# ---- block 1 ----
Block 1, routing congestion map:
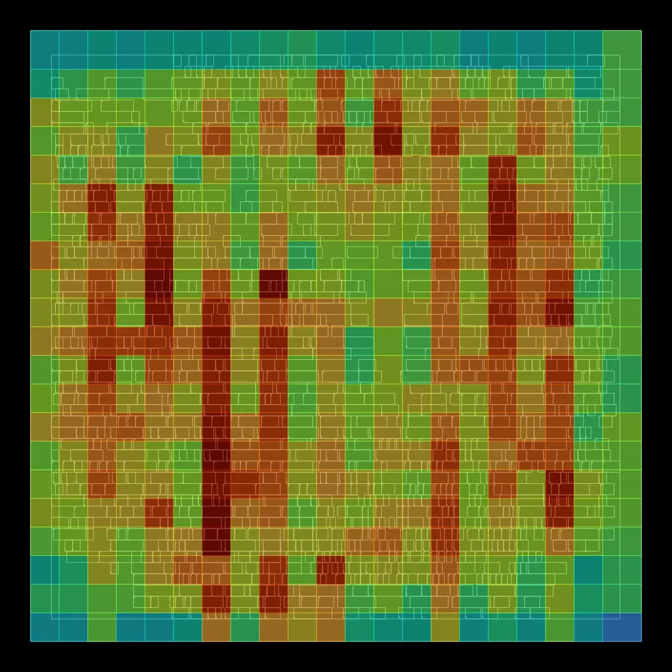

### src/rtl/relu_requant_collector_if.sv
// Handshake bundle between the CM neuron output, the requant collector and the
// next layer: per-neuron sum/bias in, a full activation vector out.
interface relu_requant_collector_if #(
  parameter int N_OUT = 20,
  parameter int IN_W  = 13,
  parameter int OUT_W = 9
);
  logic                    in_valid;
  logic                    in_ready;
  logic signed [IN_W-1:0]  in_data;
  logic signed [IN_W-1:0]  in_bias;
  logic                    out_valid;
  logic                    out_ready;
  logic [N_OUT*OUT_W-1:0]  out_vec;
  logic [4:0]              sat_count;

  modport master (
    output in_valid, in_data, in_bias, out_ready,
    input  in_ready, out_valid, out_vec, sat_count
  );

  modport slave (
    input  in_valid, in_data, in_bias, out_ready,
    output in_ready, out_valid, out_vec, sat_count
  );
endinterface

### src/rtl/relu_requant_collector.sv
// Adds bias to each neuron sum, applies ReLU / shift / clamp and packs N_OUT
// 9-bit activations into one vector for the next CM layer.
module relu_requant_collector #(
  parameter int N_OUT = 20,
  parameter int IN_W  = 13,
  parameter int OUT_W = 9,
  parameter int SHIFT = 2
) (
  input  logic                      clk,
  input  logic                      reset,
  relu_requant_collector_if.slave   bus
);
  localparam int CW = $clog2(N_OUT + 1);
  localparam logic signed [IN_W:0] ELEM_MAX = (IN_W + 1)'(2 ** (OUT_W - 1) - 1);

  typedef enum logic {FILL, HOLD} state_t;

  state_t                  state;
  state_t                  state_nxt;
  logic [CW-1:0]           acc_cnt;
  logic [CW-1:0]           wr_cnt;
  logic [4:0]              sat_cnt;
  logic                    v1;
  logic signed [IN_W:0]    sum1;
  logic [N_OUT*OUT_W-1:0]  vec;
  logic signed [IN_W:0]    relu;
  logic signed [IN_W:0]    shifted;
  logic [OUT_W-1:0]        elem;
  logic                    sat_hit;
  logic                    accept;
  logic                    last_wr;
  logic                    release_vec;

  // Ready depends only on registers, so there is no in_valid -> in_ready path.
  assign bus.in_ready  = (state == FILL) && (acc_cnt < CW'(N_OUT));
  assign accept        = bus.in_valid && bus.in_ready;
  assign last_wr       = v1 && (wr_cnt == CW'(N_OUT - 1));
  assign release_vec   = (state == HOLD) && bus.out_ready;
  assign bus.out_valid = (state == HOLD);
  assign bus.out_vec   = vec;
  assign bus.sat_count = sat_cnt;

  always_comb begin
    relu    = sum1[IN_W] ? '0 : sum1;
    shifted = relu >>> SHIFT;
    sat_hit = shifted > ELEM_MAX;
    elem    = sat_hit ? ELEM_MAX[OUT_W-1:0] : shifted[OUT_W-1:0];
  end

  always_comb begin
    state_nxt = state;
    case (state)
      FILL:    if (last_wr) state_nxt = HOLD;
      HOLD:    if (bus.out_ready) state_nxt = FILL;
      default: state_nxt = FILL;
    endcase
  end

  always_ff @(posedge clk) begin
    if (reset) state <= FILL;
    else       state <= state_nxt;
  end

  always_ff @(posedge clk) begin
    if (reset) begin
      acc_cnt <= '0;
      wr_cnt  <= '0;
      sat_cnt <= '0;
      v1      <= 1'b0;
      sum1    <= '0;
      vec     <= '0;
    end else begin
      v1 <= accept;
      if (accept) begin
        sum1    <= {bus.in_data[IN_W-1], bus.in_data} + {bus.in_bias[IN_W-1], bus.in_bias};
        acc_cnt <= acc_cnt + CW'(1);
      end
      if (v1) begin
        for (int unsigned i = 0; i < N_OUT; i++) begin
          if (wr_cnt == CW'(i)) vec[i*OUT_W +: OUT_W] <= elem;
        end
        wr_cnt <= wr_cnt + CW'(1);
        if (sat_hit) sat_cnt <= sat_cnt + 5'd1;
      end
      // v1 is never set in HOLD, so the release clear cannot race a write.
      if (release_vec) begin
        acc_cnt <= '0;
        wr_cnt  <= '0;
        sat_cnt <= '0;
      end
    end
  end
endmodule

### src/flat_wrapper.sv
// flat-port wrapper written by rule: the top's interface ports become plain ports
module relu_requant_collector_flat 
#(
  parameter int N_OUT = 20,
  parameter int IN_W  = 13,
  parameter int OUT_W = 9,
  parameter int SHIFT = 2
)
  (clk, reset, bus_in_valid, bus_in_data, bus_in_bias, bus_out_ready, bus_in_ready, bus_out_valid, bus_out_vec, bus_sat_count);
  relu_requant_collector_if #(.N_OUT(N_OUT), .IN_W(IN_W), .OUT_W(OUT_W)) bus_i ();
  input  logic clk;
  input  logic reset;
  input wire logic [$bits(bus_i.in_valid)-1:0] bus_in_valid;
  input wire logic [$bits(bus_i.in_data)-1:0] bus_in_data;
  input wire logic [$bits(bus_i.in_bias)-1:0] bus_in_bias;
  input wire logic [$bits(bus_i.out_ready)-1:0] bus_out_ready;
  output wire logic [$bits(bus_i.in_ready)-1:0] bus_in_ready;
  output wire logic [$bits(bus_i.out_valid)-1:0] bus_out_valid;
  output wire logic [$bits(bus_i.out_vec)-1:0] bus_out_vec;
  output wire logic [$bits(bus_i.sat_count)-1:0] bus_sat_count;
  assign bus_i.in_valid = bus_in_valid;
  assign bus_i.in_data = bus_in_data;
  assign bus_i.in_bias = bus_in_bias;
  assign bus_i.out_ready = bus_out_ready;
  assign bus_in_ready = bus_i.in_ready;
  assign bus_out_valid = bus_i.out_valid;
  assign bus_out_vec = bus_i.out_vec;
  assign bus_sat_count = bus_i.sat_count;
  relu_requant_collector #(.N_OUT(N_OUT), .IN_W(IN_W), .OUT_W(OUT_W), .SHIFT(SHIFT)) u_core (.clk(clk), .reset(reset), .bus(bus_i));
endmodule
### config.mk
export PLATFORM = sky130hd
export DESIGN_NAME = relu_requant_collector_flat
export DESIGN_NICKNAME = d
export VERILOG_FILES = /design/src/rtl/relu_requant_collector_if.sv /design/src/rtl/relu_requant_collector.sv /design/src/flat_wrapper.sv
export SDC_FILE = /design/constraint.sdc
export NUM_CORES = 1
export LEC_CHECK = 0
export ABC_AREA = 1
export CAP_MARGIN = 20
export CORE_MARGIN = 5
export CORE_UTILIZATION = 44
export DETAILED_ROUTE_END_ITERATION = 7
export PLACE_DENSITY = 0.75
export SETUP_SLACK_MARGIN = 0.5
export SYNTH_ARGS = -nofsm -noshare
export SYNTH_HDL_FRONTEND = slang
export SYNTH_SLANG_ARGS = --single-unit
### constraint.sdc
create_clock -name clk -period 1.6 [get_ports clk]
set_input_delay 0.24 -clock clk [delete_from_list [all_inputs] [get_ports clk]]
set_output_delay 0.24 -clock clk [all_outputs]
set_load 0.005 [all_outputs]
# ---- block 2 ----
`src/rtl/motion_pkg.sv`:
```
// motion_pkg: shared definitions for the motion step executor.
// Holds the movement command codes, the executor state enum and the
// coil pattern tables. MOTION_HALFSTEP_EN selects the 8-entry half-step
// table and widens the phase index to 3 bits; otherwise the 4-entry
// full-step table is used with a 2-bit index.
package motion_pkg;

    localparam logic [3:0] MV_STOP  = 4'b0000;
    localparam logic [3:0] MV_FWD   = 4'b0001;
    localparam logic [3:0] MV_RIGHT = 4'b0010;
    localparam logic [3:0] MV_BACK  = 4'b0100;
    localparam logic [3:0] MV_LEFT  = 4'b1000;

    typedef enum logic [1:0] {
        ST_IDLE   = 2'd0,
        ST_RUN    = 2'd1,
        ST_SETTLE = 2'd2
    } state_t;

    // Element [0] is the rightmost entry of each concatenation.
    localparam logic [3:0][3:0] FULL_STEP_TABLE = {
        4'b1100, 4'b0110, 4'b0011, 4'b1001
    };

    localparam logic [7:0][3:0] HALF_STEP_TABLE = {
        4'b1001, 4'b1000, 4'b1100, 4'b0100,
        4'b0110, 4'b0010, 4'b0011, 4'b0001
    };

`ifdef MOTION_HALFSTEP_EN
    localparam int PHASE_W = 3;
`else
    localparam int PHASE_W = 2;
`endif

    // Coil pattern for a phase index; the index width matches the table
    // length so the index wraps naturally.
    function automatic logic [3:0] phase_pattern(input logic [PHASE_W-1:0] idx);
`ifdef MOTION_HALFSTEP_EN
        return HALF_STEP_TABLE[idx];
`else
        return FULL_STEP_TABLE[idx];
`endif
    endfunction

    // True for the four codes that produce wheel motion.
    function automatic logic is_motion_code(input logic [3:0] code);
        logic result;
        result = 1'b0;
        case (code)
            MV_FWD, MV_RIGHT, MV_BACK, MV_LEFT: result = 1'b1;
            default:                            result = 1'b0;
        endcase
        return result;
    endfunction

endpackage

```
`src/rtl/motion_step_executor_phase_gen.sv`:
```
// stepper_phase_gen: phase index and coil driver for one wheel.
// The index advances or retreats by one on each step strobe and is kept
// while disabled, so a wheel resumes where it stopped. The coil output is
// registered from the next index so it changes on the same edge as the index.
// Table size follows MOTION_HALFSTEP_EN through motion_pkg.
module stepper_phase_gen
    import motion_pkg::*;
(
    input  logic       clk,
    input  logic       rst,
    input  logic       step,
    input  logic       dir,
    input  logic       enable,
    output logic [3:0] coil
);

    localparam logic [PHASE_W-1:0] PHASE_ONE = PHASE_W'(1);

    logic [PHASE_W-1:0] phase_idx;
    logic [PHASE_W-1:0] phase_idx_next;

    // Next phase index: one step forward or back when strobed.
    always_comb begin
        phase_idx_next = phase_idx;
        if (step) begin
            phase_idx_next = dir ? (phase_idx + PHASE_ONE) : (phase_idx - PHASE_ONE);
        end
    end

    // Index register and registered coil pattern, blanked when disabled.
    always_ff @(posedge clk or negedge rst) begin
        if (!rst) begin
            phase_idx <= '0;
            coil      <= 4'b0000;
        end else begin
            phase_idx <= phase_idx_next;
            coil      <= enable ? phase_pattern(phase_idx_next) : 4'b0000;
        end
    end

endmodule

```
`src/rtl/motion_step_executor.sv`:
```
// motion_step_executor: accepts one movement command per valid/ready
// handshake and runs it as a fixed-length two-wheel stepper move,
// followed by a settle hold, then pulses done. Stop codes complete at
// once with done, unknown codes are rejected with cmd_err, and halt aborts
// a move without done while keeping both wheels' phase indices.
// Optional build macro: MOTION_HALFSTEP_EN (half-step coil table).
module motion_step_executor
    import motion_pkg::*;
#(
    parameter int CLK_DIV        = 50000,
    parameter int STEPS_PER_MOVE = 200,
    parameter int SETTLE_CYCLES  = 1000
) (
    input  logic       clk,
    input  logic       rst,
    input  logic [3:0] movement_sel,
    input  logic       cmd_valid,
    output logic       cmd_ready,
    input  logic       halt,
    output logic [3:0] coil_l,
    output logic [3:0] coil_r,
    output logic       busy,
    output logic       done,
    output logic       cmd_err
);

    localparam int DIV_W    = $clog2(CLK_DIV);
    localparam int STEP_W   = $clog2(STEPS_PER_MOVE + 1);
    localparam int SETTLE_W = $clog2(SETTLE_CYCLES + 1);

    localparam logic [DIV_W-1:0]    DIV_LAST    = DIV_W'(CLK_DIV - 1);
    localparam logic [DIV_W-1:0]    DIV_ONE     = DIV_W'(1);
    localparam logic [STEP_W-1:0]   STEP_LAST   = STEP_W'(STEPS_PER_MOVE - 1);
    localparam logic [STEP_W-1:0]   STEP_ONE    = STEP_W'(1);
    localparam logic [SETTLE_W-1:0] SETTLE_LAST = SETTLE_W'(SETTLE_CYCLES - 1);
    localparam logic [SETTLE_W-1:0] SETTLE_ONE  = SETTLE_W'(1);

    state_t              state;
    state_t              state_next;
    logic [DIV_W-1:0]    div_cnt;
    logic [STEP_W-1:0]   step_cnt;
    logic [SETTLE_W-1:0] settle_cnt;
    logic                dir_l;
    logic                dir_r;
    logic                step_strobe;
    logic                accept;
    logic                phase_en;

    assign cmd_ready = (state == ST_IDLE) & ~halt;
    assign accept    = cmd_valid & cmd_ready;
    assign phase_en  = (state_next != ST_IDLE);

    // State register.
    always_ff @(posedge clk or negedge rst) begin
        if (!rst) begin
            state <= ST_IDLE;
        end else begin
            state <= state_next;
        end
    end

    // Next state and step strobe; halt wins over a coincident step.
    always_comb begin
        state_next  = state;
        step_strobe = 1'b0;
        case (state)
            ST_IDLE: begin
                if (accept && is_motion_code(movement_sel)) begin
                    state_next = ST_RUN;
                end
            end
            ST_RUN: begin
                if (halt) begin
                    state_next = ST_IDLE;
                end else if (div_cnt == DIV_LAST) begin
                    step_strobe = 1'b1;
                    if (step_cnt == STEP_LAST) begin
                        state_next = ST_SETTLE;
                    end
                end
            end
            ST_SETTLE: begin
                if (halt || (settle_cnt == SETTLE_LAST)) begin
                    state_next = ST_IDLE;
                end
            end
            default: state_next = ST_IDLE;
        endcase
    end

    // Counters, latched wheel directions and registered status outputs.
    always_ff @(posedge clk or negedge rst) begin
        if (!rst) begin
            div_cnt    <= '0;
            step_cnt   <= '0;
            settle_cnt <= '0;
            dir_l      <= 1'b0;
            dir_r      <= 1'b0;
            busy       <= 1'b0;
            done       <= 1'b0;
            cmd_err    <= 1'b0;
        end else begin
            busy    <= (state_next != ST_IDLE);
            done    <= (accept && (movement_sel == MV_STOP))
                     || ((state == ST_SETTLE) && !halt && (settle_cnt == SETTLE_LAST));
            cmd_err <= accept && (movement_sel != MV_STOP) && !is_motion_code(movement_sel);

            if (accept) begin
                dir_l <= (movement_sel == MV_FWD) || (movement_sel == MV_RIGHT);
                dir_r <= (movement_sel == MV_FWD) || (movement_sel == MV_LEFT);
            end

            div_cnt <= ((state == ST_RUN) && (state_next == ST_RUN) && !step_strobe)
                     ? (div_cnt + DIV_ONE) : '0;

            if ((state == ST_RUN) && (state_next == ST_RUN)) begin
                if (step_strobe) begin
                    step_cnt <= step_cnt + STEP_ONE;
                end
            end else begin
                step_cnt <= '0;
            end

            settle_cnt <= ((state == ST_SETTLE) && (state_next == ST_SETTLE))
                        ? (settle_cnt + SETTLE_ONE) : '0;
        end
    end

    stepper_phase_gen u_phase_l (
        .clk    (clk),
        .rst    (rst),
        .step   (step_strobe),
        .dir    (dir_l),
        .enable (phase_en),
        .coil   (coil_l)
    );

    stepper_phase_gen u_phase_r (
        .clk    (clk),
        .rst    (rst),
        .step   (step_strobe),
        .dir    (dir_r),
        .enable (phase_en),
        .coil   (coil_r)
    );

endmodule

```
`config.mk`:
```
export PLATFORM = sky130hd
export DESIGN_NAME = motion_step_executor
export DESIGN_NICKNAME = d
export VERILOG_FILES = /design/src/rtl/motion_pkg.sv /design/src/rtl/motion_step_executor_phase_gen.sv /design/src/rtl/motion_step_executor.sv
export SDC_FILE = /design/constraint.sdc
export NUM_CORES = 1
export LEC_CHECK = 0
export CAP_MARGIN = 20
export CORE_ASPECT_RATIO = 2
export CORE_UTILIZATION = 41
export DETAILED_ROUTE_END_ITERATION = 16
export PLACE_DENSITY = 0.7
export SYNTH_ARGS = -nofsm -noshare
export SYNTH_HDL_FRONTEND = slang
export SYNTH_SLANG_ARGS = --single-unit
```
`constraint.sdc`:
```
create_clock -name clk -period 5.2 [get_ports clk]
set_input_delay 1.04 -clock clk [delete_from_list [all_inputs] [get_ports clk]]
set_output_delay 1.04 -clock clk [all_outputs]
set_load 0.1 [all_outputs]
```
# ---- block 3 ----
## src/rtl/fir_coefficient_loader_if.sv

```systemverilog
// Control-port and AXI-Stream bundle between a coefficient master, the loader and fir_filter.
// The master side writes the store and requests loads; the slave side is the loader itself.
interface fir_coefficient_loader_if #(
    parameter int COEFFICIENT_WIDTH = 16,
    parameter int BANK_WIDTH        = 1,
    parameter int ADDR_WIDTH        = 4
);
    logic                         wr_en;
    logic [BANK_WIDTH-1:0]        wr_bank;
    logic [ADDR_WIDTH-1:0]        wr_addr;
    logic [COEFFICIENT_WIDTH-1:0] wr_data;
    logic                         load_start;
    logic [BANK_WIDTH-1:0]        load_bank;
    logic                         busy;
    logic                         load_done;
    logic                         load_error;
    logic                         coefficients_out_aresetn;
    logic                         coefficients_out_tvalid;
    logic [COEFFICIENT_WIDTH-1:0] coefficients_out_tdata;
    logic                         coefficients_out_tlast;
    logic                         coefficients_out_tready;

    modport master (
        output wr_en, wr_bank, wr_addr, wr_data, load_start, load_bank,
        output coefficients_out_tready,
        input  busy, load_done, load_error,
        input  coefficients_out_aresetn, coefficients_out_tvalid,
        input  coefficients_out_tdata, coefficients_out_tlast
    );

    modport slave (
        input  wr_en, wr_bank, wr_addr, wr_data, load_start, load_bank,
        input  coefficients_out_tready,
        output busy, load_done, load_error,
        output coefficients_out_aresetn, coefficients_out_tvalid,
        output coefficients_out_tdata, coefficients_out_tlast
    );
endinterface

```

## src/rtl/fir_coefficient_loader.sv

```systemverilog
// Banked coefficient store that clears a fir_filter tap index, then streams one bank over AXI-Stream.
//   state  | meaning
//   IDLE   | waiting for load_start; aresetn high, busy low
//   CLEAR  | aresetn held low for CLEAR_CYCLES cycles
//   STREAM | presenting taps, one beat per tvalid&tready
//   DONE   | load_done pulse, busy drops on exit
module fir_coefficient_loader #(
    parameter int NUMBER_TAPS       = 16,
    parameter int COEFFICIENT_WIDTH = 16,
    parameter int NUM_BANKS         = 2,
    parameter int CLEAR_CYCLES      = 2,
    parameter int REVERSE_ORDER     = 0
) (
    input logic                     clock,
    input logic                     reset,
    fir_coefficient_loader_if.slave bus
);
    localparam int BW  = (NUM_BANKS > 1) ? $clog2(NUM_BANKS) : 1;
    localparam int AW  = (NUMBER_TAPS > 1) ? $clog2(NUMBER_TAPS) : 1;
    localparam int CCW = (CLEAR_CYCLES > 1) ? $clog2(CLEAR_CYCLES) : 1;
    localparam int CW  = COEFFICIENT_WIDTH;
    localparam logic [AW-1:0]  LAST_BEAT  = AW'(NUMBER_TAPS - 1);
    localparam logic [CCW-1:0] CLEAR_LOAD = CCW'(CLEAR_CYCLES - 1);

    typedef enum logic [1:0] {S_IDLE, S_CLEAR, S_STREAM, S_DONE} state_t;

    state_t         r_state;
    state_t         w_state_next;

    logic [CW-1:0]  r_store [NUM_BANKS][NUMBER_TAPS];

    logic [BW-1:0]  r_bank,    w_bank_d;
    logic [AW-1:0]  r_beat,    w_beat_d;
    logic [CCW-1:0] r_clr_cnt, w_clr_cnt_d;
    logic           r_busy,    w_busy_d;
    logic           r_done,    w_done_d;
    logic           r_error,   w_error_d;
    logic           r_aresetn, w_aresetn_d;
    logic           r_tvalid,  w_tvalid_d;
    logic           r_tlast,   w_tlast_d;
    logic [CW-1:0]  r_tdata,   w_tdata_d;

    logic           w_wr_bank_ok;
    logic           w_wr_addr_ok;
    logic           w_load_bank_ok;
    logic           w_wr_ok;
    logic           w_load_err;
    logic           w_wr_err;
    logic           w_transfer;
    logic           w_last_beat;
    logic           w_clr_expired;
    logic [AW-1:0]  w_beat_next;
    logic [AW-1:0]  w_rd_beat;
    logic [AW-1:0]  w_rd_addr;
    logic [CW-1:0]  w_rd_data;

    // Range checks only exist when the select field can encode more entries than are stored.
    generate
        if ((1 << BW) > NUM_BANKS) begin : g_bank_chk
            assign w_wr_bank_ok   = 32'(bus.wr_bank) < NUM_BANKS;
            assign w_load_bank_ok = 32'(bus.load_bank) < NUM_BANKS;
        end else begin : g_bank_full
            assign w_wr_bank_ok   = 1'b1;
            assign w_load_bank_ok = 1'b1;
        end
        if ((1 << AW) > NUMBER_TAPS) begin : g_addr_chk
            assign w_wr_addr_ok = 32'(bus.wr_addr) < NUMBER_TAPS;
        end else begin : g_addr_full
            assign w_wr_addr_ok = 1'b1;
        end
    endgenerate

    assign w_wr_ok       = bus.wr_en & w_wr_bank_ok & w_wr_addr_ok;
    assign w_wr_err      = bus.wr_en & ~(w_wr_bank_ok & w_wr_addr_ok);
    assign w_load_err    = bus.load_start & ((r_state != S_IDLE) | ~w_load_bank_ok);
    assign w_transfer    = r_tvalid & bus.coefficients_out_tready;
    assign w_last_beat   = (r_beat == LAST_BEAT);
    assign w_clr_expired = (r_clr_cnt == '0);
    assign w_beat_next   = r_beat + AW'(1);

    // Beat index is always ascending; reversal is applied only when forming the store address.
    assign w_rd_beat = (r_state == S_STREAM) ? w_beat_next : '0;
    assign w_rd_addr = (REVERSE_ORDER != 0) ? (LAST_BEAT - w_rd_beat) : w_rd_beat;
    assign w_rd_data = r_store[r_bank][w_rd_addr];

    always_ff @(posedge clock) begin
        if (reset) begin
            for (int b = 0; b < NUM_BANKS; b++) begin
                for (int t = 0; t < NUMBER_TAPS; t++) begin
                    r_store[b][t] <= '0;
                end
            end
        end else if (w_wr_ok) begin
            r_store[bus.wr_bank][bus.wr_addr] <= bus.wr_data;
        end
    end

    always_ff @(posedge clock) begin
        if (reset) begin
            r_state <= S_IDLE;
        end else begin
            r_state <= w_state_next;
        end
    end

    always_comb begin
        w_state_next = r_state;
        case (r_state)
            S_IDLE:   if (bus.load_start && w_load_bank_ok) w_state_next = S_CLEAR;
            S_CLEAR:  if (w_clr_expired) w_state_next = S_STREAM;
            S_STREAM: if (w_transfer && w_last_beat) w_state_next = S_DONE;
            S_DONE:   w_state_next = S_IDLE;
            default:  w_state_next = S_IDLE;
        endcase
    end

    always_comb begin
        w_bank_d    = r_bank;
        w_beat_d    = r_beat;
        w_clr_cnt_d = r_clr_cnt;
        w_busy_d    = r_busy;
        w_done_d    = 1'b0;
        w_error_d   = w_load_err | w_wr_err;
        w_aresetn_d = r_aresetn;
        w_tvalid_d  = r_tvalid;
        w_tlast_d   = r_tlast;
        w_tdata_d   = r_tdata;
        case (r_state)
            S_IDLE: begin
                w_aresetn_d = 1'b1;
                w_busy_d    = 1'b0;
                if (bus.load_start && w_load_bank_ok) begin
                    w_bank_d    = bus.load_bank;
                    w_beat_d    = '0;
                    w_clr_cnt_d = CLEAR_LOAD;
                    w_aresetn_d = 1'b0;
                    w_busy_d    = 1'b1;
                end
            end
            S_CLEAR: begin
                if (w_clr_expired) begin
                    w_aresetn_d = 1'b1;
                    w_tvalid_d  = 1'b1;
                    w_tdata_d   = w_rd_data;
                    w_tlast_d   = (NUMBER_TAPS == 1);
                end else begin
                    w_clr_cnt_d = r_clr_cnt - CCW'(1);
                end
            end
            S_STREAM: begin
                if (w_transfer) begin
                    if (w_last_beat) begin
                        w_tvalid_d = 1'b0;
                        w_tlast_d  = 1'b0;
                        w_done_d   = 1'b1;
                    end else begin
                        w_beat_d  = w_beat_next;
                        w_tdata_d = w_rd_data;
                        w_tlast_d = (w_beat_next == LAST_BEAT);
                    end
                end
            end
            S_DONE: begin
                w_busy_d = 1'b0;
            end
            default: begin
                w_busy_d = 1'b0;
            end
        endcase
    end

    always_ff @(posedge clock) begin
        if (reset) begin
            r_bank    <= '0;
            r_beat    <= '0;
            r_clr_cnt <= '0;
            r_busy    <= 1'b0;
            r_done    <= 1'b0;
            r_error   <= 1'b0;
            r_aresetn <= 1'b0;
            r_tvalid  <= 1'b0;
            r_tlast   <= 1'b0;
            r_tdata   <= '0;
        end else begin
            r_bank    <= w_bank_d;
            r_beat    <= w_beat_d;
            r_clr_cnt <= w_clr_cnt_d;
            r_busy    <= w_busy_d;
            r_done    <= w_done_d;
            r_error   <= w_error_d;
            r_aresetn <= w_aresetn_d;
            r_tvalid  <= w_tvalid_d;
            r_tlast   <= w_tlast_d;
            r_tdata   <= w_tdata_d;
        end
    end

    assign bus.busy                     = r_busy;
    assign bus.load_done                = r_done;
    assign bus.load_error               = r_error;
    assign bus.coefficients_out_aresetn = r_aresetn;
    assign bus.coefficients_out_tvalid  = r_tvalid;
    assign bus.coefficients_out_tdata   = r_tdata;
    assign bus.coefficients_out_tlast   = r_tlast;
endmodule
```

## src/flat_wrapper.sv

```systemverilog
// flat-port wrapper written by rule: the top's interface ports become plain ports
module fir_coefficient_loader_flat 
#(
    parameter int NUMBER_TAPS       = 16,
    parameter int COEFFICIENT_WIDTH = 16,
    parameter int NUM_BANKS         = 2,
    parameter int CLEAR_CYCLES      = 2,
    parameter int REVERSE_ORDER     = 0
)
  (clock, reset, bus_wr_en, bus_wr_bank, bus_wr_addr, bus_wr_data, bus_load_start, bus_load_bank, bus_coefficients_out_tready, bus_busy, bus_load_done, bus_load_error, bus_coefficients_out_aresetn, bus_coefficients_out_tvalid, bus_coefficients_out_tdata, bus_coefficients_out_tlast);
  fir_coefficient_loader_if #(.COEFFICIENT_WIDTH(COEFFICIENT_WIDTH)) bus_i ();
  input logic clock;
  input logic reset;
  input wire logic [$bits(bus_i.wr_en)-1:0] bus_wr_en;
  input wire logic [$bits(bus_i.wr_bank)-1:0] bus_wr_bank;
  input wire logic [$bits(bus_i.wr_addr)-1:0] bus_wr_addr;
  input wire logic [$bits(bus_i.wr_data)-1:0] bus_wr_data;
  input wire logic [$bits(bus_i.load_start)-1:0] bus_load_start;
  input wire logic [$bits(bus_i.load_bank)-1:0] bus_load_bank;
  input wire logic [$bits(bus_i.coefficients_out_tready)-1:0] bus_coefficients_out_tready;
  output wire logic [$bits(bus_i.busy)-1:0] bus_busy;
  output wire logic [$bits(bus_i.load_done)-1:0] bus_load_done;
  output wire logic [$bits(bus_i.load_error)-1:0] bus_load_error;
  output wire logic [$bits(bus_i.coefficients_out_aresetn)-1:0] bus_coefficients_out_aresetn;
  output wire logic [$bits(bus_i.coefficients_out_tvalid)-1:0] bus_coefficients_out_tvalid;
  output wire logic [$bits(bus_i.coefficients_out_tdata)-1:0] bus_coefficients_out_tdata;
  output wire logic [$bits(bus_i.coefficients_out_tlast)-1:0] bus_coefficients_out_tlast;
  assign bus_i.wr_en = bus_wr_en;
  assign bus_i.wr_bank = bus_wr_bank;
  assign bus_i.wr_addr = bus_wr_addr;
  assign bus_i.wr_data = bus_wr_data;
  assign bus_i.load_start = bus_load_start;
  assign bus_i.load_bank = bus_load_bank;
  assign bus_i.coefficients_out_tready = bus_coefficients_out_tready;
  assign bus_busy = bus_i.busy;
  assign bus_load_done = bus_i.load_done;
  assign bus_load_error = bus_i.load_error;
  assign bus_coefficients_out_aresetn = bus_i.coefficients_out_aresetn;
  assign bus_coefficients_out_tvalid = bus_i.coefficients_out_tvalid;
  assign bus_coefficients_out_tdata = bus_i.coefficients_out_tdata;
  assign bus_coefficients_out_tlast = bus_i.coefficients_out_tlast;
  fir_coefficient_loader #(.NUMBER_TAPS(NUMBER_TAPS), .COEFFICIENT_WIDTH(COEFFICIENT_WIDTH), .NUM_BANKS(NUM_BANKS), .CLEAR_CYCLES(CLEAR_CYCLES), .REVERSE_ORDER(REVERSE_ORDER)) u_core (.clock(clock), .reset(reset), .bus(bus_i));
endmodule
```

## config.mk

```make
export PLATFORM = sky130hd
export DESIGN_NAME = fir_coefficient_loader_flat
export DESIGN_NICKNAME = d
export VERILOG_FILES = /design/src/rtl/fir_coefficient_loader_if.sv /design/src/rtl/fir_coefficient_loader.sv /design/src/flat_wrapper.sv
export SDC_FILE = /design/constraint.sdc
export NUM_CORES = 1
export LEC_CHECK = 0
export CAP_MARGIN = 20
export CELL_PAD_IN_SITES_DETAIL_PLACEMENT = 1
export CELL_PAD_IN_SITES_GLOBAL_PLACEMENT = 1
export CORE_MARGIN = 5
export CORE_UTILIZATION = 40
export DETAILED_ROUTE_END_ITERATION = 8
export GPL_TIMING_DRIVEN = 0
export PLACE_DENSITY = 0.65
export SYNTH_ARGS = -nofsm -noshare
export SYNTH_HDL_FRONTEND = slang
export SYNTH_SLANG_ARGS = --single-unit
```

## constraint.sdc

```tcl
create_clock -name clock -period 2.1 [get_ports clock]
set_input_delay 0.21 -clock clock [delete_from_list [all_inputs] [get_ports clock]]
set_output_delay 0.21 -clock clock [all_outputs]
set_load 0.02 [all_outputs]
```

Block 3, routing congestion map:
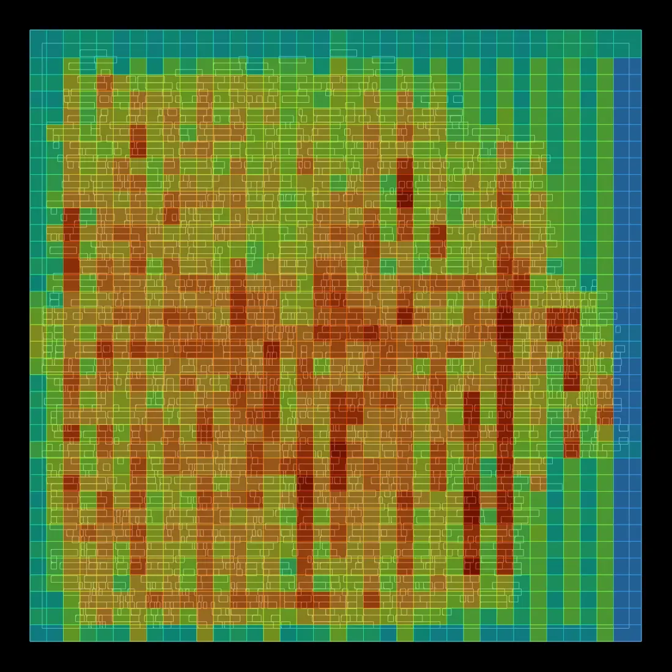
Total GRT Usage: 24.37%
met2 GRT Util: 40.18%
Wirelength per Cell: 30.40 um

==> results.py, block 3 <==
# Physical implementation metrics
metrics = {
    "run_status": {
        "status": "finished, violations left",
        "violations": "negative setup slack",
    },
    "timing": {
        "setup_slack_ns": -0.1855,
        "finalCritPeriodShare_pct": 108.8,
        "drv_slew": 0,
        "setup_viol": 27,
    },
    "setup_path": {
        "cp_top_family": "buffers and inverters",
        "critPathSlowestCell": "dfxtp_2",
        "reg2reg_from": "u_core.r_beat[0]",
        "endpoint_kind": "flop",
    },
    "logic_synthesis": {
        "synth_warnings": 0,
        "logic_family": "simple AND/OR/NAND/NOR gates",
        "ys.flops": 543,
    },
    "power_and_ir_drop": {
        "largestPowerGroup": "registers",
        "p_seq_share_pct": 44.5,
        "p_int_mw": 20.95,
    },
    "clock_tree": {
        "clkSinkCount": 543,
        "clockBufferDepth": 3,
    },
    "final_layout": {
        "lay_top_cells": "edfxtp_1 (512), mux2i_1 (257), and2_1 (242)",
        "nNetsFinal": 1828,
        "drive_gt1_share_pct": 22.63,
        "fin_util_pct": 49.10,
        "nNonClkInverters": 22,
    },
    "drt": {
        "antenna_left": 0,
        "drt_iter0_drc": 1347,
    },
    "floorplanning": {
        "row_count": 89,
    },
    "placed_design": {
        "place_congestion": 0.9081,
    },
}
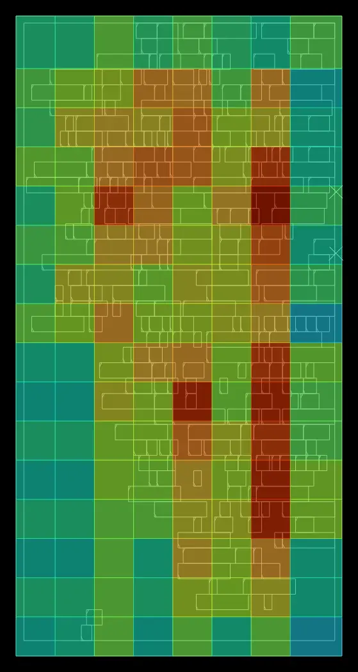
Block 2: routing congestion map
Wirelength per Cell: 13.92 um
layer with the highest usage: met2
met2 GRT Util: 28.76%

Block 2, selected gate families:
Scale bar: 20 um.
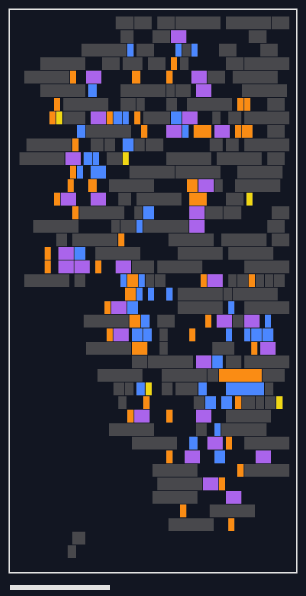
- yellow: inv cells (cells 5)
- blue: nand cells (cells 41)
- purple: xor and xnor cells (cells 32)
- orange: nor cells (cells 48; where spread over the die)

==> results.py, block 2 <==
# Physical implementation metrics
metrics = {
    "logic_synthesis": {
        "ys.flop_type": "dfrtp_1",
        "yosysTopAreaCell": "dfrtp_1",
        "xor_share_pct": 11.14,
    },
    "drt": {
        "routed_wl_mm": 4.552,
        "drc": 2,
        "drt_iter0_drc": 58,
    },
    "setup_path": {
        "r2r_cells": 6,
        "crit_arrival_ns": 2.20,
        "path_cells": "clkdlybuf4s50_1, nor3_1, buf_4",
    },
    "floorplanning": {
        "die_x_um": 57.38,
        "io_pins": 20,
    },
    "clock_tree": {
        "clock-root-buffer": "clkbuf_16",
        "cts_buffers": 5,
        "cts_tree": "yes",
    },
    "final_layout": {
        "fin_util_pct": 48.95,
        "drive_gt1_share_pct": 6.818,
        "top_regs": "div_cnt (16), settle_cnt (10), step_cnt (8)",
        "regArea_um2": 1326,
        "lay_top_cells": "dfrtp_1 (53), nor2_1 (37), xor2_1 (19)",
        "multiInputCombCellCount": 178,
        "largest-register": "div_cnt",
    },
    "timing": {
        "holdWs_ns": 0.4900,
    },
    "run_status": {
        "violations": "design-rule violations",
        "status": "finished, violations left",
    },
    "power_and_ir_drop": {
        "p_int_uw": 625.0,
    },
    "placed_design": {
        "io_buffer_count": 19,
    },
    "hold_path": {
        "worstHoldStart": "settle_cnt[0]",
    },
    "run": {
        "drv_cap": 0,
    },
    "global_routing": {
        "antenna_found_initial": 0,
    },
}
Block 1, selected gate families:
Scale bar: 50 um.
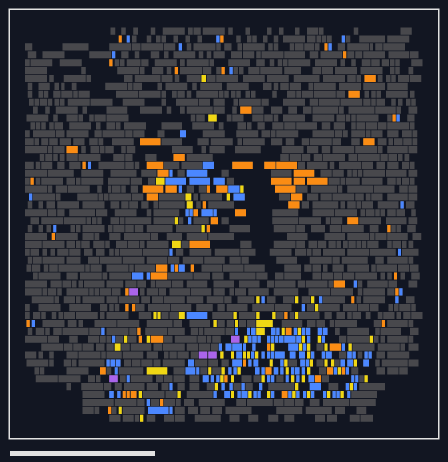
- yellow: inv cells (cells 78)
- orange: nor cells (cells 76)
- purple: xor and xnor cells (cells 5; where bottom center)
- blue: nand cells (cells 153)

Notes on 'routing congestion map' of block 1 above:
Total GRT Usage: 21.90%
Util after Layout: 75.50%
met1 GRT Util: 28.30%
Wirelength per Cell: 19.66 um
layer with the highest usage: met2

==> results.py, block 1 <==
# Physical implementation metrics
metrics = {
    "drt": {
        "routed_wl_mm": 30.79,
        "vias": 8360,
        "antenna_left": 0,
        "drt_pass1_iterations": 5,
    },
    "logic_synthesis": {
        "enable_flop_cells": 0,
        "synth_cells": 963,
        "synth_seq_share_pct": 50.41,
        "xor_share_pct": 0.5277,
    },
    "setup_path": {
        "critPathLaunch": "u_core.acc_cnt[3]",
        "cp.depth": 10,
        "cp_top_family": "simple AND/OR/NAND/NOR gates",
    },
    "power_and_ir_drop": {
        "p_seq_share_pct": 41.5,
        "vdd_drop_max_uv": 1041,
        "powerClk_mw": 5.20,
        "pwr-share-clk_pct": 40.4,
        "p_total_mw": 12.87,
    },
    "run": {
        "warnings": 32,
        "drv_cap": 0,
    },
    "placed_design": {
        "place_inst": 1398,
        "io_buffer_count": 216,
    },
    "run_status": {
        "status": "completed",
    },
    "clock_tree": {
        "cts_setup_buffers": 34,
        "worstSkewPairLatency_ns": 0.50,
    },
    "floorplanning": {
        "chipArea_um2": 21710,
        "core_area_um2": 18640,
    },
    "global_routing": {
        "grt_max_degree": 60,
    },
    "final_layout": {
        "lay_top_count": "dfxtp_2",
        "regArea_um2": 4419,
    },
    "timing": {
        "worst_slew_pin_slew_ns": 0.3705,
    },
}

# ---- block 4 ----
Block 4, clock distribution:
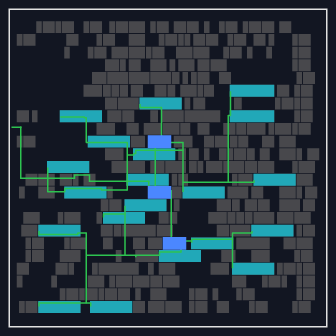

`config.mk`:
```
export PLATFORM = sky130hd
export DESIGN_NAME = msrh_rename_ctrl
export DESIGN_NICKNAME = d
export VERILOG_FILES = /design/src/rtl/msrh_pkg.sv /design/src/rtl/msrh_rename_credit_cnt.sv /design/src/rtl/msrh_rename_ctrl.sv
export SDC_FILE = /design/constraint.sdc
export NUM_CORES = 1
export LEC_CHECK = 0
export CAP_MARGIN = 15
export CORE_UTILIZATION = 44
export DETAILED_ROUTE_END_ITERATION = 10
export GPL_TIMING_DRIVEN = 0
export PLACE_DENSITY = 0.91
export SYNTH_ARGS = -nofsm -noshare
export SYNTH_HDL_FRONTEND = slang
export SYNTH_SLANG_ARGS = --single-unit
```
`constraint.sdc`:
```
create_clock -name i_clk -period 5.75 [get_ports i_clk]
set_input_delay 1.4375 -clock i_clk [delete_from_list [all_inputs] [get_ports i_clk]]
set_output_delay 1.4375 -clock i_clk [all_outputs]
set_load 0.005 [all_outputs]
```
`src/rtl/msrh_pkg.sv`:
```
// Shared types and default sizing for the rename-stage resource controller.
package msrh_pkg;

  typedef enum logic [0:0] {
    RN_IDLE    = 1'b0,
    RN_RESTORE = 1'b1
  } rn_ctrl_state_t;

  localparam int DISP_SIZE_DEF      = 2;
  localparam int FLIST_SIZE_DEF     = 32;
  localparam int SNAP_SIZE_DEF      = 4;
  localparam int RESTORE_CYCLES_DEF = 2;

  localparam int SNAP_IDX_W  = $clog2(SNAP_SIZE_DEF);
  localparam int FLIST_CNT_W = $clog2(FLIST_SIZE_DEF + 1);
  localparam int SNAP_CNT_W  = $clog2(SNAP_SIZE_DEF + 1);

endpackage

```
`src/rtl/msrh_rename_credit_cnt.sv`:
```
// Free physical-register credit counter for one dispatch lane freelist.
// Pop and free in the same cycle cancel; a free into a full freelist saturates.
module msrh_rename_credit_cnt #(
  parameter int FLIST_SIZE = 32,
  parameter int CNT_W      = $clog2(FLIST_SIZE + 1)
) (
  input  logic             i_clk,
  input  logic             i_reset_n,
  input  logic             pop,
  input  logic             free,
  output logic [CNT_W-1:0] count,
  output logic             nonzero
);

  localparam logic [CNT_W-1:0] FULL = CNT_W'(FLIST_SIZE);

  logic [CNT_W-1:0] cnt_q;
  logic [CNT_W-1:0] cnt_nxt;

  always_comb begin
    cnt_nxt = cnt_q;
    if (pop && !free) begin
      cnt_nxt = cnt_q - CNT_W'(1);
    end else if (free && !pop && (cnt_q != FULL)) begin
      cnt_nxt = cnt_q + CNT_W'(1);
    end
  end

  always_ff @(posedge i_clk or negedge i_reset_n) begin
    if (!i_reset_n) begin
      cnt_q <= FULL;
    end else begin
      cnt_q <= cnt_nxt;
    end
  end

  // A returned RNID with no room means commit and rename disagree on ownership.
  always_ff @(posedge i_clk) begin
    if (i_reset_n && free && !pop) begin
      assert (cnt_q != FULL);
    end
  end

  assign count   = cnt_q;
  assign nonzero = (cnt_q != '0);

endmodule

```
`src/rtl/msrh_rename_ctrl.sv`:
```
// Rename-stage resource controller: freelist credits, branch snapshot queue and
// flush recovery sequencing. Optional stall counters under MSRH_RENAME_CTRL_PERF_EN.
module msrh_rename_ctrl
  import msrh_pkg::*;
#(
  parameter int DISP_SIZE      = DISP_SIZE_DEF,
  parameter int FLIST_SIZE     = FLIST_SIZE_DEF,
  parameter int SNAP_SIZE      = SNAP_SIZE_DEF,
  parameter int RESTORE_CYCLES = RESTORE_CYCLES_DEF
) (
  input  logic                                        i_clk,
  input  logic                                        i_reset_n,
  input  logic                                        i_disp_valid,
  input  logic [DISP_SIZE-1:0]                        i_disp_rd_alloc,
  input  logic                                        i_disp_is_br,
  output logic                                        o_disp_ready,
  output logic [DISP_SIZE-1:0]                        o_flist_pop,
  output logic                                        o_snap_load,
  output logic [$clog2(SNAP_SIZE)-1:0]                o_snap_idx,
  input  logic [DISP_SIZE-1:0]                        i_cmt_free,
  input  logic                                        i_cmt_br_done,
  input  logic                                        i_flush,
  output logic                                        o_restore,
  output logic                                        o_busy,
  output logic [DISP_SIZE*$clog2(FLIST_SIZE+1)-1:0]   o_free_cnt,
  output logic [$clog2(SNAP_SIZE+1)-1:0]              o_snap_cnt,
  output logic [31:0]                                 o_perf_stall_flist,
  output logic [31:0]                                 o_perf_stall_snap
);

  localparam int SIDX_W = $clog2(SNAP_SIZE);
  localparam int SCNT_W = $clog2(SNAP_SIZE + 1);
  localparam int CRED_W = $clog2(FLIST_SIZE + 1);
  localparam int RCNT_W = (RESTORE_CYCLES > 1) ? $clog2(RESTORE_CYCLES) : 1;

  localparam logic [RCNT_W-1:0] RCNT_LOAD = RCNT_W'(RESTORE_CYCLES - 1);
  localparam logic [SCNT_W-1:0] SNAP_FULL = SCNT_W'(SNAP_SIZE);
  localparam logic [SIDX_W-1:0] SIDX_LAST = SIDX_W'(SNAP_SIZE - 1);

  rn_ctrl_state_t       state_q;
  rn_ctrl_state_t       state_nxt;
  logic [RCNT_W-1:0]    rcnt_q;
  logic [RCNT_W-1:0]    rcnt_nxt;
  logic                 restore_q;
  logic [SIDX_W-1:0]    wr_ptr_q;
  logic [SIDX_W-1:0]    rd_ptr_q;
  logic [SCNT_W-1:0]    snap_cnt_q;
  logic [DISP_SIZE-1:0] nonzero;
  logic [DISP_SIZE-1:0] pop;
  logic                 idle;
  logic                 ready;
  logic                 credit_ok;
  logic                 snap_ok;
  logic                 accept;
  logic                 snap_load;
  logic                 br_pop;

  assign credit_ok = &(~i_disp_rd_alloc | nonzero);
  assign snap_ok   = !i_disp_is_br || (snap_cnt_q < SNAP_FULL);
  assign accept    = i_disp_valid & ready;
  assign pop       = i_disp_rd_alloc & {DISP_SIZE{accept}};
  assign snap_load = accept & i_disp_is_br;
  assign br_pop    = i_cmt_br_done & (snap_cnt_q != '0);

  for (genvar g = 0; g < DISP_SIZE; g++) begin : g_lane
    msrh_rename_credit_cnt #(
      .FLIST_SIZE (FLIST_SIZE),
      .CNT_W      (CRED_W)
    ) u_credit (
      .i_clk     (i_clk),
      .i_reset_n (i_reset_n),
      .pop       (pop[g]),
      .free      (i_cmt_free[g]),
      .count     (o_free_cnt[g*CRED_W +: CRED_W]),
      .nonzero   (nonzero[g])
    );
  end

  always_ff @(posedge i_clk or negedge i_reset_n) begin
    if (!i_reset_n) begin
      state_q   <= RN_IDLE;
      rcnt_q    <= '0;
      restore_q <= 1'b0;
    end else begin
      state_q   <= state_nxt;
      rcnt_q    <= rcnt_nxt;
      restore_q <= i_flush;
    end
  end

  // A flush during recovery restarts the restore window from the top.
  always_comb begin
    state_nxt = state_q;
    rcnt_nxt  = rcnt_q;
    case (state_q)
      RN_IDLE: begin
        if (i_flush) begin
          state_nxt = RN_RESTORE;
          rcnt_nxt  = RCNT_LOAD;
        end
      end
      RN_RESTORE: begin
        if (i_flush) begin
          rcnt_nxt = RCNT_LOAD;
        end else if (rcnt_q == '0) begin
          state_nxt = RN_IDLE;
        end else begin
          rcnt_nxt = rcnt_q - RCNT_W'(1);
        end
      end
      default: state_nxt = RN_IDLE;
    endcase
  end

  always_comb begin
    idle   = (state_q == RN_IDLE);
    o_busy = (state_q == RN_RESTORE);
    ready  = i_reset_n & idle & ~i_flush & credit_ok & snap_ok;
  end

  always_ff @(posedge i_clk or negedge i_reset_n) begin
    if (!i_reset_n) begin
      wr_ptr_q   <= '0;
      rd_ptr_q   <= '0;
      snap_cnt_q <= '0;
    end else if (i_flush) begin
      wr_ptr_q   <= '0;
      rd_ptr_q   <= '0;
      snap_cnt_q <= '0;
    end else begin
      if (snap_load) begin
        wr_ptr_q <= (wr_ptr_q == SIDX_LAST) ? '0 : wr_ptr_q + SIDX_W'(1);
      end
      if (br_pop) begin
        rd_ptr_q <= (rd_ptr_q == SIDX_LAST) ? '0 : rd_ptr_q + SIDX_W'(1);
      end
      case ({snap_load, br_pop})
        2'b10:   snap_cnt_q <= snap_cnt_q + SCNT_W'(1);
        2'b01:   snap_cnt_q <= snap_cnt_q - SCNT_W'(1);
        default: snap_cnt_q <= snap_cnt_q;
      endcase
    end
  end

  // Retiring a snapshot that was never taken points at a commit-side bug.
  always_ff @(posedge i_clk) begin
    if (i_reset_n && i_cmt_br_done) begin
      assert (snap_cnt_q != '0);
    end
  end

  assign o_disp_ready = ready;
  assign o_flist_pop  = pop;
  assign o_snap_load  = snap_load;
  assign o_snap_idx   = wr_ptr_q;
  assign o_snap_cnt   = snap_cnt_q;
  assign o_restore    = restore_q;

`ifdef MSRH_RENAME_CTRL_PERF_EN
  logic [31:0] stall_flist_q;
  logic [31:0] stall_snap_q;

  always_ff @(posedge i_clk or negedge i_reset_n) begin
    if (!i_reset_n) begin
      stall_flist_q <= '0;
      stall_snap_q  <= '0;
    end else begin
      if (i_disp_valid && !ready && idle && !credit_ok && (stall_flist_q != '1)) begin
        stall_flist_q <= stall_flist_q + 32'd1;
      end
      if (i_disp_valid && !ready && idle && !snap_ok && (stall_snap_q != '1)) begin
        stall_snap_q <= stall_snap_q + 32'd1;
      end
    end
  end

  assign o_perf_stall_flist = stall_flist_q;
  assign o_perf_stall_snap  = stall_snap_q;
`else
  assign o_perf_stall_flist = '0;
  assign o_perf_stall_snap  = '0;
`endif

endmodule

```
# ---- block 5 ----
<file path="src/rtl/mem_port_arbiter_rr.sv">
// Round-robin arbiter sharing one cacheline memory port among N_CH requesters, with per-channel grant/wait counters.
// Latency: strobe one cycle after a request is seen in IDLE; req_resp is combinational with mem_resp; one IDLE cycle between transactions.
// Backpressure: requests are held until req_resp; a grant is locked until mem_resp and losers simply keep waiting.
module mem_port_arbiter_rr #(
  parameter int N_CH   = 2,
  parameter int LINE_W = 256,
  parameter int ADDR_W = 32,
  parameter int CNT_W  = 32
) (
  input  logic                     clk,
  input  logic                     rst,
  input  logic [N_CH-1:0]          req_read,
  input  logic [N_CH-1:0]          req_write,
  input  logic [N_CH*ADDR_W-1:0]   req_address,
  input  logic [N_CH*LINE_W-1:0]   req_wdata,
  output logic [LINE_W-1:0]        req_rdata,
  output logic [N_CH-1:0]          req_resp,
  output logic [ADDR_W-1:0]        mem_address,
  output logic [LINE_W-1:0]        mem_wdata,
  output logic                     mem_read,
  output logic                     mem_write,
  input  logic [LINE_W-1:0]        mem_rdata,
  input  logic                     mem_resp,
  input  logic [N_CH-1:0]          count_clear,
  output logic [N_CH*CNT_W-1:0]    grant_count,
  output logic [N_CH*CNT_W-1:0]    wait_count
);

  localparam int IDX_W = (N_CH > 1) ? $clog2(N_CH) : 1;

  typedef enum logic {IDLE, BUSY} state_t;

  state_t              state_q, state_d;
  logic [IDX_W-1:0]    ptr_q, ptr_d;
  logic [IDX_W-1:0]    gnt_q, gnt_d;
  logic                op_wr_q, op_wr_d;
  logic [ADDR_W-1:0]   addr_q, addr_d;
  logic [LINE_W-1:0]   wdata_q, wdata_d;
  logic [CNT_W-1:0]    grant_cnt_q [N_CH];
  logic [CNT_W-1:0]    grant_cnt_d [N_CH];
  logic [CNT_W-1:0]    wait_cnt_q  [N_CH];
  logic [CNT_W-1:0]    wait_cnt_d  [N_CH];

  logic [N_CH-1:0]     req;
  logic                win_vld;
  logic [IDX_W-1:0]    win_idx;
  logic [IDX_W:0]      cand;
  logic                win_wr;
  logic [ADDR_W-1:0]   win_addr;
  logic [LINE_W-1:0]   win_wdata;
  logic                done;
  logic [N_CH-1:0]     grant_inc;
  logic [N_CH-1:0]     wait_inc;

  // A write wins over a read when a channel raises both.
  assign req  = req_read | req_write;
  assign done = (state_q == BUSY) && mem_resp;

  // Pick the first requester at or above the pointer (wrapping) and mux out its operands.
  always_comb begin
    win_vld   = 1'b0;
    win_idx   = '0;
    cand      = '0;
    win_wr    = 1'b0;
    win_addr  = '0;
    win_wdata = '0;
    for (int k = 0; k < N_CH; k++) begin
      cand = {1'b0, ptr_q} + (IDX_W+1)'(k);
      if (cand >= (IDX_W+1)'(N_CH)) cand = cand - (IDX_W+1)'(N_CH);
      if (!win_vld && req[cand[IDX_W-1:0]]) begin
        win_vld = 1'b1;
        win_idx = cand[IDX_W-1:0];
      end
    end
    for (int i = 0; i < N_CH; i++) begin
      if (win_idx == IDX_W'(i)) begin
        win_wr    = req_write[i];
        win_addr  = req_address[i*ADDR_W +: ADDR_W];
        win_wdata = req_wdata[i*LINE_W +: LINE_W];
      end
    end
  end

  // Next-state logic: grant and latch operands in IDLE, release and rotate the pointer on mem_resp.
  always_comb begin
    state_d = state_q;
    ptr_d   = ptr_q;
    gnt_d   = gnt_q;
    op_wr_d = op_wr_q;
    addr_d  = addr_q;
    wdata_d = wdata_q;
    case (state_q)
      IDLE: begin
        if (win_vld) begin
          state_d = BUSY;
          gnt_d   = win_idx;
          op_wr_d = win_wr;
          addr_d  = win_addr;
          wdata_d = win_wdata;
        end
      end
      BUSY: begin
        if (mem_resp) begin
          state_d = IDLE;
          ptr_d   = (gnt_q == IDX_W'(N_CH-1)) ? '0 : gnt_q + 1'b1;
        end
      end
      default: state_d = IDLE;
    endcase
  end

  // Counter next-state: saturating increments, clear beats increment.
  always_comb begin
    for (int i = 0; i < N_CH; i++) begin
      grant_inc[i] = (state_q == IDLE) && win_vld && (win_idx == IDX_W'(i));
      wait_inc[i]  = req[i] &&
                     (((state_q == BUSY) && (gnt_q != IDX_W'(i))) ||
                      ((state_q == IDLE) && win_vld && (win_idx != IDX_W'(i))));
      grant_cnt_d[i] = grant_cnt_q[i];
      wait_cnt_d[i]  = wait_cnt_q[i];
      if (grant_inc[i] && (grant_cnt_q[i] != '1)) grant_cnt_d[i] = grant_cnt_q[i] + 1'b1;
      if (wait_inc[i]  && (wait_cnt_q[i]  != '1)) wait_cnt_d[i]  = wait_cnt_q[i] + 1'b1;
      if (count_clear[i]) begin
        grant_cnt_d[i] = '0;
        wait_cnt_d[i]  = '0;
      end
    end
  end

  // State, latched transaction and counters; reset abandons any downstream transaction.
  always_ff @(posedge clk or posedge rst) begin
    if (rst) begin
      state_q <= IDLE;
      ptr_q   <= '0;
      gnt_q   <= '0;
      op_wr_q <= 1'b0;
      addr_q  <= '0;
      wdata_q <= '0;
      for (int i = 0; i < N_CH; i++) begin
        grant_cnt_q[i] <= '0;
        wait_cnt_q[i]  <= '0;
      end
    end else begin
      state_q <= state_d;
      ptr_q   <= ptr_d;
      gnt_q   <= gnt_d;
      op_wr_q <= op_wr_d;
      addr_q  <= addr_d;
      wdata_q <= wdata_d;
      for (int i = 0; i < N_CH; i++) begin
        grant_cnt_q[i] <= grant_cnt_d[i];
        wait_cnt_q[i]  <= wait_cnt_d[i];
      end
    end
  end

  // Completion pulse goes only to the locked channel, in the same cycle as mem_resp.
  always_comb begin
    req_resp = '0;
    if (done) req_resp[gnt_q] = 1'b1;
  end

  assign req_rdata   = mem_rdata;
  assign mem_read    = (state_q == BUSY) && !op_wr_q;
  assign mem_write   = (state_q == BUSY) &&  op_wr_q;
  assign mem_address = addr_q;
  assign mem_wdata   = wdata_q;

  for (genvar i = 0; i < N_CH; i++) begin : g_cnt_out
    assign grant_count[i*CNT_W +: CNT_W] = grant_cnt_q[i];
    assign wait_count[i*CNT_W +: CNT_W]  = wait_cnt_q[i];
  end

endmodule

</file>
<file path="config.mk">
export PLATFORM = sky130hd
export DESIGN_NAME = mem_port_arbiter_rr
export DESIGN_NICKNAME = d
export VERILOG_FILES = /design/src/rtl/mem_port_arbiter_rr.sv
export SDC_FILE = /design/constraint.sdc
export NUM_CORES = 1
export LEC_CHECK = 0
export CAP_MARGIN = 40
export CORE_AREA = 8 8 581 583
export DETAILED_ROUTE_END_ITERATION = 16
export DIE_AREA = 0 0 589 591
export GPL_TIMING_DRIVEN = 0
export PLACE_DENSITY = 0.33
export SLEW_MARGIN = 20
export SYNTH_ARGS = -nofsm -noshare
export SYNTH_HDL_FRONTEND = slang
export SYNTH_SLANG_ARGS = --single-unit
</file>
<file path="constraint.sdc">
create_clock -name clk -period 17.6 [get_ports clk]
set_clock_uncertainty 0.15 [all_clocks]
set_input_delay 3.52 -clock clk [delete_from_list [all_inputs] [get_ports clk]]
set_output_delay 3.52 -clock clk [all_outputs]
set_load 0.01 [all_outputs]
</file>
Block 4, metal 3:
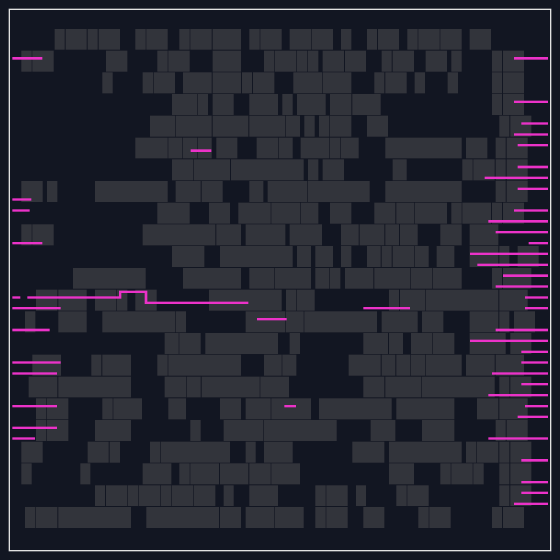
- main direction: horizontal
- nets with wire on the layer: 47
- share of all routed wire: 6.7%
- wire length on this layer: 239 um
- longest straight run: 12.6 um
routed vias: 1506
routing usage on met3: 2.196%
Routed Wire Length: 3.595 mm

About 'clock distribution' of block 4:
- blue: clock-net drivers (count 3)
- green: clock wires (length 307 um)
- cyan: flip-flops (count 20)
- routed clock nets: 4
clk latency late pin: 0.26 ns
Clock Power Share: 14.3%
clk_skew: 0.003877 ns
Clock Power: 112 uW

==> results.py, block 4 <==
# Physical implementation metrics
metrics = {
    "global_routing": {
        "grt_usage_pct": 16.00,
    },
    "placed_design": {
        "place_inst": 343,
        "post_dp_cell_area_um2": 2512,
    },
    "logic_synthesis": {
        "synth_cells": 198,
        "top_cell": "buf_4",
        "ys.flop_type": "dfrtp_1",
        "synth_seq_share_pct": 26.57,
    },
    "clock_tree": {
        "cts_tree": "yes",
        "cts_buffers": 3,
    },
    "timing": {
        "relSlewSlack_pct": 33.36,
        "worst_slew_pin_slew_ns": 0.9980,
        "holdWs_ns": 0.4903,
    },
    "final_layout": {
        "nNetsFinal": 320,
        "nNonClkInverters": 2,
    },
    "setup_path": {
        "reg2reg_from": "g_lane[1].u_credit.count[0]",
        "r2r_setup_slack_ns": 2.49,
        "startpoint_type": "primary input",
        "critPathSlowestCell": "dlymetal6s2s_1",
        "path_cells": "dlymetal6s2s_1, nand3_1, nor4_1, buf_4, clkdlybuf4s50_1",
    },
    "power_and_ir_drop": {
        "p_int_uw": 501.0,
        "pg_seq_uw": 278,
        "vdd_drop_max_uv": 121.1,
    },
    "drt": {
        "wl_met2_mm": 1.913,
    },
    "run": {
        "warnings": 26,
    },
    "hold_path": {
        "hold_path_end": "rcnt_q",
    },
    "floorplanning": {
        "row_count": 23,
    },
    "run_status": {
        "status": "completed",
    },
}
Block 5, clock distribution:
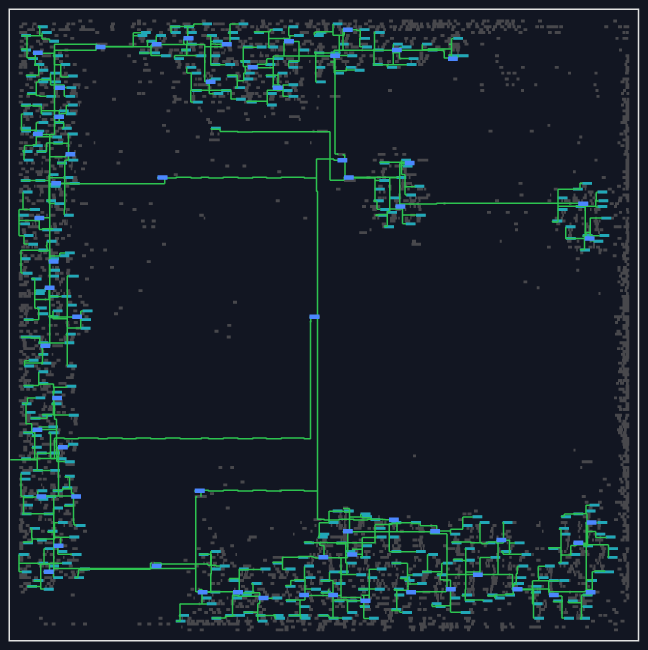
- cyan: flip-flops (count 420)
- blue: clock-net drivers (count 60)
- green: clock wires (length 10000 um)
- routed clock nets: 61

==> results.py, block 5 <==
# Physical implementation metrics
metrics = {
    "run_status": {
        "status": "completed",
    },
    "power_and_ir_drop": {
        "vdd_drop_max_uv": 64.68,
        "switching_power_mw": 1.254,
        "swShare_pct": 33.21,
        "powerClk_mw": 1.30,
    },
    "run": {
        "drv_cap": 0,
    },
    "drt": {
        "wl_met2_mm": 115.3,
        "routed_wl_mm": 215.4,
        "drt_iter0_drc": 2597,
    },
    "final_layout": {
        "largest_reg_flops": 256,
        "fillers": 37350,
        "area_dominant_class": "non-clock buffers",
        "comb_share_pct": 16.42,
        "fin_area_um2": 41780,
    },
    "logic_synthesis": {
        "yosysTopAreaCell": "dfrtp_1",
        "ys.flop_type": "dfrtp_1",
    },
    "timing": {
        "rsz0062_at_grt": "false",
        "hold_viol": 0,
    },
    "global_routing": {
        "grt_pass1_wl_mm": 269.3,
        "grt_util_met2_pct": 22.46,
    },
    "setup_path": {
        "crit_arrival_ns": 4.97,
        "r2r_setup_slack_ns": 14.25,
        "r2r_cells": 10,
        "cp.depth": 4,
    },
    "clock_tree": {
        "cts_resized": 0,
        "clk_pin_slew_ns": 0.05,
        "clockBufferDepth": 3,
    },
}

# ---- block 6 ----
Block 6, routing congestion map:
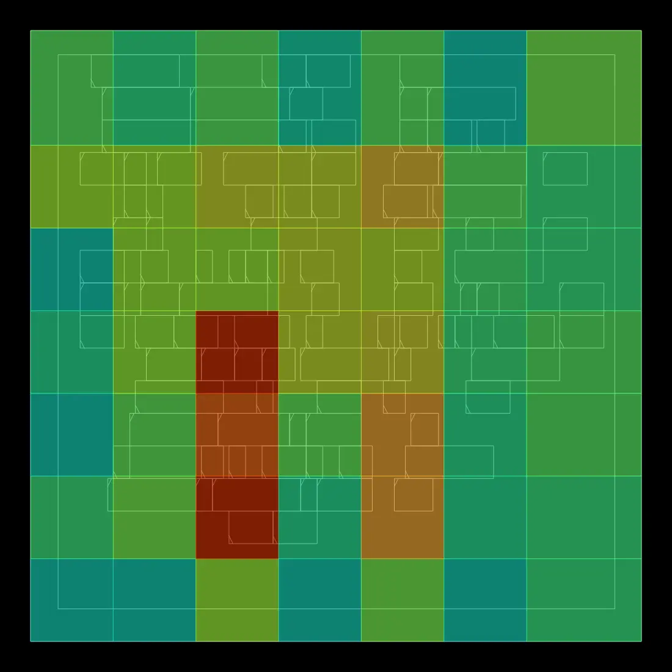
Block 6, drive-strength map:
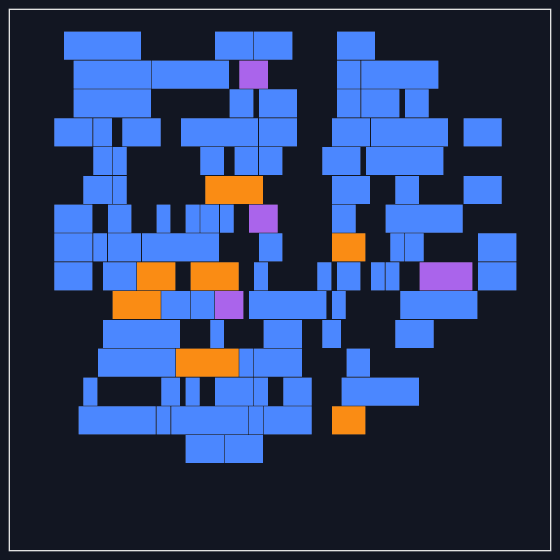
**config.mk**
```make
export PLATFORM = sky130hd
export DESIGN_NAME = serial_sum_collector
export DESIGN_NICKNAME = d
export VERILOG_FILES = /design/src/rtl/serial_adder_pkg.sv /design/src/rtl/ser_hold_reg.sv /design/src/rtl/serial_sum_collector.sv
export SDC_FILE = /design/constraint.sdc
export NUM_CORES = 1
export LEC_CHECK = 0
export CORE_MARGIN = 2
export CORE_UTILIZATION = 36
export CTS_CLUSTER_SIZE = 12
export DETAILED_ROUTE_END_ITERATION = 7
export PLACE_DENSITY = 0.65
export SYNTH_ARGS = -nofsm -noshare
export SYNTH_HDL_FRONTEND = slang
export SYNTH_HIERARCHICAL = 1
export SYNTH_SLANG_ARGS = --single-unit
```
**constraint.sdc**
```tcl
create_clock -name clk -period 3.8 [get_ports clk]
set_input_delay 0.95 -clock clk [delete_from_list [all_inputs] [get_ports clk]]
set_output_delay 0.95 -clock clk [all_outputs]
set_load 0.05 [all_outputs]
```
**src/rtl/serial_adder_pkg.sv**
```systemverilog
// +-------------------------------------------------------------------------+
// | serial_adder_pkg : shared word width and FSM states for serial adder    |
// | Rev 1.0                                                                 |
// +-------------------------------------------------------------------------+
`default_nettype none

package serial_adder_pkg;

  localparam int WIDTH_DEFAULT = 4;

  typedef enum logic [0:0] {
    IDLE    = 1'b0,
    COLLECT = 1'b1
  } state_t;

endpackage

`default_nettype wire

```
**src/rtl/ser_hold_reg.sv**
```systemverilog
// +-------------------------------------------------------------------------+
// | ser_hold_reg : single-entry valid/ready holding register with overrun   |
// | Rev 1.0                                                                 |
// +-------------------------------------------------------------------------+
`default_nettype none

module ser_hold_reg #(
  parameter int WIDTH = 5
) (
  input  logic             clk,
  input  logic             rst,
  input  logic             load,
  input  logic [WIDTH-1:0] data,
  input  logic             ready,
  output logic [WIDTH-1:0] q,
  output logic             valid,
  output logic             overrun
);

  logic [WIDTH-1:0] r_q;
  logic             r_valid;
  logic             r_overrun;

  always_ff @(posedge clk) begin
    if (rst) begin
      r_q       <= '0;
      r_valid   <= 1'b0;
      r_overrun <= 1'b0;
    end else if (load) begin
      // A completion landing on an accepted word reloads without a bubble.
      if (!r_valid || ready) begin
        r_q     <= data;
        r_valid <= 1'b1;
      end else begin
        r_overrun <= 1'b1;
      end
    end else if (r_valid && ready) begin
      r_valid <= 1'b0;
    end
  end

  assign q       = r_q;
  assign valid   = r_valid;
  assign overrun = r_overrun;

endmodule

`default_nettype wire

```
**src/rtl/serial_sum_collector.sv**
```systemverilog
// +-------------------------------------------------------------------------+
// | serial_sum_collector : LSB-first serial sum to parallel word + carry    |
// | Rev 1.0                                                                 |
// +-------------------------------------------------------------------------+
`default_nettype none

module serial_sum_collector
  import serial_adder_pkg::*;
#(
  parameter int WIDTH = WIDTH_DEFAULT
) (
  input  logic             clk,
  input  logic             rst,
  input  logic             bit_valid,
  input  logic             bit_in,
  input  logic             bit_first,
  input  logic             carry_in,
  output logic [WIDTH-1:0] word_out,
  output logic             carry_out,
  output logic             word_valid,
  input  logic             word_ready,
  output logic             busy,
  output logic             frame_err,
  output logic             overrun
);

  localparam int               c_cnt_w = $clog2(WIDTH + 1);
  localparam logic [c_cnt_w-1:0] c_last  = c_cnt_w'(WIDTH - 1);

  state_t             r_state;
  logic [c_cnt_w-1:0] r_cnt;
  logic [WIDTH-1:0]   r_shift;
  logic               r_busy;
  logic               r_frame_err;

  logic               w_start;
  logic               w_cont;
  logic               w_orphan;
  logic               w_complete;
  logic [WIDTH-1:0]   w_shift;
  logic [WIDTH:0]     w_hold_q;

  always_comb begin
    w_start  = bit_valid && bit_first;
    w_cont   = bit_valid && !bit_first && (r_state == COLLECT);
    w_orphan = bit_valid && !bit_first && (r_state == IDLE);

    w_shift = r_shift;
    if (w_start) begin
      w_shift = WIDTH'(bit_in);
    end else if (w_cont) begin
      w_shift = r_shift | (WIDTH'(bit_in) << r_cnt);
    end

    // The assembled word is taken combinationally so it lands one edge after the last bit.
    w_complete = (w_start && (WIDTH == 1)) || (w_cont && (r_cnt == c_last));
  end

  always_ff @(posedge clk) begin
    if (rst) begin
      r_state     <= IDLE;
      r_cnt       <= '0;
      r_shift     <= '0;
      r_busy      <= 1'b0;
      r_frame_err <= 1'b0;
    end else begin
      r_shift     <= w_shift;
      r_frame_err <= w_orphan || (w_start && (r_state == COLLECT));
      r_busy      <= !w_complete && (w_start || (r_state == COLLECT));

      if (w_complete) begin
        r_state <= IDLE;
        r_cnt   <= '0;
      end else if (w_start) begin
        r_state <= COLLECT;
        r_cnt   <= c_cnt_w'(1);
      end else if (w_cont) begin
        r_cnt   <= r_cnt + c_cnt_w'(1);
      end
    end
  end

  ser_hold_reg #(
    .WIDTH (WIDTH + 1)
  ) u_hold (
    .clk     (clk),
    .rst     (rst),
    .load    (w_complete),
    .data    ({carry_in, w_shift}),
    .ready   (word_ready),
    .q       (w_hold_q),
    .valid   (word_valid),
    .overrun (overrun)
  );

  assign word_out  = w_hold_q[WIDTH-1:0];
  assign carry_out = w_hold_q[WIDTH];
  assign busy      = r_busy;
  assign frame_err = r_frame_err;

endmodule

`default_nettype wire

```
==> results.py <==
# Physical implementation metrics
metrics = {
    "clock_tree": {
        "clockBufferDepth": 2,
        "cts_resized": 0,
    },
    "logic_synthesis": {
        "synth_warnings": 6,
        "logic_family": "simple AND/OR/NAND/NOR gates",
    },
    "power_and_ir_drop": {
        "powerComb_uw": 35.2,
        "powerClk_uw": 93.3,
    },
    "timing": {
        "setup_viol": 0,
    },
    "run_status": {
        "status": "completed",
    },
    "global_routing": {
        "grt_use_met1_pct": 14.36,
    },
    "final_layout": {
        "clk_share_pct": 2.682,
        "syn_to_final_growth_pct": 23.31,
        "drive_gt1_share_pct": 11.34,
    },
    "setup_path": {
        "path_buffers": 1,
        "reg2reg_from": "r_cnt[0]",
        "critPathMaxFanout": 10,
        "endpoint_kind": "flop",
    },
    "drt": {
        "antenna_left": 0,
    },
    "placed_design": {
        "place_congestion": 0.7141,
        "post_dp_cell_area_um2": 953.4,
    },
}
About 'routing congestion map' of block 6:
routing usage on met3: 4.678%
Util after Layout: 45.60%
met2 GRT Util: 17.75%
layer with the highest usage: met2

About 'drive-strength map' of block 6:
- blue: x1 and smaller (cells 86)
- orange: x2 (cells 7)
- purple: x3 and x4 (cells 4)



==> layout pictures side by side <==
Selected gate families.
image #1
Scale bar: 100 um.
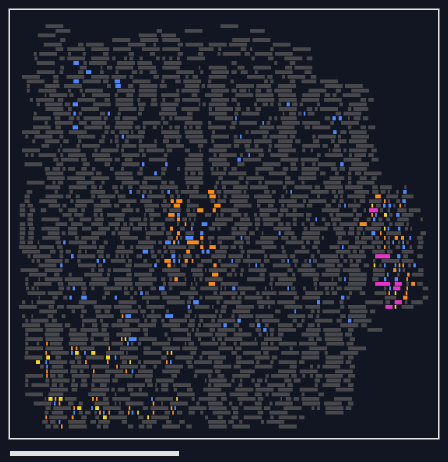
image #2
Scale bar: 20 um.
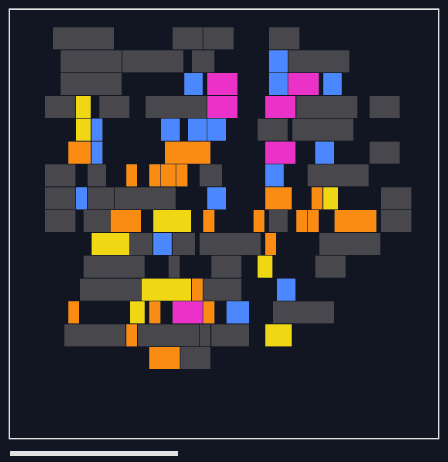
image #3
Scale bar: 20 um.
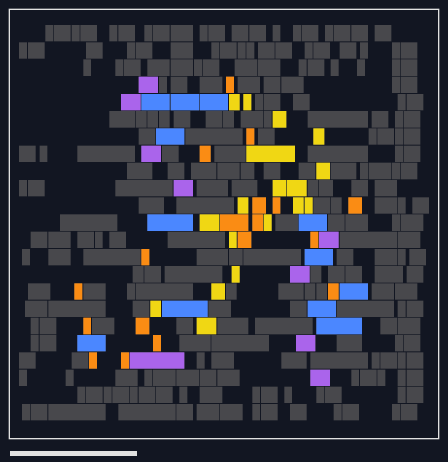
Image #3 is block 4.
Image #1 is block 3.
Image #2 is block 6.
Of these, fewest cells: image #2
Of these, largest die: image #1

Key to image #2:
- blue: nand cells (cells 16)
- magenta: mux cells (cells 6; where top center)
- orange: nor cells (cells 21)
- yellow: aoi and oai cells (cells 9)


==> notes/layouts.md <==
Pictures saved along the way, in no particular order.

Drive-strength map.
panel A
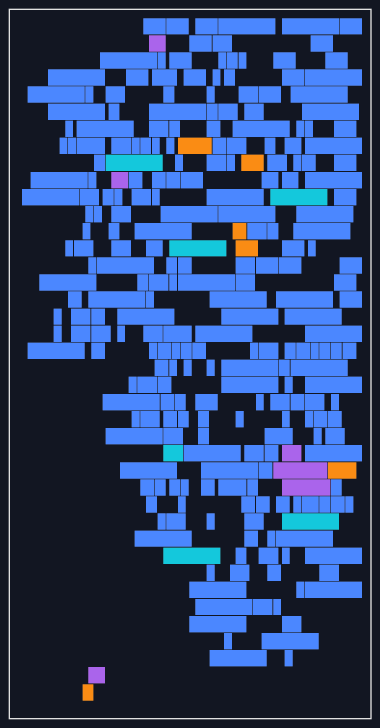
panel B
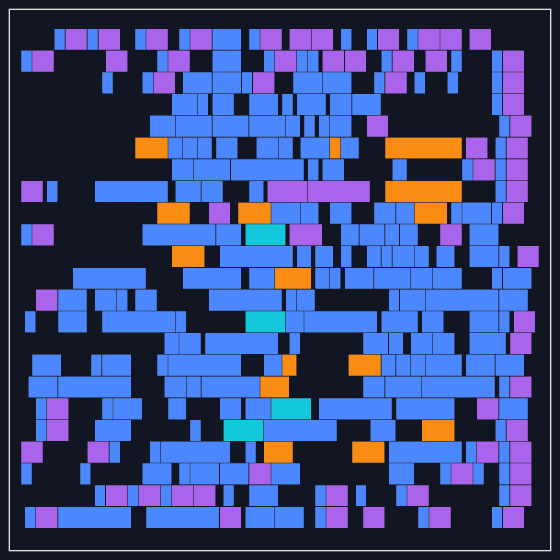
panel C
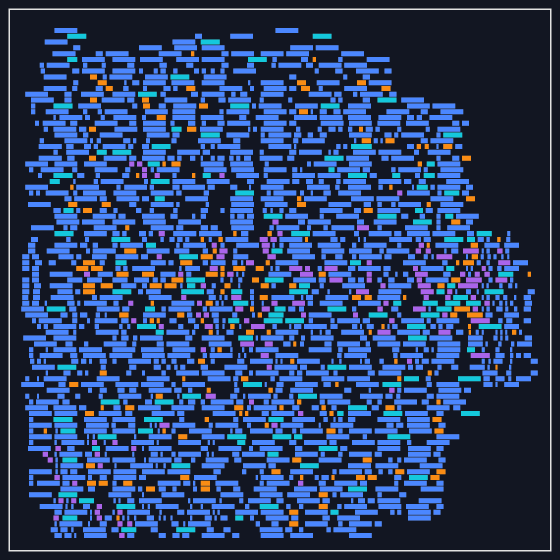
panel D
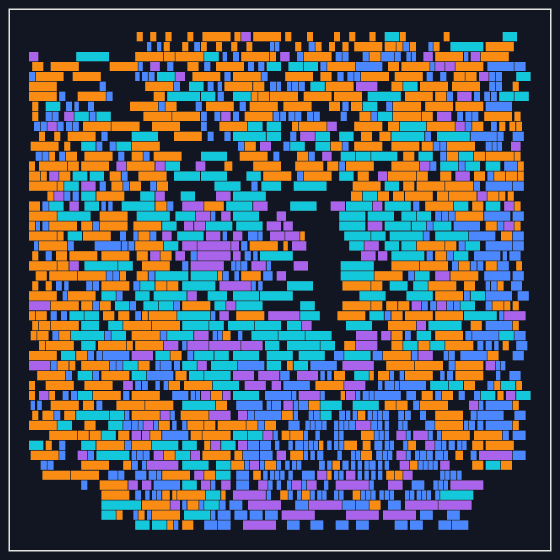
| picture | from |
|---|---|
| panel A | block 2 |
| panel D | block 1 |
| panel C | block 3 |
| panel B | block 4 |
- most cells: panel C

No activity file was given, so power comes from the tool's default toggle rates.
